==================== design 1
[config.mk]
export PLATFORM = sky130hd
export DESIGN_NAME = instr_fetch
export DESIGN_NICKNAME = d
export VERILOG_FILES = /design/src/rtl/instr_fetch.sv
export SDC_FILE = /design/constraint.sdc
export NUM_CORES = 1
export LEC_CHECK = 0
export CAP_MARGIN = 20
export CORE_MARGIN = 4
export CORE_UTILIZATION = 32
export CTS_CLUSTER_DIAMETER = 120
export DETAILED_ROUTE_END_ITERATION = 8
export PLACE_DENSITY = 0.78
export SETUP_SLACK_MARGIN = 0.15
export SLEW_MARGIN = 40
export SYNTH_ARGS = -nofsm -noshare
export SYNTH_HDL_FRONTEND = slang
export SYNTH_SLANG_ARGS = --single-unit
[constraint.sdc]
create_clock -name clk_i -period 2 [get_ports clk_i]
set_input_delay 0.2 -clock clk_i [delete_from_list [all_inputs] [get_ports clk_i]]
set_output_delay 0.2 -clock clk_i [all_outputs]
set_load 0.02 [all_outputs]
[src/rtl/instr_fetch.sv]
// instr_fetch: fetches the instruction at the PC and lets the PC register advance only when it retires
module instr_fetch #(
  parameter int AddrWidth     = 32,
  parameter int DataWidth     = 32,
  parameter int TimeoutCycles = 16
) (
  input  logic                 clk_i,
  input  logic                 rst_i,
  input  logic [AddrWidth-1:0] pc_i,
  input  logic                 halt_req_i,
  output logic                 halt_o,
  output logic                 imem_req_o,
  output logic [AddrWidth-1:0] imem_addr_o,
  input  logic                 imem_gnt_i,
  input  logic                 imem_rvalid_i,
  input  logic [DataWidth-1:0] imem_rdata_i,
  output logic [DataWidth-1:0] instr_o,
  output logic                 instr_valid_o,
  output logic                 fetch_fault_o
);
  localparam int CW = $clog2(TimeoutCycles + 1);
  localparam logic [CW-1:0] TMAX = CW'(TimeoutCycles);
  typedef enum logic [1:0] {REQ, WAIT, EXEC, FAULT} state_e;
  state_e                 state_q;
  logic [CW-1:0]          cnt_q, cnt_d;
  logic [DataWidth-1:0]   instr_q;
  logic                   valid_q, halt_q, fault_q;
  logic                   misaligned;
  assign misaligned    = pc_i[1:0] != 2'b00;
  assign imem_req_o    = state_q == REQ && !halt_req_i && !misaligned && !rst_i;
  assign imem_addr_o   = pc_i;
  assign instr_o       = instr_q;
  assign instr_valid_o = valid_q;
  assign halt_o        = halt_q;
  assign fetch_fault_o = fault_q;
  // Response-wait counter advances but never wraps past the timeout value
  always_comb cnt_d = cnt_q == TMAX ? cnt_q : cnt_q + CW'(1);
  // Fetch sequencer; retire strobe and PC halt are registered alongside the state
  always_ff @(posedge clk_i) begin
    if (rst_i) begin
      state_q <= REQ;
      cnt_q   <= '0;
      instr_q <= '0;
      valid_q <= 1'b0;
      halt_q  <= 1'b1;
      fault_q <= 1'b0;
    end else begin
      valid_q <= 1'b0;
      halt_q  <= 1'b1;
      case (state_q)
        REQ: begin
          if (misaligned) begin
            state_q <= FAULT;
            fault_q <= 1'b1;
          end else if (imem_req_o && imem_gnt_i) begin
            state_q <= WAIT;
            cnt_q   <= '0;
          end
        end
        WAIT: begin
          if (imem_rvalid_i) begin
            instr_q <= imem_rdata_i;
            state_q <= EXEC;
            valid_q <= 1'b1;
            halt_q  <= 1'b0;
          end else begin
            cnt_q <= cnt_d;
            if (cnt_d == TMAX) begin
              state_q <= FAULT;
              fault_q <= 1'b1;
            end
          end
        end
        EXEC:    state_q <= REQ;
        default: fault_q <= 1'b1;
      endcase
    end
  end
endmodule
Design 1, the metal 1 layer:
Supply wires on this layer in grey.
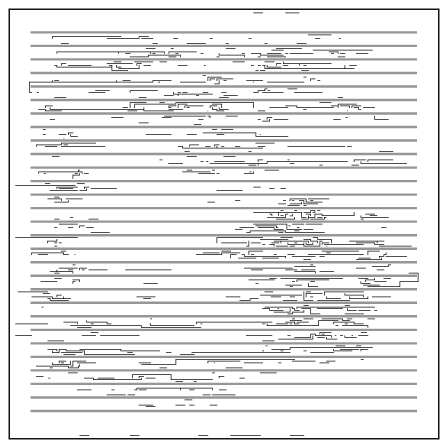
The wires run mostly horizontal. The layer carries 1850 um of wire. 300 nets have wire on it. The layer holds 38% of the routed length.

==> impl_metrics.csv <==
group,metric,value,unit
clock_tree,cts.repair_timing.setup_buffer_count,0,
setup_path,rr_startpoint,"cnt_q[0]",
pwr,intPower,1.794,mW
logic_synthesis,instance_count_of_the_mapped_netlist,249,
finish,antenna_cells,0,
setup_path,critical-path-max-stage-delay,420,ps
sta,totalNegativeSetupSlack,0,ps
routing,wl_per_cell,12.97,um
logic_synthesis,netlist.top_cell.by_area,"dfxtp_1",
logic_synthesis,average_size_of_a_mapped_cell,7.839,um^2
sta,fmax,528.5,MHz
setup_path,crit_path_class,"reg2reg",
finish,bufAreaShareNonClock,31.11,%
logic_synthesis,ys_sh_aoi,14.62,%
setup_path,timing.critical_path.arrival,2070,ps
grt,largest_net_degree_at_the_start_of_global_routing,42,
setup_path,critical_path.startpoint,"cnt_q[0]",
finish,stdcell_area,2759,um^2
run_status,outcome,"finished clean",
pwr,power-per-cell-area,976.7,nW/um^2
finish,synthToLayoutAreaGrowth,41.35,%
clock_tree,numCtsBuffers,5,
finish,ff_count,42,
die,ioPinCount,137,
clock_tree,cts.htree.levels,2,
finish,number_of_flip_flops_under_the_largest_register_name,32,

==================== design 2
File: config.mk
export PLATFORM = sky130hd
export DESIGN_NAME = mcu_command_decoder
export DESIGN_NICKNAME = d
export VERILOG_FILES = /design/src/rtl/mcu_command_decoder.sv
export SDC_FILE = /design/constraint.sdc
export NUM_CORES = 1
export LEC_CHECK = 0
export CAP_MARGIN = 30
export CELL_PAD_IN_SITES_DETAIL_PLACEMENT = 1
export CELL_PAD_IN_SITES_GLOBAL_PLACEMENT = 1
export CORE_AREA = 4 4 119 121
export CTS_CLUSTER_DIAMETER = 200
export DETAILED_ROUTE_END_ITERATION = 8
export DIE_AREA = 0 0 123 125
export GPL_TIMING_DRIVEN = 0
export MAX_ROUTING_LAYER = met4
export PLACE_DENSITY_LB_ADDON = 0.1
export SETUP_SLACK_MARGIN = 0.3
export SYNTH_ARGS = -nofsm -noshare
export SYNTH_HDL_FRONTEND = slang
export SYNTH_SLANG_ARGS = --single-unit
export TNS_END_PERCENT = 30
File: constraint.sdc
create_clock -name clock -period 4.1 [get_ports clock]
set_clock_uncertainty 0.15 [all_clocks]
set_input_delay 0.82 -clock clock [delete_from_list [all_inputs] [get_ports clock]]
set_output_delay 0.82 -clock clock [all_outputs]
set_load 0.05 [all_outputs]
File: src/rtl/mcu_command_decoder.sv
// mcu_command_decoder
// Parses the mcu_bus byte stream (command/data tagged) into frame-buffer
// pixel write requests: NOP, SET_ADDR, WRITE, FILL. Reports sticky protocol
// errors and counts completed commands.
//
// Ports:
//   clock            system clock, rising edge
//   reset            asynchronous, active-low
//   byte_valid       one-cycle strobe, a bus byte is present
//   byte_is_command  1 = command byte, 0 = data byte
//   byte_data        bus byte
//   write_valid      pixel write request pending
//   write_ready      memory accepts request when valid && ready
//   write_address    pixel address
//   write_data       pixel value
//   busy             not IDLE, or a write is pending
//   error_unknown    sticky: undefined command received
//   error_overflow   sticky: data byte dropped while a write was stalled
//   command_count    completed commands, wraps at 256
module mcu_command_decoder #(
    parameter int ADDRESS_WIDTH = 22,
    parameter int COUNT_WIDTH   = 24
) (
    input  logic                     clock,
    input  logic                     reset,
    input  logic                     byte_valid,
    input  logic                     byte_is_command,
    input  logic [7:0]               byte_data,
    output logic                     write_valid,
    input  logic                     write_ready,
    output logic [ADDRESS_WIDTH-1:0] write_address,
    output logic [7:0]               write_data,
    output logic                     busy,
    output logic                     error_unknown,
    output logic                     error_overflow,
    output logic [7:0]               command_count
);

    localparam logic [2:0] ST_IDLE      = 3'd0;
    localparam logic [2:0] ST_ADDR      = 3'd1;
    localparam logic [2:0] ST_WRITE     = 3'd2;
    localparam logic [2:0] ST_FILL_ARGS = 3'd3;
    localparam logic [2:0] ST_FILL_RUN  = 3'd4;

    logic [2:0]               state_q,     state_d;
    logic [ADDRESS_WIDTH-1:0] addr_q,      addr_d;
    logic [15:0]              arg_q,       arg_d;
    logic [1:0]               arg_cnt_q,   arg_cnt_d;
    logic [7:0]               colour_q,    colour_d;
    logic [COUNT_WIDTH-1:0]   fill_cnt_q,  fill_cnt_d;
    logic                     wr_valid_q,  wr_valid_d;
    logic [ADDRESS_WIDTH-1:0] wr_addr_q,   wr_addr_d;
    logic [7:0]               wr_data_q,   wr_data_d;
    logic                     err_unk_q,   err_unk_d;
    logic                     err_ovf_q,   err_ovf_d;
    logic [7:0]               cmd_cnt_q,   cmd_cnt_d;

    logic        accept;
    logic        slot_free;
    logic        cmd_strobe;
    logic        data_strobe;
    logic [23:0] assembled;

    always_comb begin
        state_d    = state_q;
        addr_d     = addr_q;
        arg_d      = arg_q;
        arg_cnt_d  = arg_cnt_q;
        colour_d   = colour_q;
        fill_cnt_d = fill_cnt_q;
        wr_valid_d = wr_valid_q;
        wr_addr_d  = wr_addr_q;
        wr_data_d  = wr_data_q;
        err_unk_d  = err_unk_q;
        err_ovf_d  = err_ovf_q;
        cmd_cnt_d  = cmd_cnt_q;

        accept      = wr_valid_q && write_ready;
        // A new request may be loaded when nothing is pending or the
        // pending one is accepted on this same edge.
        slot_free   = !wr_valid_q || write_ready;
        cmd_strobe  = byte_valid && byte_is_command;
        data_strobe = byte_valid && !byte_is_command;
        // Multi-byte arguments arrive MSB first; shifting keeps the last three.
        assembled   = {arg_q, byte_data};

        if (accept) begin
            wr_valid_d = 1'b0;
        end

        if (cmd_strobe) begin
            arg_cnt_d = 2'd0;
            // Leaving WRITE via a command byte completes that WRITE.
            if (state_q == ST_WRITE) begin
                cmd_cnt_d = cmd_cnt_d + 8'd1;
            end
            case (byte_data)
                8'h00: begin
                    state_d   = ST_IDLE;
                    cmd_cnt_d = cmd_cnt_d + 8'd1;
                end
                8'h01:   state_d = ST_ADDR;
                8'h02:   state_d = ST_WRITE;
                8'h03:   state_d = ST_FILL_ARGS;
                default: begin
                    state_d   = ST_IDLE;
                    err_unk_d = 1'b1;
                end
            endcase
        end else begin
            case (state_q)
                ST_ADDR: begin
                    if (data_strobe) begin
                        arg_d     = assembled[15:0];
                        arg_cnt_d = arg_cnt_q + 2'd1;
                        if (arg_cnt_q == 2'd2) begin
                            addr_d    = ADDRESS_WIDTH'(assembled);
                            cmd_cnt_d = cmd_cnt_q + 8'd1;
                            state_d   = ST_IDLE;
                        end
                    end
                end
                ST_WRITE: begin
                    if (data_strobe) begin
                        if (slot_free) begin
                            wr_valid_d = 1'b1;
                            wr_addr_d  = addr_q;
                            wr_data_d  = byte_data;
                            addr_d     = addr_q + ADDRESS_WIDTH'(1);
                        end else begin
                            err_ovf_d = 1'b1;
                        end
                    end
                end
                ST_FILL_ARGS: begin
                    if (data_strobe) begin
                        arg_cnt_d = arg_cnt_q + 2'd1;
                        if (arg_cnt_q == 2'd0) begin
                            colour_d = byte_data;
                        end else begin
                            arg_d = assembled[15:0];
                        end
                        if (arg_cnt_q == 2'd3) begin
                            fill_cnt_d = COUNT_WIDTH'(assembled);
                            state_d    = ST_FILL_RUN;
                        end
                    end
                end
                ST_FILL_RUN: begin
                    // With nothing left to issue, the command completes once
                    // the last request has been accepted.
                    if (fill_cnt_q == '0) begin
                        if (slot_free) begin
                            cmd_cnt_d = cmd_cnt_q + 8'd1;
                            state_d   = ST_IDLE;
                        end
                    end else if (slot_free) begin
                        wr_valid_d = 1'b1;
                        wr_addr_d  = addr_q;
                        wr_data_d  = colour_q;
                        addr_d     = addr_q + ADDRESS_WIDTH'(1);
                        fill_cnt_d = fill_cnt_q - COUNT_WIDTH'(1);
                    end
                end
                default: ;
            endcase
        end
    end

    always_ff @(posedge clock or negedge reset) begin
        if (!reset) begin
            state_q    <= ST_IDLE;
            addr_q     <= '0;
            arg_q      <= '0;
            arg_cnt_q  <= '0;
            colour_q   <= '0;
            fill_cnt_q <= '0;
            wr_valid_q <= 1'b0;
            wr_addr_q  <= '0;
            wr_data_q  <= '0;
            err_unk_q  <= 1'b0;
            err_ovf_q  <= 1'b0;
            cmd_cnt_q  <= '0;
        end else begin
            state_q    <= state_d;
            addr_q     <= addr_d;
            arg_q      <= arg_d;
            arg_cnt_q  <= arg_cnt_d;
            colour_q   <= colour_d;
            fill_cnt_q <= fill_cnt_d;
            wr_valid_q <= wr_valid_d;
            wr_addr_q  <= wr_addr_d;
            wr_data_q  <= wr_data_d;
            err_unk_q  <= err_unk_d;
            err_ovf_q  <= err_ovf_d;
            cmd_cnt_q  <= cmd_cnt_d;
        end
    end

    assign write_valid    = wr_valid_q;
    assign write_address  = wr_addr_q;
    assign write_data     = wr_data_q;
    assign busy           = (state_q != ST_IDLE) || wr_valid_q;
    assign error_unknown  = err_unk_q;
    assign error_overflow = err_ovf_q;
    assign command_count  = cmd_cnt_q;

endmodule

Design 2, the metal 1 layer:
Supply wires on this layer in grey.
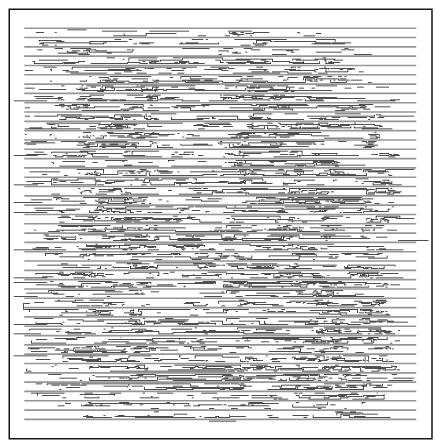
The layer carries 8960 um of wire. 709 nets have wire on it. The longest straight run is 36.3 um. The wires run mostly horizontal.

==> impl_metrics.csv <==
group,metric,value,unit
grt,gr-usage-met3,4.788,%
finish,clock_area_share,7.576,%
routing,postRouteAntennaNets,0,
pwr,vdd_ir_drop_max,0.4127,mV
setup_path,reg2reg_setup_slack,1160,ps
finish,top_area_cell_class,"logic gates",
pwr,intPower,3.249,mW
setup_path,crit_path_max_fanout,6,
run_status,outcome,"finished clean",
clock_tree,tritoncts_num_sinks,116,
pwr,combinationalPower,2.26,mW
logic_synthesis,top_cell,"dfrtp_1",
grt,antenna_found_initial,0,
finish,num-clock-buffers,22,
setup_path,endpoint_class_of_the_critical_path,"flip-flop",
logic_synthesis,ys_sh_aoi,18.79,%
Design 2, signal wires on met2:
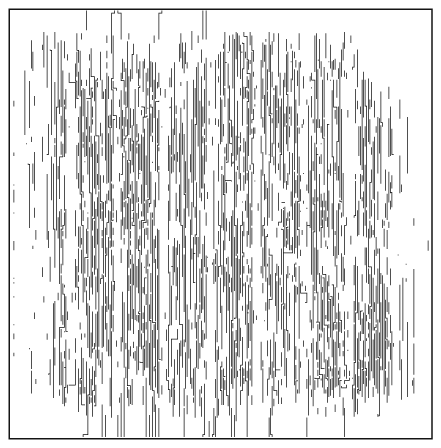
The layer carries 10400 um of wire. 693 nets have wire on it. The layer holds 51% of the routed length.
total wire length: 20.39 mm
DR vias: 5669
met2 usage: 47.38%


==================== design 3
Design 3, the metal 1 layer:
Supply wires on this layer in grey.
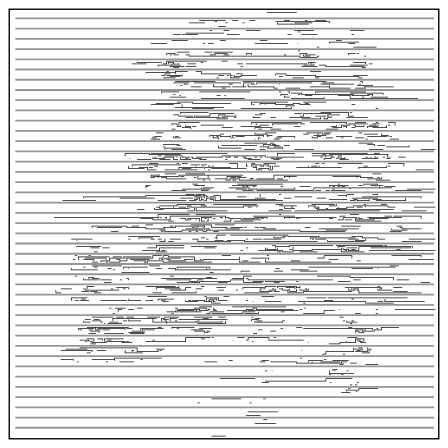
Design 3, signal wires on met2:
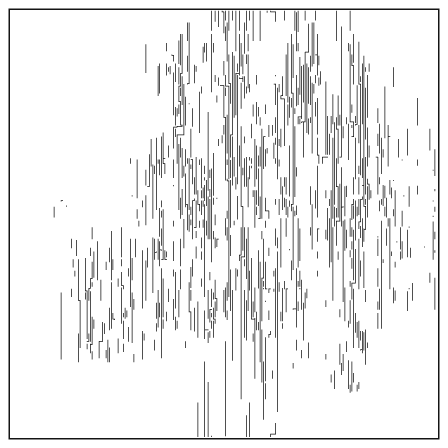
**src/rtl/axioma_icu_pkg.sv**
```systemverilog
// -----------------------------------------------------------------------------
// axioma_icu_pkg
// Shared constants for the AxiomaCore-328 input capture unit:
//   - register offsets relative to the unit's I/O base address
//   - bit positions inside ICCR and ICFR
//   - clock-select encodings and the matching prescaler divide values
// -----------------------------------------------------------------------------
package axioma_icu_pkg;

    // Register offsets from BASE_ADDR
    localparam logic [2:0] OFS_ICCR  = 3'd0;
    localparam logic [2:0] OFS_ICFR  = 3'd1;
    localparam logic [2:0] OFS_ICRL  = 3'd2;
    localparam logic [2:0] OFS_ICRH  = 3'd3;
    localparam logic [2:0] OFS_TCNTL = 3'd4;
    localparam logic [2:0] OFS_TCNTH = 3'd5;
    localparam logic [5:0] NUM_REGS  = 6'd6;

    // ICCR bit positions
    localparam int BIT_ICNC = 7;
    localparam int BIT_ICES = 6;
    localparam int BIT_ICIE = 5;
    localparam int BIT_TOIE = 4;
    localparam int BIT_CLR  = 3;

    // ICFR bit positions
    localparam int BIT_ICOVR = 2;
    localparam int BIT_TOV   = 1;
    localparam int BIT_ICF   = 0;

    // Clock-select encodings (110/111 also stop the counter)
    localparam logic [2:0] CS_STOP    = 3'b000;
    localparam logic [2:0] CS_DIV1    = 3'b001;
    localparam logic [2:0] CS_DIV8    = 3'b010;
    localparam logic [2:0] CS_DIV64   = 3'b011;
    localparam logic [2:0] CS_DIV256  = 3'b100;
    localparam logic [2:0] CS_DIV1024 = 3'b101;

    // Divide ratio for a clock select; 0 means the counter is stopped.
    function automatic logic [10:0] cs_divide(input logic [2:0] cs);
        case (cs)
            CS_DIV1:    return 11'd1;
            CS_DIV8:    return 11'd8;
            CS_DIV64:   return 11'd64;
            CS_DIV256:  return 11'd256;
            CS_DIV1024: return 11'd1024;
            default:    return 11'd0;
        endcase
    endfunction

endpackage

```
**src/rtl/axioma_icp_filter.sv**
```systemverilog
// -----------------------------------------------------------------------------
// axioma_icp_filter
// Brings the asynchronous ICP pin into the clk domain and turns it into
// single-cycle edge pulses.
//   clk, reset   : system clock, synchronous active-high reset
//   icp          : raw asynchronous capture pin
//   icnc         : 1 = edges taken from the noise-cancelled level
//   rise_pulse   : one-cycle pulse on a rising edge of the selected level
//   fall_pulse   : one-cycle pulse on a falling edge of the selected level
// The canceler keeps running while icnc=0 so toggling icnc never disturbs
// its state; each level source has its own history flop so switching the
// selection cannot fabricate an edge out of two unrelated levels.
// -----------------------------------------------------------------------------
module axioma_icp_filter #(
    parameter int NC_DEPTH = 4
) (
    input  logic clk,
    input  logic reset,
    input  logic icp,
    input  logic icnc,
    output logic rise_pulse,
    output logic fall_pulse
);
    import axioma_icu_pkg::*;

    localparam int CW = (NC_DEPTH > 1) ? $clog2(NC_DEPTH) : 1;
    localparam logic [CW-1:0] CNT_LAST = CW'(NC_DEPTH - 1);

    logic          sync1_reg;
    logic          sync2_reg;
    logic          sync_prev_reg;
    logic          filt_reg;
    logic          filt_prev_reg;
    logic [CW-1:0] cnt_reg;
    logic          level_now;
    logic          level_prev;

    always_ff @(posedge clk) begin
        if (reset) begin
            sync1_reg     <= 1'b0;
            sync2_reg     <= 1'b0;
            sync_prev_reg <= 1'b0;
            filt_reg      <= 1'b0;
            filt_prev_reg <= 1'b0;
            cnt_reg       <= '0;
        end else begin
            sync1_reg     <= icp;
            sync2_reg     <= sync1_reg;
            sync_prev_reg <= sync2_reg;
            filt_prev_reg <= filt_reg;
            // Count consecutive samples that disagree with the filtered level;
            // the NC_DEPTH-th disagreeing sample flips it.
            if (sync2_reg != filt_reg) begin
                if (cnt_reg == CNT_LAST) begin
                    filt_reg <= sync2_reg;
                    cnt_reg  <= '0;
                end else begin
                    cnt_reg <= cnt_reg + CW'(1);
                end
            end else begin
                cnt_reg <= '0;
            end
        end
    end

    assign level_now  = icnc ? filt_reg      : sync2_reg;
    assign level_prev = icnc ? filt_prev_reg : sync_prev_reg;
    assign rise_pulse = level_now & ~level_prev;
    assign fall_pulse = ~level_now & level_prev;

endmodule

```
**src/rtl/axioma_input_capture.sv**
```systemverilog
// -----------------------------------------------------------------------------
// axioma_input_capture
// 16-bit input capture unit on the AxiomaCore-328 I/O bus. Timestamps ICP
// edges against a prescaled free-running counter and raises capture and
// overflow interrupts.
//   clk, reset            : system clock, synchronous active-high reset
//   io_addr/io_data_in    : I/O address and write data
//   io_read/io_write      : one-cycle access strobes
//   io_data_out           : combinational read data (0 when idle/unmapped)
//   icp                   : asynchronous capture pin
//   icp_capt_irq          : ICF & ICIE
//   icp_ovf_irq           : TOV & TOIE
//   debug_tcnt/debug_icr  : live counter and capture register
// Registers at BASE_ADDR+0..5: ICCR, ICFR, ICRL, ICRH, TCNTL, TCNTH.
// -----------------------------------------------------------------------------
module axioma_input_capture #(
    parameter logic [5:0] BASE_ADDR = 6'h38,
    parameter int         NC_DEPTH  = 4
) (
    input  logic        clk,
    input  logic        reset,
    input  logic [5:0]  io_addr,
    input  logic [7:0]  io_data_in,
    output logic [7:0]  io_data_out,
    input  logic        io_read,
    input  logic        io_write,
    input  logic        icp,
    output logic        icp_capt_irq,
    output logic        icp_ovf_irq,
    output logic [15:0] debug_tcnt,
    output logic [15:0] debug_icr
);
    import axioma_icu_pkg::*;

    logic        icnc_reg, ices_reg, icie_reg, toie_reg;
    logic [2:0]  cs_reg;
    logic        icf_reg, tov_reg, icovr_reg;
    logic [15:0] icr_reg, tcnt_reg;
    logic [7:0]  temp_reg;
    logic [9:0]  presc_reg;

    logic [5:0]  offset;
    logic        hit;
    logic [2:0]  reg_sel;
    logic        wr_iccr, wr_icfr, rd_icrl, rd_tcntl;
    logic        clr_req, cs_change;
    logic [10:0] div, div_m1;
    logic        tick, wrap;
    logic        rise_pulse, fall_pulse, capture;

    axioma_icp_filter #(.NC_DEPTH(NC_DEPTH)) u_filter (
        .clk        (clk),
        .reset      (reset),
        .icp        (icp),
        .icnc       (icnc_reg),
        .rise_pulse (rise_pulse),
        .fall_pulse (fall_pulse)
    );

    // Address decode: unsigned offset from the base, mapped below NUM_REGS.
    assign offset   = io_addr - BASE_ADDR;
    assign hit      = (offset < NUM_REGS);
    assign reg_sel  = offset[2:0];
    assign wr_iccr  = io_write & hit & (reg_sel == OFS_ICCR);
    assign wr_icfr  = io_write & hit & (reg_sel == OFS_ICFR);
    assign rd_icrl  = io_read  & hit & (reg_sel == OFS_ICRL);
    assign rd_tcntl = io_read  & hit & (reg_sel == OFS_TCNTL);

    assign clr_req   = wr_iccr & io_data_in[BIT_CLR];
    assign cs_change = wr_iccr & (io_data_in[2:0] != cs_reg);

    assign div    = cs_divide(cs_reg);
    assign div_m1 = div - 11'd1;
    assign tick   = (div != 11'd0) && (presc_reg == div_m1[9:0]);
    // A CLR in the same cycle suppresses the overflow flag.
    assign wrap   = tick & (tcnt_reg == 16'hFFFF) & ~clr_req;

    assign capture = ices_reg ? rise_pulse : fall_pulse;

    always_ff @(posedge clk) begin
        if (reset) begin
            icnc_reg  <= 1'b0;
            ices_reg  <= 1'b0;
            icie_reg  <= 1'b0;
            toie_reg  <= 1'b0;
            cs_reg    <= CS_STOP;
            icf_reg   <= 1'b0;
            tov_reg   <= 1'b0;
            icovr_reg <= 1'b0;
            icr_reg   <= 16'h0000;
            tcnt_reg  <= 16'h0000;
            temp_reg  <= 8'h00;
            presc_reg <= 10'd0;
        end else begin
            if (wr_iccr) begin
                icnc_reg <= io_data_in[BIT_ICNC];
                ices_reg <= io_data_in[BIT_ICES];
                icie_reg <= io_data_in[BIT_ICIE];
                toie_reg <= io_data_in[BIT_TOIE];
                cs_reg   <= io_data_in[2:0];
            end

            if (clr_req || cs_change || tick)
                presc_reg <= 10'd0;
            else if (div != 11'd0)
                presc_reg <= presc_reg + 10'd1;

            if (clr_req)
                tcnt_reg <= 16'h0000;
            else if (tick)
                tcnt_reg <= tcnt_reg + 16'd1;

            // Capture samples the counter before any same-cycle tick or clear.
            if (capture)
                icr_reg <= tcnt_reg;

            // Write-one-to-clear; a same-cycle set takes priority.
            icf_reg   <= (icf_reg   & ~(wr_icfr & io_data_in[BIT_ICF]))   | capture;
            icovr_reg <= (icovr_reg & ~(wr_icfr & io_data_in[BIT_ICOVR])) | (capture & icf_reg);
            tov_reg   <= (tov_reg   & ~(wr_icfr & io_data_in[BIT_TOV]))   | wrap;

            if (rd_icrl)
                temp_reg <= icr_reg[15:8];
            else if (rd_tcntl)
                temp_reg <= tcnt_reg[15:8];
        end
    end

    always_comb begin
        io_data_out = 8'h00;
        if (io_read && hit) begin
            case (reg_sel)
                OFS_ICCR:  io_data_out = {icnc_reg, ices_reg, icie_reg, toie_reg, 1'b0, cs_reg};
                OFS_ICFR:  io_data_out = {5'b00000, icovr_reg, tov_reg, icf_reg};
                OFS_ICRL:  io_data_out = icr_reg[7:0];
                OFS_ICRH:  io_data_out = temp_reg;
                OFS_TCNTL: io_data_out = tcnt_reg[7:0];
                OFS_TCNTH: io_data_out = temp_reg;
                default:   io_data_out = 8'h00;
            endcase
        end
    end

    assign icp_capt_irq = icf_reg & icie_reg;
    assign icp_ovf_irq  = tov_reg & toie_reg;
    assign debug_tcnt   = tcnt_reg;
    assign debug_icr    = icr_reg;

endmodule

```
**config.mk**
```make
export PLATFORM = sky130hd
export DESIGN_NAME = axioma_input_capture
export DESIGN_NICKNAME = d
export VERILOG_FILES = /design/src/rtl/axioma_icu_pkg.sv /design/src/rtl/axioma_icp_filter.sv /design/src/rtl/axioma_input_capture.sv
export SDC_FILE = /design/constraint.sdc
export NUM_CORES = 1
export LEC_CHECK = 0
export CORE_UTILIZATION = 28
export DETAILED_ROUTE_END_ITERATION = 10
export HOLD_SLACK_MARGIN = 0.08
export PLACE_DENSITY_LB_ADDON = 0.3
export SLEW_MARGIN = 25
export SYNTH_ARGS = -nofsm -noshare
export SYNTH_HDL_FRONTEND = slang
export SYNTH_SLANG_ARGS = --single-unit
```
**constraint.sdc**
```tcl
create_clock -name clk -period 4.8 [get_ports clk]
set_input_delay 0.72 -clock clk [delete_from_list [all_inputs] [get_ports clk]]
set_output_delay 0.72 -clock clk [all_outputs]
set_load 0.005 [all_outputs]
```
==> impl_metrics.csv <==
group,metric,value,unit
logic_synthesis,synth.net_count,438,
logic_synthesis,synth_warnings,0,
pwr,leakagePower,1.662,nW
logic_synthesis,edf_count,0,
logic_synthesis,numSynthFlops,67,
run_status,outcome,"finished clean",
routing,routedLengthMet1,4.205,mm
grt,gr-max-usage-layer,"met2",
routing,first_iter_violations,147,
finish,clock_area_share,7.168,%
sta,grt_setup_unrepaired,"false",
pwr,vdd_ir_drop_max,0.1597,mV
placed_design,preCtsSetupSlack,988.6,ps
setup_path,regToRegEndpoint,"debug_tcnt[7]",
clock_tree,worstSkewPairLatency,330,ps
logic_synthesis,mapped_cell_area,3496,um^2
grt,track_usage,14.54,%
placed_design,placement.io_buffers,60,
routing,remaining_drc_errors,0,
finish,fillCellCount,1254,
Notes on 'the metal 1 layer' of design 3 above:
The longest straight run is 29.4 um. The wires run mostly horizontal.
total wire length: 8.969 mm
met1 usage in global routing: 18.51%
DR vias: 3078

Notes on 'signal wires on met2' of design 3 above:
The longest straight run is 42.5 um. 411 nets have wire on it. The layer holds 48% of the routed length. The layer carries 4280 um of wire.


==================== design 4
`config.mk`:
```
export PLATFORM = sky130hd
export DESIGN_NAME = cache_linefill
export DESIGN_NICKNAME = d
export VERILOG_FILES = /design/src/rtl/cache_linefill.sv
export SDC_FILE = /design/constraint.sdc
export NUM_CORES = 1
export LEC_CHECK = 0
export CAP_MARGIN = 15
export CORE_UTILIZATION = 30
export DETAILED_ROUTE_END_ITERATION = 7
export PLACE_DENSITY = 0.51
export REMOVE_ABC_BUFFERS = 1
export SETUP_SLACK_MARGIN = 0.02
export SLEW_MARGIN = 20
export SYNTH_ARGS = -nofsm -noshare
export SYNTH_HDL_FRONTEND = slang
export SYNTH_SLANG_ARGS = --single-unit
```
`constraint.sdc`:
```
create_clock -name nGCLK -period 6.5 [get_ports nGCLK]
set_input_delay 0.65 -clock nGCLK [delete_from_list [all_inputs] [get_ports nGCLK]]
set_output_delay 0.65 -clock nGCLK [all_outputs]
set_load 0.02 [all_outputs]
```
`src/rtl/cache_linefill.sv`:
```
// cache_linefill: critical-word-first 8-beat line fill that writes the assembled line to the cache RAM
//   nGCLK/RESET          clock, synchronous active-high reset
//   miss_req/miss_addr   miss request (taken only when idle) and missing byte address
//   busy                 fill or write in progress
//   mem_req/mem_addr     burst read request and current beat word address
//   mem_ack/mem_rdata    beat handshake and data
//   crit_valid/crit_data first returned word, forwarded combinationally
//   write_sel/write_port line index and 256-bit line for the RAM, held between writes
//   wr_ena/fill_done     one-cycle RAM write strobe and completion pulse
module cache_linefill #(
  parameter int LSS = 8,
  parameter int AW  = 32
) (
  input  logic           nGCLK,
  input  logic           RESET,
  input  logic           miss_req,
  input  logic [AW-1:0]  miss_addr,
  output logic           busy,
  output logic           mem_req,
  output logic [AW-1:0]  mem_addr,
  input  logic           mem_ack,
  input  logic [31:0]    mem_rdata,
  output logic           crit_valid,
  output logic [31:0]    crit_data,
  output logic [LSS-1:0] write_sel,
  output logic [255:0]   write_port,
  output logic           wr_ena,
  output logic           fill_done
);
  typedef enum logic [1:0] {IDLE, FILL, WRITE} state_t;
  state_t         state_q, state_d;
  logic [AW-6:0]  tag_q, tag_d;
  logic [2:0]     start_q, start_d, beat_q, beat_d;
  logic [255:0]   buf_q, buf_d, port_q, port_d;
  logic [LSS-1:0] sel_q, sel_d;
  logic [31:0]    crit_q, crit_d;
  logic [2:0]     w;
  logic           ack;
  logic           unused;
  assign unused = ^miss_addr[1:0];
  assign w   = start_q + beat_q;
  assign ack = mem_ack && state_q == FILL;
  always_comb begin
    state_d = state_q;
    tag_d   = tag_q;
    start_d = start_q;
    beat_d  = beat_q;
    buf_d   = buf_q;
    port_d  = port_q;
    sel_d   = sel_q;
    crit_d  = crit_q;
    if (state_q == IDLE && miss_req) begin
      state_d = FILL;
      tag_d   = miss_addr[AW-1:5];
      start_d = miss_addr[4:2];
      beat_d  = '0;
    end
    if (ack) begin
      buf_d[{w, 5'b0} +: 32] = mem_rdata;
      beat_d = beat_q + 3'd1;
      crit_d = beat_q == 3'd0 ? mem_rdata : crit_q;
      // the RAM-facing copy is loaded with the final beat so it is valid during WRITE and held after
      if (beat_q == 3'd7) begin
        state_d = WRITE;
        port_d  = buf_d;
        sel_d   = tag_q[LSS-1:0];
      end
    end
    if (state_q == WRITE) state_d = IDLE;
  end
  always_ff @(posedge nGCLK) begin
    if (RESET) begin
      state_q <= IDLE;
      tag_q   <= '0;
      start_q <= '0;
      beat_q  <= '0;
      buf_q   <= '0;
      port_q  <= '0;
      sel_q   <= '0;
      crit_q  <= '0;
    end else begin
      state_q <= state_d;
      tag_q   <= tag_d;
      start_q <= start_d;
      beat_q  <= beat_d;
      buf_q   <= buf_d;
      port_q  <= port_d;
      sel_q   <= sel_d;
      crit_q  <= crit_d;
    end
  end
  assign busy       = state_q != IDLE;
  assign mem_req    = state_q == FILL;
  assign mem_addr   = mem_req ? {tag_q, w, 2'b00} : '0;
  assign crit_valid = ack && beat_q == 3'd0;
  assign crit_data  = crit_valid ? mem_rdata : crit_q;
  assign write_sel  = sel_q;
  assign write_port = port_q;
  assign wr_ena     = state_q == WRITE;
  assign fill_done  = wr_ena;
endmodule

```
Design 4, the metal 1 layer:
Supply wires on this layer in grey.
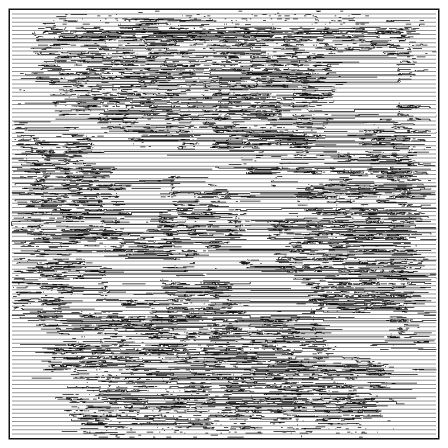
The wires run mostly horizontal. 2987 nets have wire on it. The layer holds 46% of the routed length.

Design 4, signal wires on met2:
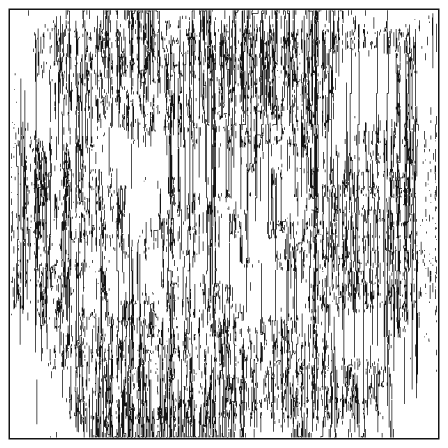
The layer holds 45% of the routed length. The longest straight run is 153 um. The layer carries 41.3 mm of wire. The wires run mostly vertical.
met2 usage: 35.18%
DR vias: 21200
total wire length: 91.31 mm

==> impl_metrics.csv <==
group,metric,value,unit
placed_design,place.detailed.instances,4179,
finish,logic_area,10620,um^2
pwr,switching_power,2.030,mW
job,timing.max_cap.violations,0,
logic_synthesis,synthFlopType,"dfxtp_1",
grt,largest_net_degree_at_the_start_of_global_routing,186,
routing,wl_met3,5.340,mm
pwr,seq_power_share,44.2,%
placed_design,placement.cell_area,28250,um^2
routing,routedLengthMet1,41.57,mm
logic_synthesis,synth_warnings,0,
setup_path,critical_path.startpoint,"beat_q[0]",
sta,clock_tree_skew_after_final_layout,23.06,ps
grt,global_route.overflow_total,0,
placed_design,detailedPlacementHpwl,51.88,mm
logic_synthesis,yosysSeqAreaShare,49.69,%
run_status,outcome,"finished clean",
grt,gr-usage-met3,4.783,%
grt,met1_usage_in_global_routing,29.80,%
die,tap-cell-count,1040,
sta,worstMarginPinSlew,1117,ps
logic_synthesis,xor_share,0.1005,%
routing,detailedRoute.firstPassIterationCount,5,
finish,nonClockBufferCount,469,

==================== design 5
Design 5, the metal 1 layer:
Supply wires on this layer in grey.
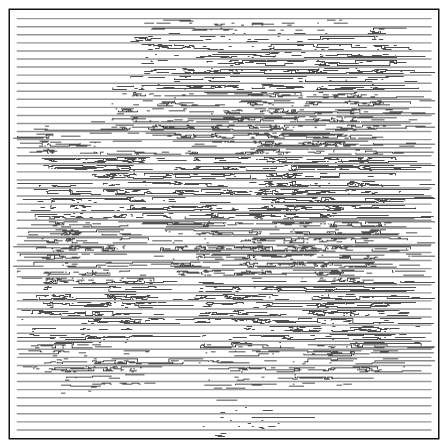
--- config.mk ---
export PLATFORM = sky130hd
export DESIGN_NAME = table_move_arbiter
export DESIGN_NICKNAME = d
export VERILOG_FILES = /design/src/rtl/table_move_arbiter.sv
export SDC_FILE = /design/constraint.sdc
export NUM_CORES = 1
export LEC_CHECK = 0
export CAP_MARGIN = 20
export CORE_MARGIN = 2
export CORE_UTILIZATION = 37
export DETAILED_ROUTE_END_ITERATION = 10
export GPL_TIMING_DRIVEN = 1
export PLACE_DENSITY = 0.6
export SETUP_SLACK_MARGIN = 0.4
export SLEW_MARGIN = 5
export SYNTH_ARGS = -nofsm -noshare
export SYNTH_HDL_FRONTEND = slang
export SYNTH_SLANG_ARGS = --single-unit
--- constraint.sdc ---
create_clock -name clk -period 12.2 [get_ports clk]
set_input_delay 2.44 -clock clk [delete_from_list [all_inputs] [get_ports clk]]
set_output_delay 2.44 -clock clk [all_outputs]
set_load 0.01 [all_outputs]
--- src/rtl/table_move_arbiter.sv ---
// Round-robin owner of the slide-table stepper driver for two move requesters.
// Sequences homing and move pulses, times the settle windows, and homes the table on abort.
module table_move_arbiter #(
   parameter int HOME_CYCLES = 500_000_000,
   parameter int MOVE_CYCLES = 500_000_000,
   parameter int DEST_W      = 32
) (
   input  logic              clk,
   input  logic              rst,
   input  logic              req0,
   input  logic [DEST_W-1:0] dest0,
   input  logic              home0,
   output logic              ack0,
   output logic              done0,
   input  logic              req1,
   input  logic [DEST_W-1:0] dest1,
   input  logic              home1,
   output logic              ack1,
   output logic              done1,
   input  logic              abort,
   output logic              err,
   output logic              busy,
   output logic              table_start,
   output logic              table_back,
   output logic [DEST_W-1:0] table_dest,
   output logic [DEST_W-1:0] pos,
   output logic              pos_valid
);

   localparam logic [31:0] LP_HOME_TC = 32'(HOME_CYCLES - 1);
   localparam logic [31:0] LP_MOVE_TC = 32'(MOVE_CYCLES - 1);

   typedef enum logic [2:0] {
      S_IDLE,
      S_HOME_PULSE,
      S_HOME_WAIT,
      S_MOVE_PULSE,
      S_MOVE_WAIT,
      S_FINISH
   } state_t;

   state_t            r_state;
   state_t            w_next;
   logic [31:0]       r_cnt;
   logic              r_last;
   logic              r_id;
   logic              r_aborting;
   logic              r_pos_valid;
   logic              r_start;
   logic              r_back;
   logic [DEST_W-1:0] r_dest;
   logic [DEST_W-1:0] r_table_dest;
   logic [DEST_W-1:0] r_pos;

   logic              w_gnt_id;
   logic              w_take;
   logic              w_sel_home;
   logic [DEST_W-1:0] w_sel_dest;
   logic              w_abort_hit;
   logic              w_home_tc;
   logic              w_move_tc;

   always_comb begin
      w_gnt_id = 1'b0;
      if (req0 && req1) begin
         w_gnt_id = ~r_last;
      end else if (req1) begin
         w_gnt_id = 1'b1;
      end
   end

   assign w_take     = (r_state == S_IDLE) && (req0 || req1) && !abort;
   assign w_sel_dest = w_gnt_id ? dest1 : dest0;
   assign w_sel_home = w_gnt_id ? home1 : home0;
   assign w_home_tc  = (r_cnt == LP_HOME_TC);
   assign w_move_tc  = (r_cnt == LP_MOVE_TC);

   // abort recovery homing runs to completion once started
   assign w_abort_hit = abort && !r_aborting &&
                        (r_state == S_HOME_PULSE || r_state == S_HOME_WAIT ||
                         r_state == S_MOVE_PULSE || r_state == S_MOVE_WAIT);

   always_comb begin
      w_next = r_state;
      unique case (r_state)
         S_IDLE: begin
            if (w_take) begin
               if (w_sel_home || !r_pos_valid) begin
                  w_next = S_HOME_PULSE;
               end else if (w_sel_dest == r_pos) begin
                  w_next = S_FINISH;
               end else begin
                  w_next = S_MOVE_PULSE;
               end
            end
         end
         S_HOME_PULSE: w_next = S_HOME_WAIT;
         S_HOME_WAIT: begin
            if (w_home_tc) begin
               if (r_aborting || r_dest == '0) begin
                  w_next = S_FINISH;
               end else begin
                  w_next = S_MOVE_PULSE;
               end
            end
         end
         S_MOVE_PULSE: w_next = S_MOVE_WAIT;
         S_MOVE_WAIT: begin
            if (w_move_tc) begin
               w_next = S_FINISH;
            end
         end
         S_FINISH: w_next = S_IDLE;
         default:  w_next = S_IDLE;
      endcase
      // a back pulse just issued already starts the homing run
      if (w_abort_hit && r_state != S_HOME_PULSE) begin
         w_next = S_HOME_PULSE;
      end
   end

   always_ff @(posedge clk or posedge rst) begin
      if (rst) begin
         r_state      <= S_IDLE;
         r_cnt        <= '0;
         r_last       <= 1'b1;
         r_id         <= 1'b0;
         r_aborting   <= 1'b0;
         r_pos_valid  <= 1'b0;
         r_start      <= 1'b1;
         r_back       <= 1'b1;
         r_dest       <= '0;
         r_table_dest <= '0;
         r_pos        <= '0;
      end else begin
         r_state <= w_next;
         r_start <= (w_next != S_MOVE_PULSE);
         r_back  <= (w_next != S_HOME_PULSE);
         if (r_state == S_HOME_WAIT || r_state == S_MOVE_WAIT) begin
            r_cnt <= r_cnt + 32'd1;
         end else begin
            r_cnt <= '0;
         end
         if (w_take) begin
            r_id   <= w_gnt_id;
            r_last <= w_gnt_id;
            r_dest <= w_sel_dest;
         end
         if (w_next == S_MOVE_PULSE) begin
            r_table_dest <= (r_state == S_IDLE) ? w_sel_dest : r_dest;
         end
         if (w_abort_hit) begin
            r_aborting <= 1'b1;
         end else if (r_state == S_FINISH) begin
            r_aborting <= 1'b0;
         end
         if (w_abort_hit || (abort && r_state == S_IDLE)) begin
            r_pos_valid <= 1'b0;
         end else if (r_state == S_HOME_WAIT && w_home_tc) begin
            r_pos       <= '0;
            r_pos_valid <= 1'b1;
         end else if (r_state == S_MOVE_WAIT && w_move_tc) begin
            r_pos       <= r_table_dest;
            r_pos_valid <= 1'b1;
         end
      end
   end

   assign ack0        = w_take && !w_gnt_id;
   assign ack1        = w_take && w_gnt_id;
   assign done0       = (r_state == S_FINISH) && !r_id;
   assign done1       = (r_state == S_FINISH) && r_id;
   assign err         = (r_state == S_FINISH) && r_aborting;
   assign busy        = (r_state != S_IDLE);
   assign table_start = r_start;
   assign table_back  = r_back;
   assign table_dest  = r_table_dest;
   assign pos         = r_pos;
   assign pos_valid   = r_pos_valid;

endmodule

==> impl_metrics.csv <==
group,metric,value,unit
run_status,outcome,"finished clean",
pwr,vdd_ir_drop_max,0.1133,mV
finish,fillCellCount,1844,
finish,post_layout_nonfiller_instances,1200,
pwr,swShare,34.26,%
pwr,powerClk,0.532,mW
finish,logic_area,3492,um^2
routing,detailedRoute.firstPassIterationCount,6,
finish,layout-drive-gt1-share,8.556,%
finish,layout.nets,995,
logic_synthesis,area_leaders,"dfrtp_1, o21ai_0, nand2_1",
setup_path,worst-endpoint-required,9760,ps
hold_path,min_delay_path_depth,1,
setup_path,crit_end,"ack1",
sta,totalNegativeSetupSlack,0,ps
logic_synthesis,netlist.top_cell.by_area,"dfrtp_1",
hold_path,hold-path-endpoint,"r_cnt[0]",
clock_tree,clk_path_buf_depth,2,
pwr,seq_cell_power,0.682,mW
routing,routedLengthMet1,10.38,mm
finish,clock_area_share,6.330,%
routing,route.detailed.vias_per_inst,5.203,
sta,setup_violations,0,
logic_synthesis,top_cell,"nand2_1",
pwr,clock_power_share,28.8,%
setup_path,critical_path.slowest_cell,"clkdlybuf4s50_1",
sta,fmax,141.3,MHz
sta,post-route-min-period,7078,ps
finish,sh_seq_area,35.95,%
grt,antenna_found_initial,0,
job,timing.max_cap.violations,0,
clock_tree,cts.htree.levels,4,
finish,area.share.combinational,36.58,%
finish,postLayoutCoreUtil,49.21,%
finish,antenna_cells,0,
setup_path,path_delay_family,"buffers and inverters",
Notes on 'the metal 1 layer' of design 5 above:
The layer holds 46% of the routed length. The wires run mostly horizontal. 891 nets have wire on it. The layer carries 10400 um of wire.
DR vias: 6244
total wire length: 22.68 mm
met1 usage in global routing: 32.09%


==================== design 6
Design 6, the metal 1 layer:
Supply wires on this layer in grey.
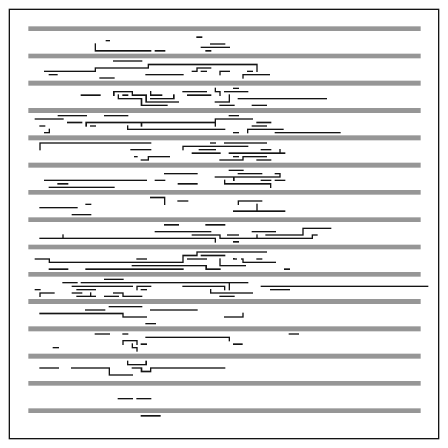
Design 6, signal wires on met2:
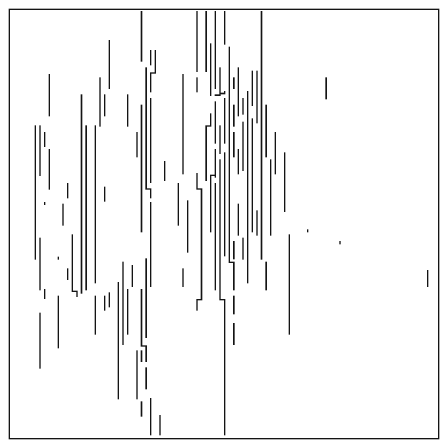
Design 6, M3 wires:
Scale bar: 10 um.
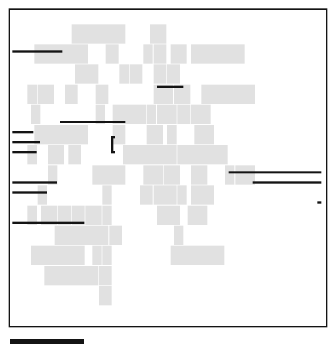
File: config.mk
export PLATFORM = sky130hd
export DESIGN_NAME = shift_right_seq
export DESIGN_NICKNAME = d
export VERILOG_FILES = /design/src/rtl/shift_pkg.sv /design/src/rtl/shift_right_stage.sv /design/src/rtl/shift_right_seq.sv
export SDC_FILE = /design/constraint.sdc
export NUM_CORES = 1
export LEC_CHECK = 0
export ABC_CLOCK_PERIOD_IN_PS = 2760
export CAP_MARGIN = 20
export CORE_MARGIN = 1.5
export CORE_UTILIZATION = 35
export CTS_BUF_LIST = sky130_fd_sc_hd__clkbuf_2
export DETAILED_ROUTE_END_ITERATION = 8
export DONT_BUFFER_PORTS = 1
export SLEW_MARGIN = 20
export SYNTH_ARGS = -nofsm -noshare
export SYNTH_HDL_FRONTEND = slang
export SYNTH_SLANG_ARGS = --single-unit
export TNS_END_PERCENT = 50
File: constraint.sdc
create_clock -name clk -period 2.76 [get_ports clk]
set_input_delay 0.276 -clock clk [delete_from_list [all_inputs] [get_ports clk]]
set_output_delay 0.276 -clock clk [all_outputs]
set_load 0.005 [all_outputs]
File: src/rtl/shift_pkg.sv
// -----------------------------------------------------------------------------
// shift_pkg
// Shared definitions for the sequential right shifter:
//   - shift_state_t : controller states (IDLE, SHIFT, DONE)
//   - cnt_width()   : width of a counter able to hold 0..w, i.e. ceil(log2(w+1))
//   - SHIFT_LOGICAL / SHIFT_ARITH : encoding of the 'arith' mode input
// No ports (package).
// -----------------------------------------------------------------------------
package shift_pkg;

  typedef enum logic [1:0] {
    IDLE  = 2'd0,
    SHIFT = 2'd1,
    DONE  = 2'd2
  } shift_state_t;

  localparam logic SHIFT_LOGICAL = 1'b0;
  localparam logic SHIFT_ARITH   = 1'b1;

  // Counter width that can represent every value from 0 up to and including w.
  function automatic int cnt_width(input int w);
    return $clog2(w + 1);
  endfunction

endpackage : shift_pkg

File: src/rtl/shift_right_stage.sv
// -----------------------------------------------------------------------------
// shift_right_stage
// Combinational one-position right step built from per-bit 2:1 mux cells.
// Ports:
//   din  [WIDTH-1:0] in  : data to step
//   fill             in  : bit shifted into the MSB position
//   en               in  : 1 = step right by one, 0 = pass din through
//   dout [WIDTH-1:0] out : stepped (or passed-through) data
// -----------------------------------------------------------------------------
module shift_right_stage
  import shift_pkg::*;
#(
  parameter int WIDTH = 4
) (
  input  logic [WIDTH-1:0] din,
  input  logic             fill,
  input  logic             en,
  output logic [WIDTH-1:0] dout
);

  for (genvar i = 0; i < WIDTH; i++) begin : g_bit
    logic shifted_in_s;

    // The MSB takes the fill bit; every other bit takes its upper neighbour.
    if (i == WIDTH - 1) begin : g_msb
      assign shifted_in_s = fill;
    end else begin : g_low
      assign shifted_in_s = din[i + 1];
    end

    assign dout[i] = en ? shifted_in_s : din[i];
  end

endmodule : shift_right_stage

File: src/rtl/shift_right_seq.sv
// -----------------------------------------------------------------------------
// shift_right_seq
// Sequential right shifter: accepts operand 'a' and shift amount 'b' over a
// valid/ready handshake, shifts one bit per clock (logical or arithmetic) and
// returns the result over a second valid/ready handshake.
// Ports:
//   clk                   in  : rising-edge clock
//   rst                   in  : synchronous active-high reset
//   in_valid              in  : operand request
//   in_ready              out : idle and able to accept
//   a        [WIDTH-1:0]  in  : operand, sampled on accept
//   b        [WIDTH-1:0]  in  : unsigned shift amount, sampled on accept
//   arith                 in  : 1 = sign fill, 0 = zero fill, sampled on accept
//   out_valid             out : result available
//   out_ready             in  : consumer takes result
//   s        [WIDTH-1:0]  out : result (meaningful while out_valid = 1)
// All outputs are decoded from registered state only.
// -----------------------------------------------------------------------------
module shift_right_seq
  import shift_pkg::*;
#(
  parameter int WIDTH = 4
) (
  input  logic             clk,
  input  logic             rst,
  input  logic             in_valid,
  output logic             in_ready,
  input  logic [WIDTH-1:0] a,
  input  logic [WIDTH-1:0] b,
  input  logic             arith,
  output logic             out_valid,
  input  logic             out_ready,
  output logic [WIDTH-1:0] s
);

  localparam int CW = cnt_width(WIDTH);

  localparam logic [CW-1:0]  CNT_MAX   = CW'(WIDTH);
  localparam logic [CW-1:0]  CNT_ZERO  = {CW{1'b0}};
  localparam logic [CW-1:0]  CNT_ONE   = CW'(1);
  localparam logic [WIDTH:0] SAT_LIMIT = (WIDTH + 1)'(WIDTH);

  shift_state_t     state_q;
  logic [WIDTH-1:0] data_q;
  logic             fill_q;
  logic [CW-1:0]    cnt_q;

  logic [WIDTH-1:0] data_d;
  logic [CW-1:0]    cnt_load_s;
  logic             fill_load_s;
  logic             shift_en_s;

  // Clamp the shift amount so any b >= WIDTH loads exactly WIDTH (no wrap).
  always_comb begin
    cnt_load_s = CNT_ZERO;
    if ({1'b0, b} >= SAT_LIMIT) begin
      cnt_load_s = CNT_MAX;
    end else begin
      cnt_load_s = CW'(b);
    end
  end

  assign fill_load_s = (arith == SHIFT_ARITH) ? a[WIDTH-1] : 1'b0;
  assign shift_en_s  = (state_q == SHIFT);

  shift_right_stage #(
    .WIDTH (WIDTH)
  ) u_stage (
    .din  (data_q),
    .fill (fill_q),
    .en   (shift_en_s),
    .dout (data_d)
  );

  // Controller FSM plus data, fill and count registers.
  always_ff @(posedge clk) begin
    if (rst) begin
      state_q <= IDLE;
      data_q  <= {WIDTH{1'b0}};
      fill_q  <= 1'b0;
      cnt_q   <= CNT_ZERO;
    end else begin
      case (state_q)
        IDLE: begin
          if (in_valid) begin
            data_q  <= a;
            fill_q  <= fill_load_s;
            cnt_q   <= cnt_load_s;
            state_q <= (cnt_load_s != CNT_ZERO) ? SHIFT : DONE;
          end else begin
            state_q <= IDLE;
          end
        end
        SHIFT: begin
          data_q <= data_d;
          cnt_q  <= cnt_q - CNT_ONE;
          // Last step: count goes 1 -> 0 on this same edge.
          if (cnt_q == CNT_ONE) begin
            state_q <= DONE;
          end else begin
            state_q <= SHIFT;
          end
        end
        DONE: begin
          if (out_ready) begin
            state_q <= IDLE;
          end else begin
            state_q <= DONE;
          end
        end
        default: begin
          state_q <= IDLE;
        end
      endcase
    end
  end

  assign in_ready  = (state_q == IDLE);
  assign out_valid = (state_q == DONE);
  assign s         = data_q;

endmodule : shift_right_seq

==> impl_metrics.csv <==
group,metric,value,unit
die,ioPinCount,19,
pwr,leakagePower,0.2079,nW
routing,wl_met3,70,um
logic_synthesis,yosys_area,550.5,um^2
setup_path,critical_path.startpoint,"state_q[0]",
clock_tree,cts_root_buf,"clkbuf_2",
setup_path,crit_path_max_fanout,12,
run_status,outcome,"finished clean",
logic_synthesis,edf_count,0,
finish,postLayoutCoreUtil,37.73,%
routing,wl_per_cell,13.35,um
sta,post-route-period-util,57.06,%
logic_synthesis,synthFlopType,"dfxtp_1",
logic_synthesis,synth.top_cell.area_share,36.36,%
setup_path,worst-endpoint-required,2940,ps
setup_path,endpoint_class_of_the_critical_path,"flip-flop",
die,tap-cell-count,16,
die,chipWidth,42.66,um
finish,stdcell_area,561.8,um^2
pwr,power-per-cell-area,576.4,nW/um^2
grt,grt_first_pass_wirelength,1.890,mm
finish,logic_area,307.8,um^2
finish,top_area_cell_class,"logic gates",
Notes on 'the metal 1 layer' of design 6 above:
The longest straight run is 17.5 um. The wires run mostly horizontal. 73 nets have wire on it. The layer carries 495 um of wire.
met1 usage in global routing: 16.09%
total wire length: 1.121 mm

Notes on 'signal wires on met2' of design 6 above:
The layer carries 546 um of wire. The longest straight run is 24.6 um. The layer holds 49% of the routed length.
met2 usage: 22.12%
DR vias: 467

Notes on 'M3 wires' of design 6 above:
12 nets have wire on it. The longest straight run is 12.2 um. The layer holds 6.3% of the routed length. The layer carries 70.6 um of wire.


==================== design 7
[src/rtl/pong_pkg.sv]
// Shared types, playfield geometry and colours for the pong scene generator.
// Exports coord_t, state_t and the in_span() window helper.
package pong_pkg;

  typedef logic [10:0] coord_t;

  typedef enum logic [1:0] {
    SERVE,
    PLAY,
    MISS
  } state_t;

  localparam coord_t HLINES       = 11'd640;
  localparam coord_t VLINES       = 11'd480;
  localparam coord_t BALL_SIZE    = 11'd8;
  localparam coord_t PADDLE_X     = 11'd16;
  localparam coord_t PADDLE_W     = 11'd8;
  localparam coord_t PADDLE_H     = 11'd64;
  localparam coord_t BALL_SPEED   = 11'd2;
  localparam coord_t PADDLE_SPEED = 11'd4;
  localparam int     SERVE_FRAMES = 60;

  localparam coord_t BALL_X0 = HLINES / 2 - BALL_SIZE / 2;
  localparam coord_t BALL_Y0 = VLINES / 2 - BALL_SIZE / 2;
  localparam coord_t PY0     = (VLINES - PADDLE_H) / 2;
  localparam coord_t PY_MAX  = VLINES - PADDLE_H;

  localparam logic [11:0] C_BALL   = 12'hFFF;
  localparam logic [11:0] C_PADDLE = 12'h0F0;
  localparam logic [11:0] C_BAR    = 12'hFF0;
  localparam logic [11:0] C_BG     = 12'h008;
  localparam logic [11:0] C_MISS   = 12'hF00;
  localparam logic [11:0] C_BLACK  = 12'h000;

  // p lies in [lo, lo+len); upper bound formed as a sum.
  function automatic logic in_span(coord_t p, coord_t lo, coord_t len);
    return (p >= lo) && (p < lo + len);
  endfunction

endpackage

[src/rtl/pong_scene_gen_if.sv]
// Pixel bus between the VGA controller and the scene generator.
// master: drives hcount/vcount, takes rgb. slave: the reverse.
interface pong_scene_gen_if;
  import pong_pkg::*;

  coord_t      hcount;
  coord_t      vcount;
  logic [11:0] rgb;

  modport master (output hcount, output vcount, input rgb);
  modport slave  (input hcount, input vcount, output rgb);
endinterface

[src/rtl/pong_ball_ctrl.sv]
// Ball position/direction registers and wall/paddle collision logic.
// In: clk, rst, frame_tick, state, py. Out: bx, by, miss_evt (comb, PLAY tick).
module pong_ball_ctrl
  import pong_pkg::*;
(
  input  logic   clk,
  input  logic   rst,
  input  logic   frame_tick,
  input  state_t state,
  input  coord_t py,
  output coord_t bx,
  output coord_t by,
  output logic   miss_evt
);

  coord_t bx_q, bx_d, by_q, by_d;
  logic   dx_q, dx_d;  // 1: moving left
  logic   dy_q, dy_d;  // 1: moving up
  logic   overlap;

  assign overlap = (by_q + BALL_SIZE > py) && (by_q < py + PADDLE_H);

  always_comb begin
    bx_d     = bx_q;
    by_d     = by_q;
    dx_d     = dx_q;
    dy_d     = dy_q;
    miss_evt = 1'b0;
    if (frame_tick) begin
      unique case (state)
        PLAY: begin
          if (!dx_q) begin
            if (bx_q + BALL_SIZE + BALL_SPEED > HLINES) begin
              bx_d = HLINES - BALL_SIZE;
              dx_d = 1'b1;
            end else begin
              bx_d = bx_q + BALL_SPEED;
            end
          end else if (bx_q < PADDLE_X + PADDLE_W + BALL_SPEED) begin
            if (overlap) begin
              bx_d = PADDLE_X + PADDLE_W;
              dx_d = 1'b0;
            end else begin
              miss_evt = 1'b1;
            end
          end else begin
            bx_d = bx_q - BALL_SPEED;
          end
          if (dy_q) begin
            if (by_q < BALL_SPEED) begin
              by_d = '0;
              dy_d = 1'b0;
            end else begin
              by_d = by_q - BALL_SPEED;
            end
          end else if (by_q + BALL_SIZE + BALL_SPEED > VLINES) begin
            by_d = VLINES - BALL_SIZE;
            dy_d = 1'b1;
          end else begin
            by_d = by_q + BALL_SPEED;
          end
          // A missed ball freezes where it was; it is hidden then re-parked.
          if (miss_evt) begin
            bx_d = bx_q;
            by_d = by_q;
            dx_d = dx_q;
            dy_d = dy_q;
          end
        end
        SERVE, MISS: begin
          bx_d = BALL_X0;
          by_d = BALL_Y0;
          dx_d = 1'b0;
          dy_d = 1'b0;
        end
        default: begin
          bx_d = BALL_X0;
          by_d = BALL_Y0;
          dx_d = 1'b0;
          dy_d = 1'b0;
        end
      endcase
    end
  end

  always_ff @(posedge clk) begin
    if (rst) begin
      bx_q <= BALL_X0;
      by_q <= BALL_Y0;
      dx_q <= 1'b0;
      dy_q <= 1'b0;
    end else begin
      bx_q <= bx_d;
      by_q <= by_d;
      dx_q <= dx_d;
      dy_q <= dy_d;
    end
  end

  assign bx = bx_q;
  assign by = by_q;

endmodule

[src/rtl/pong_scene_gen.sv]
// Pong pixel source: game FSM, paddle, button syncs, registered pixel mux.
// Ports: clk, rst, vga (slave: hcount/vcount in, rgb out), btn_up/down/serve,
// miss_count, frame_tick. SCORE_BAR_EN adds the yellow miss bar.
module pong_scene_gen
  import pong_pkg::*;
(
  input  logic              clk,
  input  logic              rst,
  pong_scene_gen_if.slave   vga,
  input  logic              btn_up,
  input  logic              btn_down,
  input  logic              btn_serve,
  output logic [3:0]        miss_count,
  output logic              frame_tick
);

  logic [1:0]  up_s_q, dn_s_q, sv_s_q;
  logic        cmp_d, cmp_q, tick_q;
  state_t      state_q, state_d;
  logic [5:0]  cnt_q, cnt_d;
  logic [3:0]  mc_q, mc_d;
  coord_t      py_q, py_d;
  logic [11:0] rgb_q, rgb_d;
  coord_t      bx, by;
  logic        miss_evt;
  logic        up, dn, sv;
  logic        vis, ball_on, pad_on, bar_on;

  assign up    = up_s_q[1];
  assign dn    = dn_s_q[1];
  assign sv    = sv_s_q[1];
  // Counters hold for 2 clk; the edge detect keeps the tick to one clk.
  assign cmp_d = (vga.vcount == VLINES) && (vga.hcount == '0);

  pong_ball_ctrl u_ball (
    .clk        (clk),
    .rst        (rst),
    .frame_tick (tick_q),
    .state      (state_q),
    .py         (py_q),
    .bx         (bx),
    .by         (by),
    .miss_evt   (miss_evt)
  );

  always_comb begin
    state_d = state_q;
    cnt_d   = cnt_q;
    mc_d    = mc_q;
    py_d    = py_q;
    if (tick_q) begin
      if (up && !dn) begin
        py_d = (py_q < PADDLE_SPEED) ? '0 : py_q - PADDLE_SPEED;
      end else if (dn && !up) begin
        py_d = (py_q + PADDLE_SPEED > PY_MAX) ? PY_MAX : py_q + PADDLE_SPEED;
      end
      unique case (state_q)
        SERVE: begin
          if (cnt_q == 6'(SERVE_FRAMES - 1) || sv) begin
            state_d = PLAY;
            cnt_d   = '0;
          end else begin
            cnt_d = cnt_q + 6'd1;
          end
        end
        PLAY: begin
          if (miss_evt) begin
            state_d = MISS;
            mc_d    = (mc_q == 4'd15) ? mc_q : mc_q + 4'd1;
          end
        end
        MISS:    state_d = SERVE;
        default: state_d = SERVE;
      endcase
    end
  end

  always_comb begin
    vis     = (vga.hcount < HLINES) && (vga.vcount < VLINES);
    ball_on = (state_q != MISS) &&
              in_span(vga.hcount, bx, BALL_SIZE) &&
              in_span(vga.vcount, by, BALL_SIZE);
    pad_on  = in_span(vga.hcount, PADDLE_X, PADDLE_W) &&
              in_span(vga.vcount, py_q, PADDLE_H);
`ifdef SCORE_BAR_EN
    bar_on  = (vga.vcount < 11'd4) &&
              (vga.hcount < {3'b000, mc_q, 4'b0000});
`else
    bar_on  = 1'b0;
`endif
    rgb_d = (state_q == MISS) ? C_MISS : C_BG;
    if (!vis)         rgb_d = C_BLACK;
    else if (ball_on) rgb_d = C_BALL;
    else if (pad_on)  rgb_d = C_PADDLE;
    else if (bar_on)  rgb_d = C_BAR;
  end

  always_ff @(posedge clk) begin
    if (rst) begin
      up_s_q  <= '0;
      dn_s_q  <= '0;
      sv_s_q  <= '0;
      cmp_q   <= 1'b0;
      tick_q  <= 1'b0;
      state_q <= SERVE;
      cnt_q   <= '0;
      mc_q    <= '0;
      py_q    <= PY0;
      rgb_q   <= C_BLACK;
    end else begin
      up_s_q  <= {up_s_q[0], btn_up};
      dn_s_q  <= {dn_s_q[0], btn_down};
      sv_s_q  <= {sv_s_q[0], btn_serve};
      cmp_q   <= cmp_d;
      tick_q  <= cmp_d & ~cmp_q;
      state_q <= state_d;
      cnt_q   <= cnt_d;
      mc_q    <= mc_d;
      py_q    <= py_d;
      rgb_q   <= rgb_d;
    end
  end

  assign vga.rgb    = rgb_q;
  assign miss_count = mc_q;
  assign frame_tick = tick_q;

endmodule

[src/flat_wrapper.sv]
// flat-port wrapper written by rule: the top's interface ports become plain ports
module pong_scene_gen_flat import pong_pkg::*;
  (clk, rst, btn_up, btn_down, btn_serve, miss_count, frame_tick, vga_hcount, vga_vcount, vga_rgb);
  pong_scene_gen_if vga_i ();
  input  logic clk;
  input  logic rst;
  input  logic btn_up;
  input  logic btn_down;
  input  logic btn_serve;
  output logic [3:0] miss_count;
  output logic frame_tick;
  input wire logic [$bits(vga_i.hcount)-1:0] vga_hcount;
  input wire logic [$bits(vga_i.vcount)-1:0] vga_vcount;
  output wire logic [$bits(vga_i.rgb)-1:0] vga_rgb;
  assign vga_i.hcount = vga_hcount;
  assign vga_i.vcount = vga_vcount;
  assign vga_rgb = vga_i.rgb;
  pong_scene_gen u_core (.clk(clk), .rst(rst), .vga(vga_i), .btn_up(btn_up), .btn_down(btn_down), .btn_serve(btn_serve), .miss_count(miss_count), .frame_tick(frame_tick));
endmodule
[config.mk]
export PLATFORM = sky130hd
export DESIGN_NAME = pong_scene_gen_flat
export DESIGN_NICKNAME = d
export VERILOG_FILES = /design/src/rtl/pong_pkg.sv /design/src/rtl/pong_scene_gen_if.sv /design/src/rtl/pong_ball_ctrl.sv /design/src/rtl/pong_scene_gen.sv /design/src/flat_wrapper.sv
export SDC_FILE = /design/constraint.sdc
export NUM_CORES = 1
export LEC_CHECK = 0
export ABC_AREA = 1
export CAP_MARGIN = 20
export CORE_AREA = 2 2 107 109
export CTS_CLUSTER_DIAMETER = 150
export DETAILED_ROUTE_END_ITERATION = 8
export DIE_AREA = 0 0 109 111
export HOLD_SLACK_MARGIN = 0.03
export MAX_ROUTING_LAYER = met4
export PLACE_DENSITY = 0.85
export RECOVER_POWER = 25
export SLEW_MARGIN = 20
export SYNTH_ARGS = -nofsm -noshare
export SYNTH_HDL_FRONTEND = slang
export SYNTH_SLANG_ARGS = --single-unit
[constraint.sdc]
create_clock -name clk -period 2.9 [get_ports clk]
set_input_delay 0.29 -clock clk [delete_from_list [all_inputs] [get_ports clk]]
set_output_delay 0.29 -clock clk [all_outputs]
set_load 0.01 [all_outputs]
==> impl_metrics.csv <==
group,metric,value,unit
routing,first_iter_violations,454,
die,floorplan.core_area,11080,um^2
logic_synthesis,synth_cell_types,50,
logic_synthesis,yosys_area,5928,um^2
clock_tree,cts_hold_repair.buffers,0,
pwr,power-per-cell-area,239.3,nW/um^2
pwr,switching_power,0.4375,mW
sta,final_max_slew_viol_count,0,
finish,fillCellCount,992,
finish,top_area_cell_class,"logic gates",
logic_synthesis,top_cell,"nand2_1",
sta,fmax,374.0,MHz
routing,wl_per_cell,14.69,um
die,die_area,12100,um^2
setup_path,worst-endpoint-required,3070,ps
logic_synthesis,top_logic_kind,"simple AND/OR/NAND/NOR gates",
setup_path,crit_path_max_fanout,6,
sta,totalNegativeSetupSlack,0,ps
logic_synthesis,synth.top_cell.area_share,18.57,%
logic_synthesis,netlist.top_cell.by_area,"dfxtp_1",
setup_path,endpoint_class_of_the_critical_path,"flip-flop",
grt,largest_net_degree_at_the_start_of_global_routing,28,
setup_path,timing.critical_path.arrival,2850,ps
sta,post-route-min-period,2673,ps
grt,gr-usage-met3,3.351,%
sta,post-route-period-util,92.19,%
finish,ff_count,55,
clock_tree,cts_repair_resize_count,0,
finish,sequential_cell_area,1112,um^2
die,tap-cell-count,143,
sta,fin_ws,226.5,ps
logic_synthesis,edf_count,0,
routing,routedLengthMet1,6.586,mm
logic_synthesis,average_size_of_a_mapped_cell,6.558,um^2
run_status,outcome,"finished clean",
pwr,clock_power_share,42.1,%
sta,hold_slack,403.2,ps
hold_path,worst_hold_startpoint,"u_core.up_s_q[0]",
finish,nonClockInverterCount,103,
sta,clock_tree_skew_after_final_layout,14.65,ps
Design 7, the metal 1 layer:
Supply wires on this layer in grey.
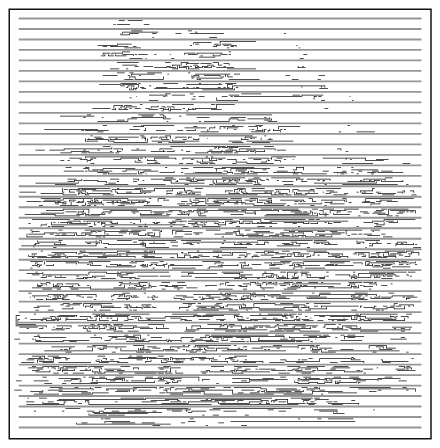
992 nets have wire on it. The longest straight run is 32.7 um. The layer holds 41% of the routed length. The layer carries 6590 um of wire.
met1 usage in global routing: 33.43%
total wire length: 16.02 mm
DR vias: 6154

Design 7, signal wires on met2:
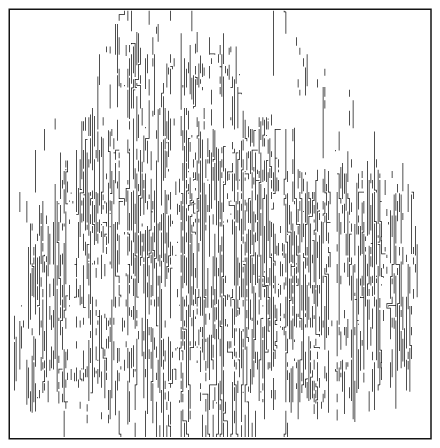
The layer holds 49% of the routed length. 833 nets have wire on it. The wires run mostly vertical.


==================== design 8
File: src/rtl/pair_triple_pkg.sv
// pair_triple_pkg
// Shared definitions for the pair/triple pattern generator:
//   - mode_e      : request pattern class encoding
//   - state_e     : generator FSM states
//   - maj3_f      : majority-of-three helper
//   - mode_match  : decides whether a pattern belongs to the requested class
//   - width localparams for the index, pass and transfer counters
package pair_triple_pkg;

    localparam int IDX_W  = 3;
    localparam int PASS_W = 2;
    localparam int CNT_W  = 6;

    localparam logic [IDX_W-1:0] IDX_LAST = 3'd7;

    typedef enum logic [1:0] {
        MODE_ALL     = 2'b00,
        MODE_MAJ     = 2'b01,
        MODE_NONMAJ  = 2'b10,
        MODE_ALL_ALT = 2'b11
    } mode_e;

    typedef enum logic [1:0] {
        ST_IDLE = 2'b00,
        ST_RUN  = 2'b01,
        ST_FIN  = 2'b10
    } state_e;

    // True when at least two of the three inputs are set.
    function automatic logic maj3_f(input logic a, input logic b, input logic c);
        return (a & b) | (a & c) | (b & c);
    endfunction

    // The pattern is offered to the consumer only if it belongs to the class.
    function automatic logic mode_match(input mode_e mode, input logic maj);
        logic hit;
        case (mode)
            MODE_MAJ:    hit = maj;
            MODE_NONMAJ: hit = ~maj;
            MODE_ALL:    hit = 1'b1;
            default:     hit = 1'b1;
        endcase
        return hit;
    endfunction

endpackage

File: src/rtl/pair_triple_gen_maj3.sv
// maj3
// Combinational majority-of-three voter.
// Ports:
//   a, b, c : input bits
//   y       : 1 iff at least two inputs are 1
module maj3
    import pair_triple_pkg::*;
(
    input  logic a,
    input  logic b,
    input  logic c,
    output logic y
);

    assign y = maj3_f(a, b, c);

endmodule

File: src/rtl/pair_triple_gen.sv
// pair_triple_gen
// Walks all 3-bit patterns in ascending order, NREP times per request, and
// offers the ones belonging to the requested class to a valid/ready consumer
// together with the expected pair/triple detector answer.
// Ports:
//   clk, reset         : clock, synchronous active-high reset
//   req_val / req_rdy  : request handshake (ready only when idle)
//   req_mode           : 00 all, 01 majority-only, 10 non-majority-only, 11 as 00
//   resp_val / resp_rdy: pattern handshake
//   out0..out2         : pattern bits (out0 is the MSB of the walk index)
//   exp                : majority of out0..out2
//   done               : one-cycle pulse after the last pass
//   emit_cnt           : patterns transferred for the current/most recent request
module pair_triple_gen
    import pair_triple_pkg::*;
#(
    parameter int NREP = 1
) (
    input  logic             clk,
    input  logic             reset,
    input  logic             req_val,
    output logic             req_rdy,
    input  logic [1:0]       req_mode,
    output logic             resp_val,
    input  logic             resp_rdy,
    output logic             out0,
    output logic             out1,
    output logic             out2,
    output logic             exp,
    output logic             done,
    output logic [CNT_W-1:0] emit_cnt
);

    localparam logic [PASS_W-1:0] LAST_PASS = PASS_W'(NREP - 1);

    state_e              state_r,    state_s;
    mode_e               mode_r,     mode_s;
    logic [IDX_W-1:0]    idx_r,      idx_s;
    logic [PASS_W-1:0]   pass_r,     pass_s;
    logic [CNT_W-1:0]    emit_cnt_r, emit_cnt_s;

    logic                req_rdy_r,  req_rdy_s;
    logic                resp_val_r, resp_val_s;
    logic [IDX_W-1:0]    out_r,      out_s;
    logic                exp_r,      exp_s;
    logic                done_r,     done_s;

    logic                maj_s;
    logic                xfer_s;
    logic                advance_s;

    // Outputs are registered, so they are derived from the next-state values;
    // the voter therefore looks at the index the walk is about to present.
    maj3 u_maj3 (
        .a (idx_s[2]),
        .b (idx_s[1]),
        .c (idx_s[0]),
        .y (maj_s)
    );

    // Next-state logic: request acceptance, index/pass walk and transfer count.
    always_comb begin
        state_s    = state_r;
        mode_s     = mode_r;
        idx_s      = idx_r;
        pass_s     = pass_r;
        emit_cnt_s = emit_cnt_r;
        xfer_s     = 1'b0;
        advance_s  = 1'b0;
        case (state_r)
            ST_IDLE: begin
                if (req_val && req_rdy_r) begin
                    mode_s     = mode_e'(req_mode);
                    idx_s      = 3'd0;
                    pass_s     = 2'd0;
                    emit_cnt_s = 6'd0;
                    state_s    = ST_RUN;
                end else begin
                    state_s    = ST_IDLE;
                end
            end
            ST_RUN: begin
                // resp_val_r is high exactly when the current index matches the
                // class, so a non-matching index is skipped without waiting.
                xfer_s    = resp_val_r & resp_rdy;
                advance_s = ~resp_val_r | resp_rdy;
                if (xfer_s) begin
                    emit_cnt_s = emit_cnt_r + 6'd1;
                end else begin
                    emit_cnt_s = emit_cnt_r;
                end
                if (advance_s) begin
                    if (idx_r == IDX_LAST) begin
                        idx_s = 3'd0;
                        if (pass_r == LAST_PASS) begin
                            pass_s  = pass_r;
                            state_s = ST_FIN;
                        end else begin
                            pass_s  = pass_r + 2'd1;
                            state_s = ST_RUN;
                        end
                    end else begin
                        idx_s   = idx_r + 3'd1;
                        state_s = ST_RUN;
                    end
                end else begin
                    idx_s   = idx_r;
                    state_s = ST_RUN;
                end
            end
            ST_FIN: begin
                state_s = ST_IDLE;
            end
            default: begin
                state_s = ST_IDLE;
            end
        endcase
    end

    // Output decode of the next state, registered below.
    always_comb begin
        req_rdy_s  = 1'b0;
        resp_val_s = 1'b0;
        out_s      = 3'd0;
        exp_s      = 1'b0;
        done_s     = 1'b0;
        case (state_s)
            ST_IDLE: begin
                req_rdy_s = 1'b1;
            end
            ST_RUN: begin
                out_s      = idx_s;
                exp_s      = maj_s;
                resp_val_s = mode_match(mode_s, maj_s);
            end
            ST_FIN: begin
                done_s = 1'b1;
            end
            default: begin
                req_rdy_s = 1'b0;
            end
        endcase
    end

    // FSM, counters and registered outputs; reset wins over any handshake.
    always_ff @(posedge clk) begin
        if (reset) begin
            state_r    <= ST_IDLE;
            mode_r     <= MODE_ALL;
            idx_r      <= 3'd0;
            pass_r     <= 2'd0;
            emit_cnt_r <= 6'd0;
            req_rdy_r  <= 1'b1;
            resp_val_r <= 1'b0;
            out_r      <= 3'd0;
            exp_r      <= 1'b0;
            done_r     <= 1'b0;
        end else begin
            state_r    <= state_s;
            mode_r     <= mode_s;
            idx_r      <= idx_s;
            pass_r     <= pass_s;
            emit_cnt_r <= emit_cnt_s;
            req_rdy_r  <= req_rdy_s;
            resp_val_r <= resp_val_s;
            out_r      <= out_s;
            exp_r      <= exp_s;
            done_r     <= done_s;
        end
    end

    assign req_rdy  = req_rdy_r;
    assign resp_val = resp_val_r;
    assign out0     = out_r[2];
    assign out1     = out_r[1];
    assign out2     = out_r[0];
    assign exp      = exp_r;
    assign done     = done_r;
    assign emit_cnt = emit_cnt_r;

endmodule

File: config.mk
export PLATFORM = sky130hd
export DESIGN_NAME = pair_triple_gen
export DESIGN_NICKNAME = d
export VERILOG_FILES = /design/src/rtl/pair_triple_pkg.sv /design/src/rtl/pair_triple_gen_maj3.sv /design/src/rtl/pair_triple_gen.sv
export SDC_FILE = /design/constraint.sdc
export NUM_CORES = 1
export LEC_CHECK = 0
export CAP_MARGIN = 20
export CORE_MARGIN = 2
export CORE_UTILIZATION = 38
export CTS_BUF_LIST = sky130_fd_sc_hd__clkbuf_4
export CTS_CLUSTER_DIAMETER = 200
export CTS_CLUSTER_SIZE = 20
export DETAILED_ROUTE_END_ITERATION = 6
export GPL_TIMING_DRIVEN = 0
export PLACE_DENSITY = 0.71
export SYNTH_ARGS = -nofsm -noshare
export SYNTH_HDL_FRONTEND = slang
export SYNTH_SLANG_ARGS = --single-unit
export TNS_END_PERCENT = 1
File: constraint.sdc
create_clock -name clk -period 2 [get_ports clk]
set_clock_uncertainty 0.15 [all_clocks]
set_input_delay 0.4 -clock clk [delete_from_list [all_inputs] [get_ports clk]]
set_output_delay 0.4 -clock clk [all_outputs]
set_load 0.005 [all_outputs]
Design 8, the metal 1 layer:
Supply wires on this layer in grey.
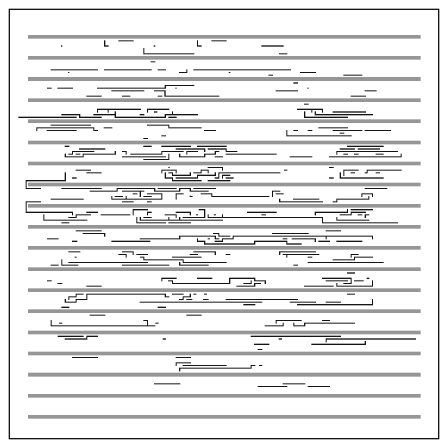
The longest straight run is 17.9 um. The layer carries 917 um of wire. 126 nets have wire on it.

Design 8, signal wires on met2:
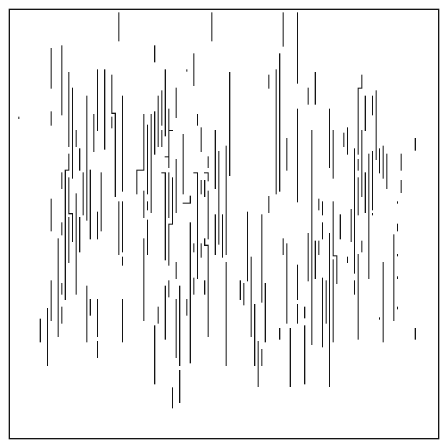
The wires run mostly vertical. 123 nets have wire on it.

==> impl_metrics.csv <==
group,metric,value,unit
setup_path,regToRegEndpoint,"resp_val",
finish,nonClockInverterCount,7,
pwr,power-per-cell-area,720.7,nW/um^2
finish,layout-drive-gt1-share,16.67,%
grt,largest_net_degree_at_the_start_of_global_routing,14,
pwr,intPower,0.7445,mW
setup_path,critical_path.slowest_cell,"dfxtp_4",
sta,report.final.hold_viol_count,0,
run_status,outcome,"finished clean",
logic_synthesis,area_leaders,"dfxtp_1, ha_1, nor2_1",
hold_path,min_path_type,"reg2reg",
setup_path,path_depth,8,
grt,met1_usage_in_global_routing,16.53,%
grt,track_usage,15.44,%
grt,globalRouteMet2Util,28.37,%
finish,fillCellCount,236,
logic_synthesis,top_cells_by_count,"dfxtp_1, nor2_1, inv_1, ha_1",
clock_tree,worstSkewPairLatency,320,ps
finish,nonClockBufferCount,24,
routing,postRouteAntennaNets,0,
clock_tree,clk_path_buf_depth,2,
routing,detailroute.via_count,837,
logic_synthesis,xor_share,3.526,%
setup_path,rr_startpoint,"state_r[0]",
die,row_cnt,18,
clock_tree,tritoncts,"done",
setup_path,worst-endpoint-required,2100,ps
hold_path,worst_hold_startpoint,"pass_r[1]",
finish,ff_count,22,
sta,post-route-min-period,1955,ps
logic_synthesis,numSynthFlops,22,
finish,layout_top_cell_excl_fill_tap,"dfxtp_1",
setup_path,endpoint_class_of_the_critical_path,"flip-flop",
placed_design,gp_routability_congestion,0.7557,
finish,most-common-layout-cells,"dfxtp_1, nor2_1, clkdlybuf4s50_1",
clock_tree,cts_repair_resize_count,11,

==================== design 9
Design 9, the metal 1 layer:
Supply wires on this layer in grey.
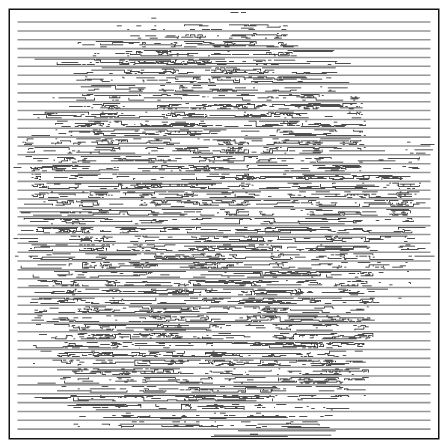
Design 9, signal wires on met2:
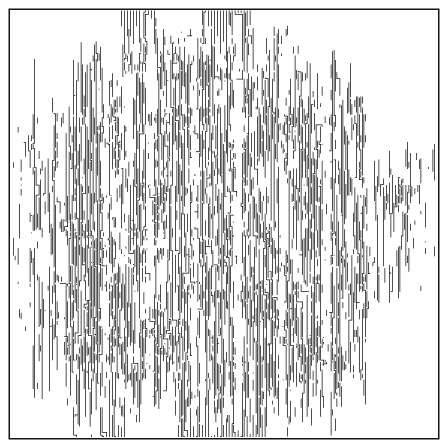
$ cat config.mk
export PLATFORM = sky130hd
export DESIGN_NAME = fir_result_serializer
export DESIGN_NICKNAME = d
export VERILOG_FILES = /design/src/rtl/fir_pkg.sv /design/src/rtl/fir_scale_sat.sv /design/src/rtl/fir_result_serializer.sv
export SDC_FILE = /design/constraint.sdc
export NUM_CORES = 1
export LEC_CHECK = 0
export CAP_MARGIN = 20
export CORE_MARGIN = 2
export CORE_UTILIZATION = 54
export CTS_BUF_LIST = sky130_fd_sc_hd__clkbuf_8 sky130_fd_sc_hd__clkbuf_16
export DETAILED_ROUTE_END_ITERATION = 6
export PLACE_DENSITY = 0.81
export SKIP_CTS_REPAIR_TIMING = 1
export SLEW_MARGIN = 20
export SYNTH_ARGS = -nofsm -noshare
export SYNTH_HDL_FRONTEND = slang
export SYNTH_SLANG_ARGS = --single-unit
export TNS_END_PERCENT = 5
$ cat constraint.sdc
create_clock -name clkIn -period 3.4 [get_ports clkIn]
set_input_delay 0.68 -clock clkIn [delete_from_list [all_inputs] [get_ports clkIn]]
set_output_delay 0.68 -clock clkIn [all_outputs]
set_load 0.05 [all_outputs]
$ cat src/rtl/fir_pkg.sv
// rtl/fir_pkg.sv - shared widths and sample types for the FIR filter datapath
// Purpose: common localparams and sample/result typedefs used by the FIR core
//          and its downstream stages.
// Ports:   none (package).
package fir_pkg;

    localparam int FIR_IN_SAMPLE_WIDTH  = 16;
    localparam int FIR_OUT_SAMPLE_WIDTH = 32;
    localparam int MAX_SAMPLES_NUM      = 8;

    typedef logic signed [FIR_IN_SAMPLE_WIDTH-1:0]  fir_sample_t;
    typedef logic signed [FIR_OUT_SAMPLE_WIDTH-1:0] fir_result_t;

endpackage

$ cat src/rtl/fir_scale_sat.sv
// rtl/fir_scale_sat.sv - combinational scale (shift) and 16-bit saturation of one FIR result
// Purpose: y = sat16(x >>> SHIFT), floor by default; with FIR_OUT_ROUND_EN defined,
//          y = sat16((x + 2^(SHIFT-1)) >>> SHIFT) (round half up).
// Ports:   x  in  32-bit signed filter result
//          y  out 16-bit signed scaled, saturated sample
// Config:  FIR_OUT_ROUND_EN
module fir_scale_sat
    import fir_pkg::*;
#(
    parameter int SHIFT = 15
) (
    input  fir_result_t x,
    output fir_sample_t y
);

    // Half an output LSB; evaluates to zero when SHIFT is 0.
    localparam logic [32:0] ROUND_BIAS = (33'd1 << SHIFT) >> 1;

    // 33 bits so the rounding add on a maximal positive input cannot wrap.
    logic signed [32:0] wide;
    logic signed [32:0] shifted;

    always_comb begin
        wide = {x[31], x};
`ifdef FIR_OUT_ROUND_EN
        wide = wide + $signed(ROUND_BIAS);
`endif
        shifted = wide >>> SHIFT;
        if (shifted > 33'sd32767) begin
            y = 16'sh7FFF;
        end else if (shifted < -33'sd32768) begin
            y = 16'sh8000;
        end else begin
            y = shifted[15:0];
        end
    end

endmodule

$ cat src/rtl/fir_result_serializer.sv
// rtl/fir_result_serializer.sv - ping-pong block buffer that scales FIR results and streams them out
// Purpose: captures a block of SAMPLES_NUM results on doneIn, scales/saturates every lane
//          to 16 bits, and emits the block one lane per valid/ready transfer. Two block
//          buffers absorb backpressure; a block arriving with both full is dropped.
// Ports:   clkIn, nResetIn (async, active-low)
//          doneIn, dataIn[32*SAMPLES_NUM]  block capture from the filter core (lane 0 in MSBs)
//          readyIn                         downstream accepts a sample
//          validOut, dataOut[16], lastOut  output stream, lastOut on the final lane
//          busyOut                         both buffers occupied
//          overflowOut, clearIn            sticky drop flag and its synchronous clear
// Config:  FIR_OUT_ROUND_EN (forwarded to fir_scale_sat)
module fir_result_serializer
    import fir_pkg::*;
#(
    parameter int SAMPLES_NUM = 4,
    parameter int SHIFT       = 15
) (
    input  logic                                      clkIn,
    input  logic                                      nResetIn,
    input  logic                                      doneIn,
    input  logic [FIR_OUT_SAMPLE_WIDTH*SAMPLES_NUM-1:0] dataIn,
    input  logic                                      readyIn,
    output logic                                      validOut,
    output logic [FIR_IN_SAMPLE_WIDTH-1:0]            dataOut,
    output logic                                      lastOut,
    output logic                                      busyOut,
    output logic                                      overflowOut,
    input  logic                                      clearIn
);

    localparam int LANE_W = (SAMPLES_NUM > 1) ? $clog2(SAMPLES_NUM) : 1;
    localparam logic [LANE_W-1:0] LAST_LANE = LANE_W'(SAMPLES_NUM - 1);

    fir_sample_t scaled [SAMPLES_NUM];
    fir_sample_t buffer [2][SAMPLES_NUM];

    logic [1:0]        count;
    logic [1:0]        count_nxt;
    logic              wr_ptr;
    logic              wr_nxt;
    logic              rd_ptr;
    logic              rd_nxt;
    logic [LANE_W-1:0] lane_idx;
    logic [LANE_W-1:0] lane_nxt;
    logic              xfer;
    logic              last_xfer;
    logic              capture;
    logic              drop;
    logic              ovf_nxt;
    fir_sample_t       data_nxt;

    for (genvar k = 0; k < SAMPLES_NUM; k++) begin : g_lane
        fir_scale_sat #(
            .SHIFT(SHIFT)
        ) u_scale_sat (
            .x(dataIn[FIR_OUT_SAMPLE_WIDTH*(SAMPLES_NUM-k)-1 -: FIR_OUT_SAMPLE_WIDTH]),
            .y(scaled[k])
        );
    end

    always_comb begin
        xfer      = validOut && readyIn;
        last_xfer = xfer && (lane_idx == LAST_LANE);
        // A last-lane transfer frees its slot on the same edge, so a coincident
        // capture with both buffers full still has somewhere to go.
        capture   = doneIn && ((count != 2'd2) || last_xfer);
        drop      = doneIn && !capture;

        count_nxt = count;
        if (capture && !last_xfer) begin
            count_nxt = count + 2'd1;
        end else if (!capture && last_xfer) begin
            count_nxt = count - 2'd1;
        end

        wr_nxt = wr_ptr ^ capture;
        rd_nxt = rd_ptr ^ last_xfer;

        lane_nxt = lane_idx;
        if (last_xfer) begin
            lane_nxt = '0;
        end else if (xfer) begin
            lane_nxt = lane_idx + 1'b1;
        end

        // Bypass the buffer when the slot being read next is the one written this edge.
        if (capture && (wr_ptr == rd_nxt)) begin
            data_nxt = scaled[lane_nxt];
        end else begin
            data_nxt = buffer[rd_nxt][lane_nxt];
        end

        ovf_nxt = overflowOut;
        if (drop) begin
            ovf_nxt = 1'b1;
        end else if (clearIn) begin
            ovf_nxt = 1'b0;
        end
    end

    always_ff @(posedge clkIn or negedge nResetIn) begin
        if (!nResetIn) begin
            for (int b = 0; b < 2; b++) begin
                for (int k = 0; k < SAMPLES_NUM; k++) begin
                    buffer[b][k] <= '0;
                end
            end
            count       <= 2'd0;
            wr_ptr      <= 1'b0;
            rd_ptr      <= 1'b0;
            lane_idx    <= '0;
            validOut    <= 1'b0;
            dataOut     <= '0;
            lastOut     <= 1'b0;
            busyOut     <= 1'b0;
            overflowOut <= 1'b0;
        end else begin
            if (capture) begin
                for (int k = 0; k < SAMPLES_NUM; k++) begin
                    buffer[wr_ptr][k] <= scaled[k];
                end
            end
            count       <= count_nxt;
            wr_ptr      <= wr_nxt;
            rd_ptr      <= rd_nxt;
            lane_idx    <= lane_nxt;
            validOut    <= (count_nxt != 2'd0);
            dataOut     <= data_nxt;
            lastOut     <= (count_nxt != 2'd0) && (lane_nxt == LAST_LANE);
            busyOut     <= (count_nxt == 2'd2);
            overflowOut <= ovf_nxt;
        end
    end

endmodule

==> impl_metrics.csv <==
group,metric,value,unit
run_status,outcome,"finished clean",
pwr,clock_power_share,15.2,%
logic_synthesis,numSynthFlops,154,
pwr,intPower,6.300,mW
sta,worstMarginPinSlew,729.3,ps
pwr,maxPowerGroup,"combinational logic",
die,floorplan.core_area,15890,um^2
setup_path,critical_path.slowest_cell,"a2111oi_0",
sta,setup_violations,0,
sta,grt_setup_unrepaired,"false",
grt,vias_in_the_first_global_route,7331,
pwr,fraction_of_power_consumed_by_combinational_cells,54.1,%
routing,route.top_layer_used,"met4",
finish,number_of_flip_flops_under_the_largest_register_name,128,
logic_synthesis,ys_cells,956,
logic_synthesis,synthMuxAreaShare,15.21,%
die,initial_utilization,55.31,%
About 'the metal 1 layer' of design 9:
The wires run mostly horizontal. The longest straight run is 45.5 um. 1009 nets have wire on it. The layer carries 9610 um of wire.
met1 usage in global routing: 36.48%
DR vias: 7435
total wire length: 23.74 mm

About 'signal wires on met2' of design 9:
The wires run mostly vertical. 914 nets have wire on it.
met2 usage: 47.79%


==================== design 10
Design 10, the metal 1 layer:
Supply wires on this layer in grey.
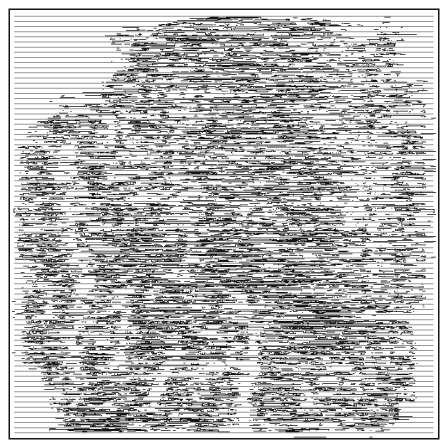
Design 10, signal wires on met2:
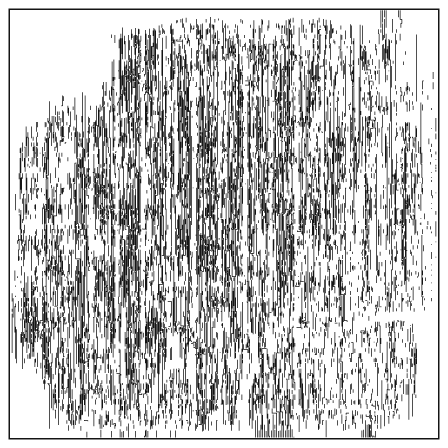
--- src/rtl/vector_mul_seq.sv ---
// vector_mul_seq: sequential per-element (a/DIV_A)*(b/DIV_B) over VEC_LEN operands with a single shared arithmetic lane
module vector_mul_seq #(
  parameter int VEC_LEN = 100,
  parameter int DIV_A   = 50000000,
  parameter int DIV_B   = 43,
  parameter int ADDR_W  = 7
) (
  input  logic                     clk,
  input  logic                     rst,
  input  logic                     start,
  input  logic                     abort,
  output logic                     rd_en,
  output logic [ADDR_W-1:0]        rd_addr,
  input  logic signed [31:0]       a_data,
  input  logic signed [31:0]       b_data,
  output logic                     wr_en,
  output logic [ADDR_W-1:0]        wr_addr,
  output logic signed [31:0]       wr_data,
  input  logic                     wr_ready,
  output logic                     busy,
  output logic                     done
);
  typedef enum logic [2:0] {IDLE, READ, CALC, WRITE, DONE} state_t;
  localparam logic signed [31:0] da = DIV_A;
  localparam logic signed [31:0] db = DIV_B;
  localparam logic [ADDR_W-1:0] last = ADDR_W'(VEC_LEN - 1);
  state_t state, state_n;
  logic [ADDR_W-1:0] idx, idx_n;
  logic signed [31:0] prod, prod_n, qa, qb;
  assign qa = a_data / da;
  assign qb = b_data / db;
  always_comb begin
    state_n = state;
    idx_n = idx;
    prod_n = prod;
    unique case (state)
      IDLE: if (start && !abort) begin
        state_n = READ;
        idx_n = '0;
      end
      READ: state_n = abort ? IDLE : CALC;
      CALC: begin
        state_n = abort ? IDLE : WRITE;
        prod_n = qa * qb;
      end
      WRITE: if (abort) state_n = IDLE;
        else if (wr_ready) begin
          state_n = (idx == last) ? DONE : READ;
          idx_n = (idx == last) ? idx : idx + 1'b1;
        end
      DONE: state_n = IDLE;
      default: state_n = IDLE;
    endcase
  end
  always_ff @(posedge clk) begin
    if (rst) begin
      state <= IDLE;
      idx <= '0;
      prod <= '0;
    end else begin
      state <= state_n;
      idx <= idx_n;
      prod <= prod_n;
    end
  end
  // addresses and data are gated so idle outputs stay zero and in range
  assign rd_en = state == READ;
  assign rd_addr = rd_en ? idx : '0;
  assign wr_en = state == WRITE;
  assign wr_addr = wr_en ? idx : '0;
  assign wr_data = wr_en ? prod : '0;
  assign busy = rd_en || wr_en || state == CALC;
  assign done = state == DONE;
endmodule

--- config.mk ---
export PLATFORM = sky130hd
export DESIGN_NAME = vector_mul_seq
export DESIGN_NICKNAME = d
export VERILOG_FILES = /design/src/rtl/vector_mul_seq.sv
export SDC_FILE = /design/constraint.sdc
export NUM_CORES = 1
export LEC_CHECK = 0
export ABC_AREA = 1
export CORE_MARGIN = 2
export CORE_UTILIZATION = 55
export CTS_CLUSTER_DIAMETER = 40
export CTS_CLUSTER_SIZE = 10
export DETAILED_ROUTE_END_ITERATION = 7
export PLACE_DENSITY = 0.69
export SLEW_MARGIN = 20
export SYNTH_ARGS = -nofsm -noshare
export SYNTH_HDL_FRONTEND = slang
export SYNTH_SLANG_ARGS = --single-unit
--- constraint.sdc ---
create_clock -name clk -period 37.2 [get_ports clk]
set_clock_uncertainty 0.1 [all_clocks]
set_input_delay 9.3 -clock clk [delete_from_list [all_inputs] [get_ports clk]]
set_output_delay 9.3 -clock clk [all_outputs]
set_load 0.1 [all_outputs]
==> impl_metrics.csv <==
group,metric,value,unit
run_status,outcome,"finished clean",
finish,postLayoutCoreUtil,60.08,%
grt,global_route.overflow_total,0,
finish,post_layout_nonfiller_instances,4638,
grt,vias_in_the_first_global_route,22750,
finish,clock_area_share,0.5670,%
setup_path,regToRegEndpoint,"idx[6]",
clock_tree,cts_root_buf,"clkbuf_16",
job,timing.max_cap.violations,0,
clock_tree,cts_hold_repair.buffers,0,
logic_synthesis,ys_cells,3881,
sta,post-route-period-util,93.97,%
placed_design,detailedPlacementHpwl,59.65,mm
clock_tree,cts_repair_resize_count,0,
die,ioPinCount,119,
finish,largest-register,"prod",
setup_path,crit_path_class,"in2reg",
finish,sh_seq_area,2.865,%
setup_path,path_depth,192,
logic_synthesis,instance_count_of_the_mapped_netlist,3881,
placed_design,place.detailed.instances,4622,
## Picture notes: 'the metal 1 layer' of design 10
The wires run mostly horizontal. The layer carries 31.2 mm of wire. The layer holds 45% of the routed length.

## Picture notes: 'signal wires on met2' of design 10
The wires run mostly vertical. The layer holds 48% of the routed length. The layer carries 33.1 mm of wire. 3579 nets have wire on it. The longest straight run is 75.3 um.


==================== design 11
Design 11, the metal 1 layer:
Supply wires on this layer in grey.
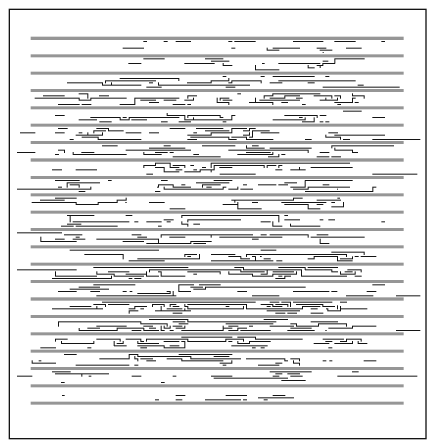
Design 11, the clock network:
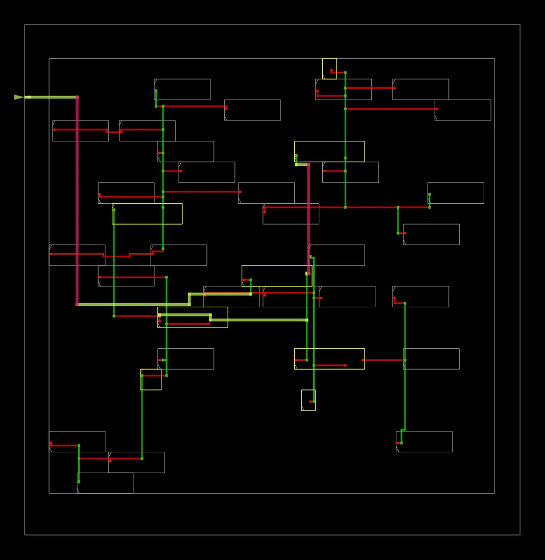
Design 11, gate-type map:
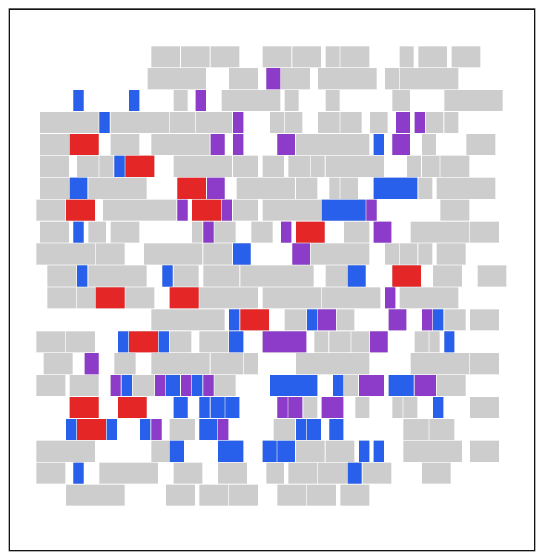
File: src/rtl/multicycle_ctrl.sv
// Multicycle control unit: steps each instruction through FETCH/DECODE/EXE/MEM/WB
// and drives the datapath control strobes, plus halt/illegal/retired-count status.
//
// state  | meaning
// IDLE   | testbench owns memory, waiting for TBorNot=0
// FETCH  | load instruction register
// DECODE | opcode visible on InsM, latched at the end of this state
// EXE    | ALU / branch / jump work
// MEM    | memory access for LD/ST, data hold for LI/MOV
// WB     | register-file writeback and PC update
// HALT   | stopped until reset
module multicycle_ctrl #(
    parameter logic [4:0]  HALT_OPC = 5'h1F,
    parameter int unsigned CNT_W    = 16
) (
    input  logic             clk,
    input  logic             Rst,
    input  logic             TBorNot,
    input  logic [7:0]       InsM,
    input  logic [1:0]       InsL,
    input  logic [2:0]       PSW_NZC,
    output logic [1:0]       Jump,
    output logic             Branch,
    output logic             Buff_PC,
    output logic             WBresource,
    output logic             PCplus1orWB,
    output logic             RBresource,
    output logic             WE_RF,
    output logic             LI,
    output logic             oprandB,
    output logic             Flag,
    output logic             ALUop,
    output logic             Buff_PSW,
    output logic             Buff_OutR,
    output logic             MEMresource,
    output logic             LIorMOV,
    output logic             ALUorNot,
    output logic             Buff_MEMIns,
    output logic             WE_MEM,
    output logic [2:0]       State,
    output logic             Halted,
    output logic             Illegal,
    output logic [CNT_W-1:0] InsCount
);

    typedef enum logic [2:0] {
        S_IDLE   = 3'd0,
        S_FETCH  = 3'd1,
        S_DECODE = 3'd2,
        S_EXE    = 3'd3,
        S_MEM    = 3'd4,
        S_WB     = 3'd5,
        S_HALT   = 3'd6
    } state_t;

    localparam logic [4:0] OP_RALU  = 5'd0;
    localparam logic [4:0] OP_IALU  = 5'd1;
    localparam logic [4:0] OP_LI    = 5'd2;
    localparam logic [4:0] OP_MOV   = 5'd3;
    localparam logic [4:0] OP_LD    = 5'd4;
    localparam logic [4:0] OP_ST    = 5'd5;
    localparam logic [4:0] OP_B     = 5'd6;
    localparam logic [4:0] OP_BCOND = 5'd7;
    localparam logic [4:0] OP_JAL   = 5'd8;
    localparam logic [4:0] OP_JR    = 5'd9;

    localparam logic [CNT_W-1:0] CNT_ONE = {{(CNT_W-1){1'b0}}, 1'b1};

    state_t           state_q;
    state_t           state_d;
    state_t           after_ins;
    logic [7:0]       ins_m_q;
    logic [1:0]       ins_l_q;
    logic [CNT_W-1:0] ins_count_q;
    logic [4:0]       opc_live;
    logic [4:0]       opc_q;
    logic [2:0]       cond_q;

    assign opc_live = InsM[7:3];
    assign opc_q    = ins_m_q[7:3];
    assign cond_q   = ins_m_q[2:0];
    assign State    = state_q;
    assign InsCount = ins_count_q;

    function automatic logic cond_true(input logic [2:0] cond, input logic [2:0] nzc);
        logic res;
        res = 1'b0;
        case (cond)
            3'b000:  res = nzc[1];
            3'b001:  res = ~nzc[1];
            3'b010:  res = nzc[0];
            3'b011:  res = ~nzc[0];
            3'b100:  res = nzc[2];
            3'b101:  res = ~nzc[2];
            3'b110:  res = 1'b1;
            default: res = 1'b0;
        endcase
        return res;
    endfunction

    always_ff @(posedge clk) begin
        if (!Rst) begin
            state_q     <= S_IDLE;
            ins_m_q     <= '0;
            ins_l_q     <= '0;
            ins_count_q <= '0;
        end else begin
            state_q <= state_d;
            // IR is loaded at the FETCH->DECODE edge, so InsM is only valid from DECODE on
            if (state_q == S_DECODE) begin
                ins_m_q <= InsM;
                ins_l_q <= InsL;
            end
            if (Buff_PC) begin
                ins_count_q <= ins_count_q + CNT_ONE;
            end
        end
    end

    always_comb begin
        after_ins = TBorNot ? S_IDLE : S_FETCH;
        state_d   = state_q;
        case (state_q)
            S_IDLE:   if (!TBorNot) state_d = S_FETCH;
            S_FETCH:  state_d = S_DECODE;
            S_DECODE: state_d = (opc_live == HALT_OPC) ? S_HALT : S_EXE;
            S_EXE: begin
                case (opc_q)
                    OP_RALU, OP_IALU, OP_LI, OP_MOV, OP_LD, OP_ST: state_d = S_MEM;
                    default: state_d = after_ins;
                endcase
            end
            S_MEM:    state_d = (opc_q == OP_ST) ? after_ins : S_WB;
            S_WB:     state_d = after_ins;
            S_HALT:   state_d = S_HALT;
            default:  state_d = S_IDLE;
        endcase
    end

    // Strobes are forced low while Rst is asserted so an aborted instruction never writes
    always_comb begin
        Jump        = 2'b00;
        Branch      = 1'b0;
        Buff_PC     = 1'b0;
        WBresource  = 1'b0;
        PCplus1orWB = 1'b0;
        RBresource  = 1'b0;
        WE_RF       = 1'b0;
        LI          = 1'b0;
        oprandB     = 1'b0;
        Flag        = 1'b0;
        ALUop       = 1'b0;
        Buff_PSW    = 1'b0;
        Buff_OutR   = 1'b0;
        MEMresource = 1'b0;
        LIorMOV     = 1'b0;
        ALUorNot    = 1'b0;
        Buff_MEMIns = 1'b0;
        WE_MEM      = 1'b0;
        Halted      = 1'b0;
        Illegal     = 1'b0;
        if (Rst) begin
            case (state_q)
                S_FETCH: Buff_MEMIns = 1'b1;
                S_DECODE: Illegal = (opc_live > OP_JR) && (opc_live != HALT_OPC);
                S_EXE: begin
                    case (opc_q)
                        OP_RALU, OP_IALU: begin
                            ALUop    = ins_l_q[0];
                            Flag     = ins_l_q[1];
                            Buff_PSW = 1'b1;
                            oprandB  = (opc_q == OP_IALU);
                        end
                        OP_LI: begin
                            LI       = 1'b1;
                            ALUorNot = 1'b1;
                        end
                        OP_MOV: begin
                            Buff_OutR = 1'b1;
                            LIorMOV   = 1'b1;
                            ALUorNot  = 1'b1;
                        end
                        OP_LD: oprandB = 1'b1;
                        OP_ST: begin
                            RBresource = 1'b1;
                            oprandB    = 1'b1;
                        end
                        OP_B: begin
                            Jump    = 2'b01;
                            Buff_PC = 1'b1;
                        end
                        OP_BCOND: begin
                            Branch  = cond_true(cond_q, PSW_NZC);
                            Buff_PC = 1'b1;
                        end
                        OP_JAL: begin
                            Jump    = 2'b10;
                            WE_RF   = 1'b1;
                            Buff_PC = 1'b1;
                        end
                        OP_JR: begin
                            Jump    = 2'b11;
                            Buff_PC = 1'b1;
                        end
                        default: Buff_PC = 1'b1;
                    endcase
                end
                S_MEM: begin
                    case (opc_q)
                        OP_LI: begin
                            LI       = 1'b1;
                            ALUorNot = 1'b1;
                        end
                        OP_MOV: begin
                            LIorMOV  = 1'b1;
                            ALUorNot = 1'b1;
                        end
                        OP_LD: MEMresource = 1'b1;
                        OP_ST: begin
                            MEMresource = 1'b1;
                            WE_MEM      = 1'b1;
                            Buff_PC     = 1'b1;
                        end
                        default: ;
                    endcase
                end
                S_WB: begin
                    WE_RF   = 1'b1;
                    Buff_PC = 1'b1;
                    if (opc_q == OP_LD) begin
                        WBresource = 1'b1;
                    end else begin
                        PCplus1orWB = 1'b1;
                    end
                end
                S_HALT: Halted = 1'b1;
                default: ;
            endcase
        end
    end

endmodule
File: config.mk
export PLATFORM = sky130hd
export DESIGN_NAME = multicycle_ctrl
export DESIGN_NICKNAME = d
export VERILOG_FILES = /design/src/rtl/multicycle_ctrl.sv
export SDC_FILE = /design/constraint.sdc
export NUM_CORES = 1
export LEC_CHECK = 0
export CAP_MARGIN = 20
export CORE_AREA = 3 3 62 64
export CTS_BUF_LIST = sky130_fd_sc_hd__clkbuf_16
export CTS_CLUSTER_SIZE = 25
export DETAILED_ROUTE_END_ITERATION = 8
export DIE_AREA = 0 0 65 67
export GPL_ROUTABILITY_DRIVEN = 0
export HOLD_SLACK_MARGIN = 0.02
export PLACE_DENSITY_LB_ADDON = 0.15
export SLEW_MARGIN = 20
export SYNTH_ARGS = -nofsm -noshare
export SYNTH_HDL_FRONTEND = slang
export SYNTH_SLANG_ARGS = --single-unit
File: constraint.sdc
create_clock -name clk -period 4.5 [get_ports clk]
set_input_delay 0.9 -clock clk [delete_from_list [all_inputs] [get_ports clk]]
set_output_delay 0.9 -clock clk [all_outputs]
set_load 0.01 [all_outputs]
==> impl_metrics.csv <==
group,metric,value,unit
hold_path,min_delay_path_depth,2,
pwr,seq_power_share,41.6,%
setup_path,crit_path_max_fanout,10,
finish,nonClockBufferCount,59,
logic_synthesis,top_logic_kind,"simple AND/OR/NAND/NOR gates",
run_status,outcome,"finished clean",
finish,sequential_cell_area,580.6,um^2
setup_path,timing.critical_path.arrival,2920,ps
hold_path,worst_hold_startpoint,"InsCount[15]",
logic_synthesis,synth.top_cell.area_share,36.17,%
pwr,vdd_ir_drop_max,0.2034,mV
pwr,swShare,24.58,%
grt,grt_first_pass_wirelength,6.513,mm
pwr,powerClk,0.316,mW
routing,wl_per_cell,13.34,um
setup_path,critical-path-max-stage-delay,600,ps
sta,final_max_slew_viol_count,0,
logic_synthesis,ys_cells,198,
logic_synthesis,netlist.top_cell.by_area,"dfxtp_1",
logic_synthesis,synthFlopType,"dfxtp_1",
setup_path,worst-endpoint-required,3600,ps
clock_tree,tritoncts,"done",
logic_synthesis,synth-async-reset-ratio,0,%
logic_synthesis,top_cell,"dfxtp_1",
placed_design,preCtsSetupSlack,695.6,ps
clock_tree,clk_transition_reported_paths,50,ps
setup_path,path_delay_family,"buffers and inverters",
routing,postRouteAntennaNets,0,
## Picture notes: 'the metal 1 layer' of design 11
The wires run mostly horizontal. The layer holds 46% of the routed length. The layer carries 1820 um of wire. 232 nets have wire on it.
DR vias: 1611
met1 usage in global routing: 24.36%

## Picture notes: 'the clock network' of design 11
clock network latency to the later pin of the worst-skew pair: 270 ps
clock buffers created by TritonCTS: 5
total of clock buffers placed in the layout: 5
clock tree skew after final layout: 2.780 ps

## Picture notes: 'gate-type map' of design 11
mux cells: marked red, cells 14, most used mux2i_1. nor cells: marked blue, cells 46, most used nor2_1. nand cells: marked purple, cells 35, most used nand2_1.
combinational fraction of the cell area: 40.64%
number of cells in the finished layout apart from fillers: 297
most frequent standard cell in the layout excluding fill and tap cells: clkdlybuf4s50_1


==================== design 12
[config.mk]
export PLATFORM = sky130hd
export DESIGN_NAME = dma_priority_arbiter
export DESIGN_NICKNAME = d
export VERILOG_FILES = /design/src/rtl/dma_priority_arbiter_pkg.sv /design/src/rtl/dma_priority_arbiter_rr_pick.sv /design/src/rtl/dma_priority_arbiter.sv
export SDC_FILE = /design/constraint.sdc
export NUM_CORES = 1
export LEC_CHECK = 0
export CAP_MARGIN = 25
export CORE_ASPECT_RATIO = 0.6
export CORE_MARGIN = 8
export CORE_UTILIZATION = 45
export DETAILED_ROUTE_END_ITERATION = 6
export PLACE_DENSITY = 0.76
export SYNTH_ARGS = -nofsm -noshare
export SYNTH_HDL_FRONTEND = slang
export SYNTH_SLANG_ARGS = --single-unit
[constraint.sdc]
create_clock -name CLK -period 2.3 [get_ports CLK]
set_input_delay 0.23 -clock CLK [delete_from_list [all_inputs] [get_ports CLK]]
set_output_delay 0.23 -clock CLK [all_outputs]
set_load 0.01 [all_outputs]
[src/rtl/dma_priority_arbiter_pkg.sv]
// Shared DMA arbiter types: FSM state encoding and default channel count.
package DmaPackage;

    localparam int DMA_NUM_CH_DEFAULT = 4;

    typedef enum logic [1:0] {
        ARB_IDLE  = 2'd0,
        ARB_REQ   = 2'd1,
        ARB_GRANT = 2'd2
    } arb_state_e;

endpackage

[src/rtl/dma_priority_arbiter_rr_pick.sv]
// Channel picker: lowest pending index, or first pending at/after topPtr when rotating.
// Latency: purely combinational.
// Backpressure: none; the result is only consumed when the caller latches a grant.
module dma_rr_pick
    import DmaPackage::*;
#(
    parameter int NUM_CH = DMA_NUM_CH_DEFAULT,
    parameter int CHW    = $clog2(NUM_CH)
) (
    input  logic [NUM_CH-1:0] pending,
    input  logic [CHW-1:0]    topPtr,
    input  logic              rotEn,
    output logic [CHW-1:0]    winner,
    output logic              any
);

    int             slot;
    logic [CHW-1:0] scanIdx;
    logic           found;

    assign any = |pending;

    // Walk NUM_CH slots starting at the effective pointer, wrapping modulo NUM_CH.
    always_comb begin
        winner  = '0;
        found   = 1'b0;
        slot    = 0;
        scanIdx = '0;
        for (int i = 0; i < NUM_CH; i++) begin
            slot = (rotEn ? int'(topPtr) : 0) + i;
            if (slot >= NUM_CH) begin
                slot = slot - NUM_CH;
            end
            scanIdx = slot[CHW-1:0];
            if (!found && pending[scanIdx]) begin
                winner = scanIdx;
                found  = 1'b1;
            end
        end
    end

endmodule

[src/rtl/dma_priority_arbiter.sv]
// DMA channel arbiter owning the HRQ/HLDA handshake and a registered one-hot DACK.
// Latency: DREQ->HRQ 2 cycles, swReq->HRQ 1 cycle, HLDA->DACK 1 cycle.
// Backpressure: a grant holds until xferDone or HLDA drop; other requests wait.
module dma_priority_arbiter
    import DmaPackage::*;
#(
    parameter int NUM_CH = DMA_NUM_CH_DEFAULT,
    parameter int CHW    = $clog2(NUM_CH)
) (
    input  logic              CLK,
    input  logic              RESET_N,
    input  logic [NUM_CH-1:0] DREQ,
    output logic [NUM_CH-1:0] DACK,
    output logic              HRQ,
    input  logic              HLDA,
    input  logic [NUM_CH-1:0] maskBits,
    input  logic [NUM_CH-1:0] swReq,
    input  logic              rotEn,
    input  logic              ctrlDisable,
    input  logic              dreqActiveLow,
    input  logic              dackActiveLow,
    input  logic              xferDone,
    output logic              grantValid,
    output logic [CHW-1:0]    grantCh
);

    arb_state_e        state;
    logic [NUM_CH-1:0] reqQ;
    logic [NUM_CH-1:0] pending;
    logic [NUM_CH-1:0] ackVec;
    logic [CHW-1:0]    topPtr;
    logic [CHW-1:0]    nextPtr;
    logic [CHW-1:0]    winner;
    logic              anyPending;

    assign pending = ctrlDisable ? '0 : ((reqQ & ~maskBits) | swReq);
    assign nextPtr = (grantCh == CHW'(NUM_CH - 1)) ? '0 : grantCh + CHW'(1);
    assign DACK    = ackVec ^ {NUM_CH{dackActiveLow}};

    dma_rr_pick #(
        .NUM_CH (NUM_CH),
        .CHW    (CHW)
    ) picker (
        .pending (pending),
        .topPtr  (topPtr),
        .rotEn   (rotEn),
        .winner  (winner),
        .any     (anyPending)
    );

    always_ff @(posedge CLK) begin
        if (!RESET_N) begin
            state      <= ARB_IDLE;
            HRQ        <= 1'b0;
            ackVec     <= '0;
            grantValid <= 1'b0;
            grantCh    <= '0;
            topPtr     <= '0;
            reqQ       <= '0;
        end else begin
            reqQ <= DREQ ^ {NUM_CH{dreqActiveLow}};

            // Only a completed service moves the pointer; an HLDA abort leaves it alone.
            if (!rotEn) begin
                topPtr <= '0;
            end else if (state == ARB_GRANT && xferDone) begin
                topPtr <= nextPtr;
            end

            case (state)
                ARB_IDLE: begin
                    if (anyPending) begin
                        state <= ARB_REQ;
                        HRQ   <= 1'b1;
                    end
                end
                ARB_REQ: begin
                    if (HLDA && anyPending) begin
                        state      <= ARB_GRANT;
                        grantCh    <= winner;
                        ackVec     <= NUM_CH'(1) << winner;
                        grantValid <= 1'b1;
                    end else if (!anyPending) begin
                        state <= ARB_IDLE;
                        HRQ   <= 1'b0;
                    end
                end
                ARB_GRANT: begin
                    if (xferDone || !HLDA) begin
                        state      <= ARB_IDLE;
                        HRQ        <= 1'b0;
                        ackVec     <= '0;
                        grantValid <= 1'b0;
                    end
                end
                default: begin
                    state      <= ARB_IDLE;
                    HRQ        <= 1'b0;
                    ackVec     <= '0;
                    grantValid <= 1'b0;
                end
            endcase
        end
    end

endmodule

Design 12, the metal 1 layer:
Supply wires on this layer in grey.
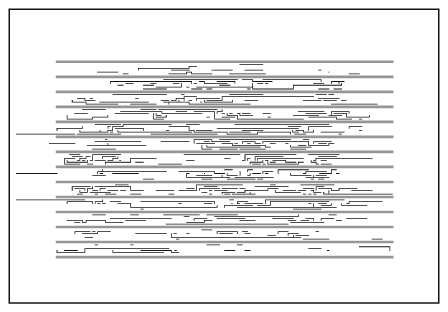
The layer holds 49% of the routed length. The layer carries 1450 um of wire.
met1 usage in global routing: 18.93%
DR vias: 1092
total wire length: 2.932 mm

Design 12, signal wires on met2:
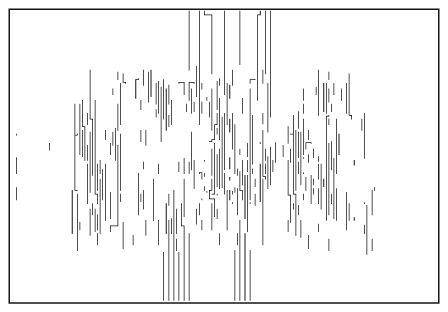
The layer carries 1230 um of wire. The wires run mostly vertical.
met2 usage: 23.50%

==> impl_metrics.csv <==
group,metric,value,unit
setup_path,cp_cell_sequence,"clkdlybuf4s50_1, nor2b_4, o21a_1, a32oi_1, nor3_1, o41ai_1, buf_4, nand2_1, a32o_1",
logic_synthesis,yosys_area,1021,um^2
setup_path,critical-path-max-stage-delay,500,ps
logic_synthesis,mapped_cell_area,1021,um^2
run_status,outcome,"finished clean",
routing,postRouteAntennaNets,0,
setup_path,crit_path_class,"in2reg",
setup_path,critical_path_buf_inv_count,2,
pwr,seq_cell_power,0.303,mW
placed_design,placement.cell_area,1405,um^2
pwr,leakagePower,0.5887,nW
hold_path,min_delay_path_depth,2,
die,tap-cell-count,30,
setup_path,reg2reg_setup_slack,290,ps
finish,sequential_cell_area,320.3,um^2
die,initial_utilization,47.19,%
logic_synthesis,top_cell,"dfxtp_1",
job,timing.max_cap.violations,0,
routing,wl_per_cell,14.81,um
finish,fillCellCount,186,
setup_path,critical_path.slowest_cell,"clkdlybuf4s50_1",
logic_synthesis,area_leaders,"dfxtp_1, xor2_1, nand2_1",
pwr,combinationalPower,0.179,mW
logic_synthesis,ys_sh_aoi,21.94,%

==================== design 13
Design 13, the metal 1 layer:
Supply wires on this layer in grey.
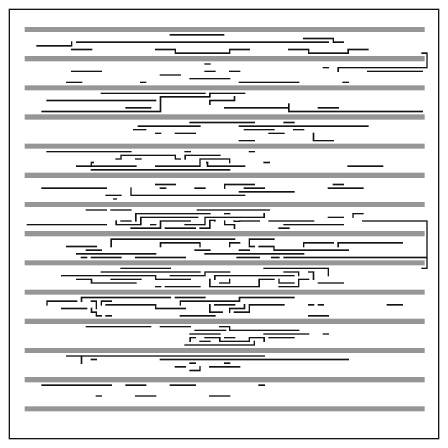
Design 13, signal wires on met2:
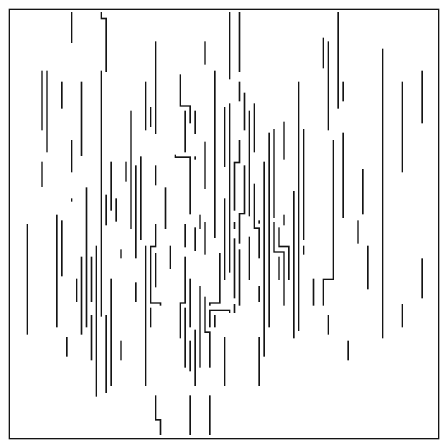
**src/rtl/elevator_pkg.sv**
```systemverilog
// Shared definitions for the elevator interval timer and its controllers.
package elevator_pkg;

  // Default width of the interval counter (max interval 15 ticks).
  localparam int unsigned CNT_W_DEFAULT = 4;

  // Timer state encoding.
  typedef enum logic [1:0] {
    IDLE = 2'd0,
    RUN  = 2'd1,
    FIN  = 2'd2
  } timer_state_e;

  // Tick counts approximating common wall-clock intervals with a ~1.3 s tick.
  localparam int unsigned TICK_1S = 1;
  localparam int unsigned TICK_2S = 2;
  localparam int unsigned TICK_4S = 3;
  localparam int unsigned TICK_8S = 6;

endpackage

```
**src/rtl/elevator_interval_timer_tick_sync_edge.sv**
```systemverilog
// Synchronizer chain plus registered rising-edge detector for an asynchronous
// input; reusable for push-button inputs.
module tick_sync_edge #(
  parameter int unsigned SYNC_STAGES = 2
) (
  input  logic clk,
  input  logic reset,
  input  logic async_in,
  output logic pulse_out
);

  logic [SYNC_STAGES-1:0] sync_q;
  logic                   hist_q;
  logic                   pulse_q;

  // Shift the async input through the sync chain; pulse when the last stage
  // is high and the history flop still holds the previous low level.
  always_ff @(posedge clk or posedge reset) begin
    if (reset) begin
      sync_q  <= '0;
      hist_q  <= 1'b0;
      pulse_q <= 1'b0;
    end else begin
      sync_q  <= {sync_q[SYNC_STAGES-2:0], async_in};
      hist_q  <= sync_q[SYNC_STAGES-1];
      pulse_q <= sync_q[SYNC_STAGES-1] & ~hist_q;
    end
  end

  assign pulse_out = pulse_q;

endmodule

```
**src/rtl/elevator_interval_timer.sv**
```systemverilog
// Interval timer: counts a loaded number of slow tick_in rising edges and
// pulses done on completion. Optional macro ELEVATOR_TIMER_HOLD_EN adds a
// hold input that freezes counting while the door is obstructed.
module elevator_interval_timer
  import elevator_pkg::*;
#(
  parameter int unsigned CNT_W       = CNT_W_DEFAULT,
  parameter int unsigned SYNC_STAGES = 2
) (
  input  logic             clk,
  input  logic             reset,
  input  logic             tick_in,
  input  logic             start,
  input  logic [CNT_W-1:0] duration,
  input  logic             abort,
`ifdef ELEVATOR_TIMER_HOLD_EN
  input  logic             hold,
`endif
  output logic             busy,
  output logic             done,
  output logic [CNT_W-1:0] remaining,
  output logic             tick_pulse
);

  timer_state_e     state_q, state_d;
  logic [CNT_W-1:0] remaining_q, remaining_d;
  logic             busy_q, busy_d;
  logic             done_q, done_d;
  logic             tick_w;
  logic             count_en;

  tick_sync_edge #(
    .SYNC_STAGES(SYNC_STAGES)
  ) u_tick_sync (
    .clk      (clk),
    .reset    (reset),
    .async_in (tick_in),
    .pulse_out(tick_w)
  );

  // Decide whether the current tick pulse is allowed to count.
  always_comb begin
`ifdef ELEVATOR_TIMER_HOLD_EN
    count_en = tick_w & ~hold;
`else
    count_en = tick_w;
`endif
  end

  // State and registered outputs.
  always_ff @(posedge clk or posedge reset) begin
    if (reset) begin
      state_q     <= IDLE;
      remaining_q <= '0;
      busy_q      <= 1'b0;
      done_q      <= 1'b0;
    end else begin
      state_q     <= state_d;
      remaining_q <= remaining_d;
      busy_q      <= busy_d;
      done_q      <= done_d;
    end
  end

  // Next-state and counter update; abort outranks a coincident tick.
  always_comb begin
    state_d     = state_q;
    remaining_d = remaining_q;
    case (state_q)
      IDLE: begin
        if (start) begin
          if (duration != '0) begin
            state_d     = RUN;
            remaining_d = duration;
          end else begin
            state_d = FIN;
          end
        end
      end
      RUN: begin
        if (abort) begin
          state_d     = IDLE;
          remaining_d = '0;
        end else if (count_en) begin
          if (remaining_q > CNT_W'(1)) begin
            remaining_d = remaining_q - CNT_W'(1);
          end else begin
            remaining_d = '0;
            state_d     = FIN;
          end
        end
      end
      FIN: begin
        state_d = IDLE;
      end
      default: begin
        state_d     = IDLE;
        remaining_d = '0;
      end
    endcase
  end

  // Outputs are derived from the next state so they line up with it.
  always_comb begin
    busy_d = (state_d == RUN);
    done_d = (state_d == FIN);
  end

  assign busy       = busy_q;
  assign done       = done_q;
  assign remaining  = remaining_q;
  assign tick_pulse = tick_w;

endmodule

```
**config.mk**
```make
export PLATFORM = sky130hd
export DESIGN_NAME = elevator_interval_timer
export DESIGN_NICKNAME = d
export VERILOG_FILES = /design/src/rtl/elevator_pkg.sv /design/src/rtl/elevator_interval_timer_tick_sync_edge.sv /design/src/rtl/elevator_interval_timer.sv
export SDC_FILE = /design/constraint.sdc
export NUM_CORES = 1
export LEC_CHECK = 0
export CORE_UTILIZATION = 40
export CTS_CLUSTER_SIZE = 12
export DETAILED_ROUTE_END_ITERATION = 10
export PLACE_DENSITY = 0.73
export REMOVE_ABC_BUFFERS = 1
export SLEW_MARGIN = 5
export SYNTH_ARGS = -nofsm -noshare
export SYNTH_HDL_FRONTEND = slang
export SYNTH_SLANG_ARGS = --single-unit
```
**constraint.sdc**
```tcl
create_clock -name clk -period 1.75 [get_ports clk]
set_input_delay 0.35 -clock clk [delete_from_list [all_inputs] [get_ports clk]]
set_output_delay 0.35 -clock clk [all_outputs]
set_load 0.03 [all_outputs]
```
==> impl_metrics.csv <==
group,metric,value,unit
run_status,violations,"setup timing",
sta,setup_violations,1,
finish,postLayoutCoreUtil,68.85,%
placed_design,place.detailed.instances,93,
setup_path,endpoint_class_of_the_critical_path,"flip-flop",
setup_path,timing.critical_path.arrival,1950,ps
finish,post_layout_nonfiller_instances,99,
finish,ff_count,12,
setup_path,regToRegEndpoint,"done",
setup_path,crit_end,"done",
finish,num-clock-buffers,4,
logic_synthesis,synth_adder_area_share,4.357,%
grt,grt_first_pass_wirelength,2.118,mm
grt,met1_usage_in_global_routing,27.74,%
setup_path,critical_path.slowest_cell,"or4b_4",
sta,fin_ws,-5.131,ps
job,tool_warnings,28,
sta,post-route-period-util,100.3,%
logic_synthesis,instance_count_of_the_mapped_netlist,54,
clock_tree,tritoncts,"done",
finish,clock_area_share,4.000,%
sta,report.final.hold_viol_count,0,
logic_synthesis,edf_count,0,
placed_design,placement.cell_area,813.3,um^2
finish,nonClockInverterCount,5,
pwr,seq_power_share,31.0,%
finish,top_area_cell_class,"flip-flops and latches",
die,row_cnt,13,
clock_tree,tritoncts_num_sinks,12,
logic_synthesis,netlist.top_cell.by_area,"dfrtp_1",
hold_path,hold-path-endpoint,"u_tick_sync.sync_q[1]",
hold_path,worst_hold_startpoint,"u_tick_sync.sync_q[0]",
run_status,outcome,"complete, but fails checks",
setup_path,worst-endpoint-required,1950,ps
routing,remaining_drc_errors,0,
setup_path,critical_path.startpoint,"remaining[1]",
routing,wl_met3,63,um
About 'the metal 1 layer' of design 13:
81 nets have wire on it. The longest straight run is 23.5 um. The layer holds 48% of the routed length. The layer carries 692 um of wire.

About 'signal wires on met2' of design 13:
The wires run mostly vertical. 84 nets have wire on it. The longest straight run is 26.9 um. The layer holds 47% of the routed length. The layer carries 674 um of wire.
DR vias: 545
total wire length: 1.436 mm
met2 usage: 31.45%



==> screenshots <==
Gate-type map.
picture 1
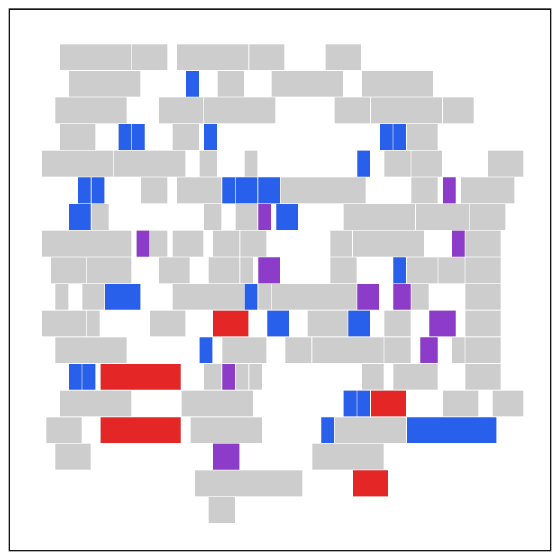
picture 2
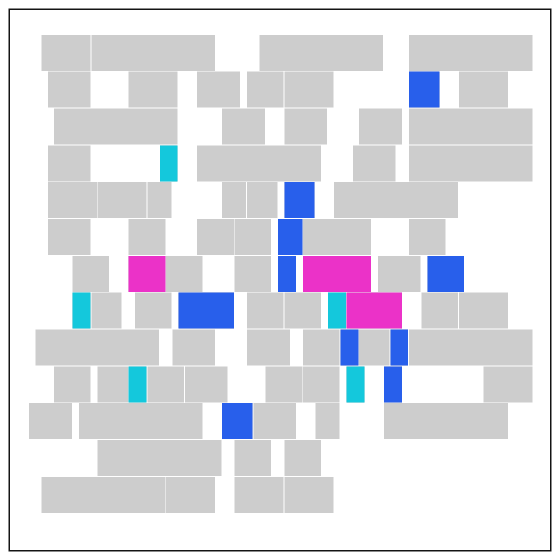
picture 3
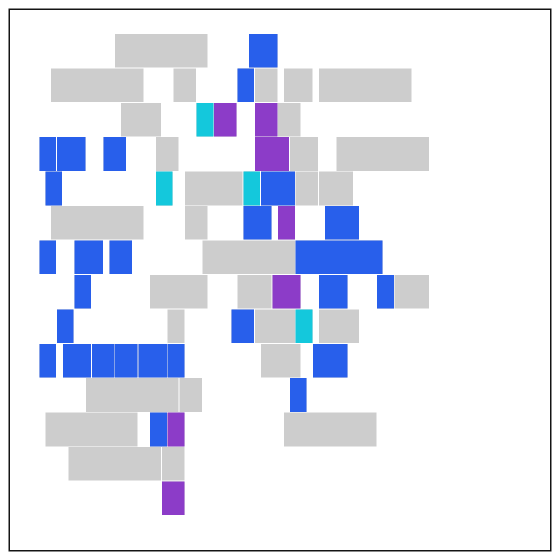
picture 4
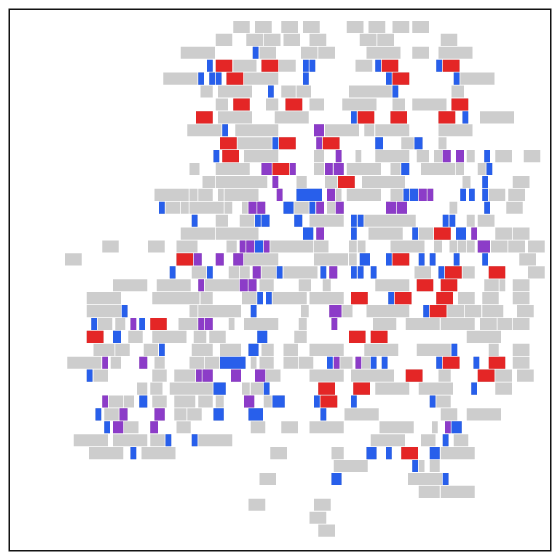
picture 5
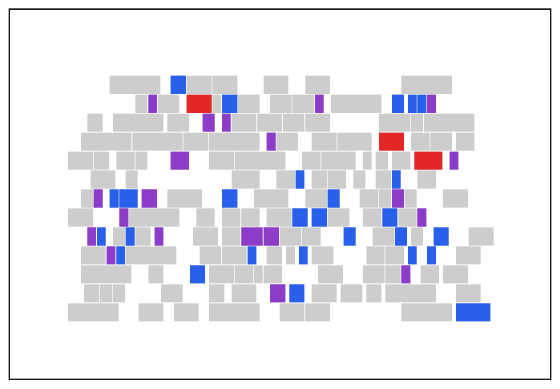
Of these, most cells: picture 4
picture 2: design 13
picture 1: design 8
picture 4: design 3
picture 5: design 12
picture 3: design 6


==> notes/layouts.md <==
Pictures saved along the way, in no particular order.

The metal 4 layer.
Supply wires on this layer in grey.
image #1
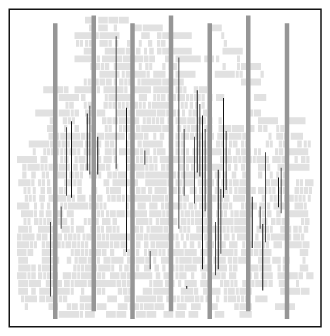
image #2
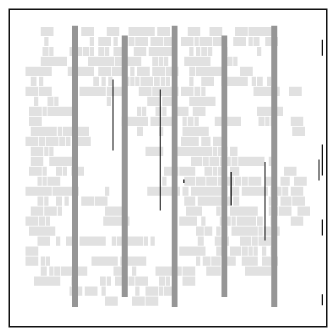
image #3
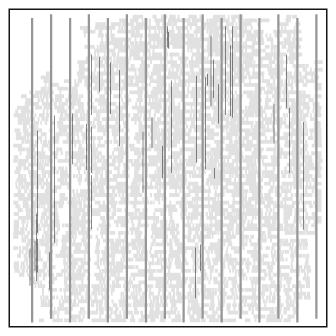
image #4
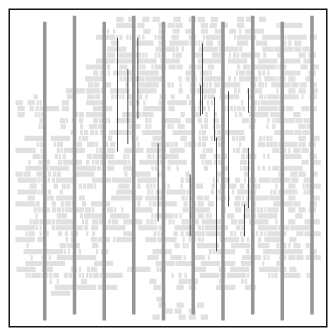
image #5
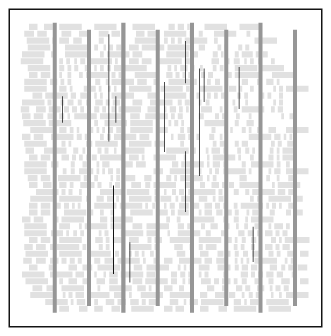
image #6
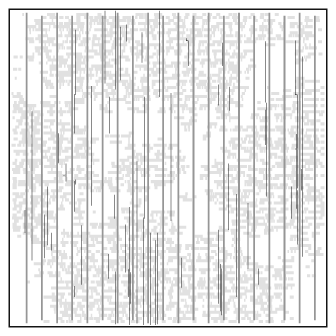
| from | picture |
|---|---|
| design 10 | image #3 |
| design 7 | image #1 |
| design 1 | image #2 |
| design 4 | image #6 |
| design 5 | image #4 |
| design 2 | image #5 |

No activity file was given, so power comes from the tool's default toggle rates.
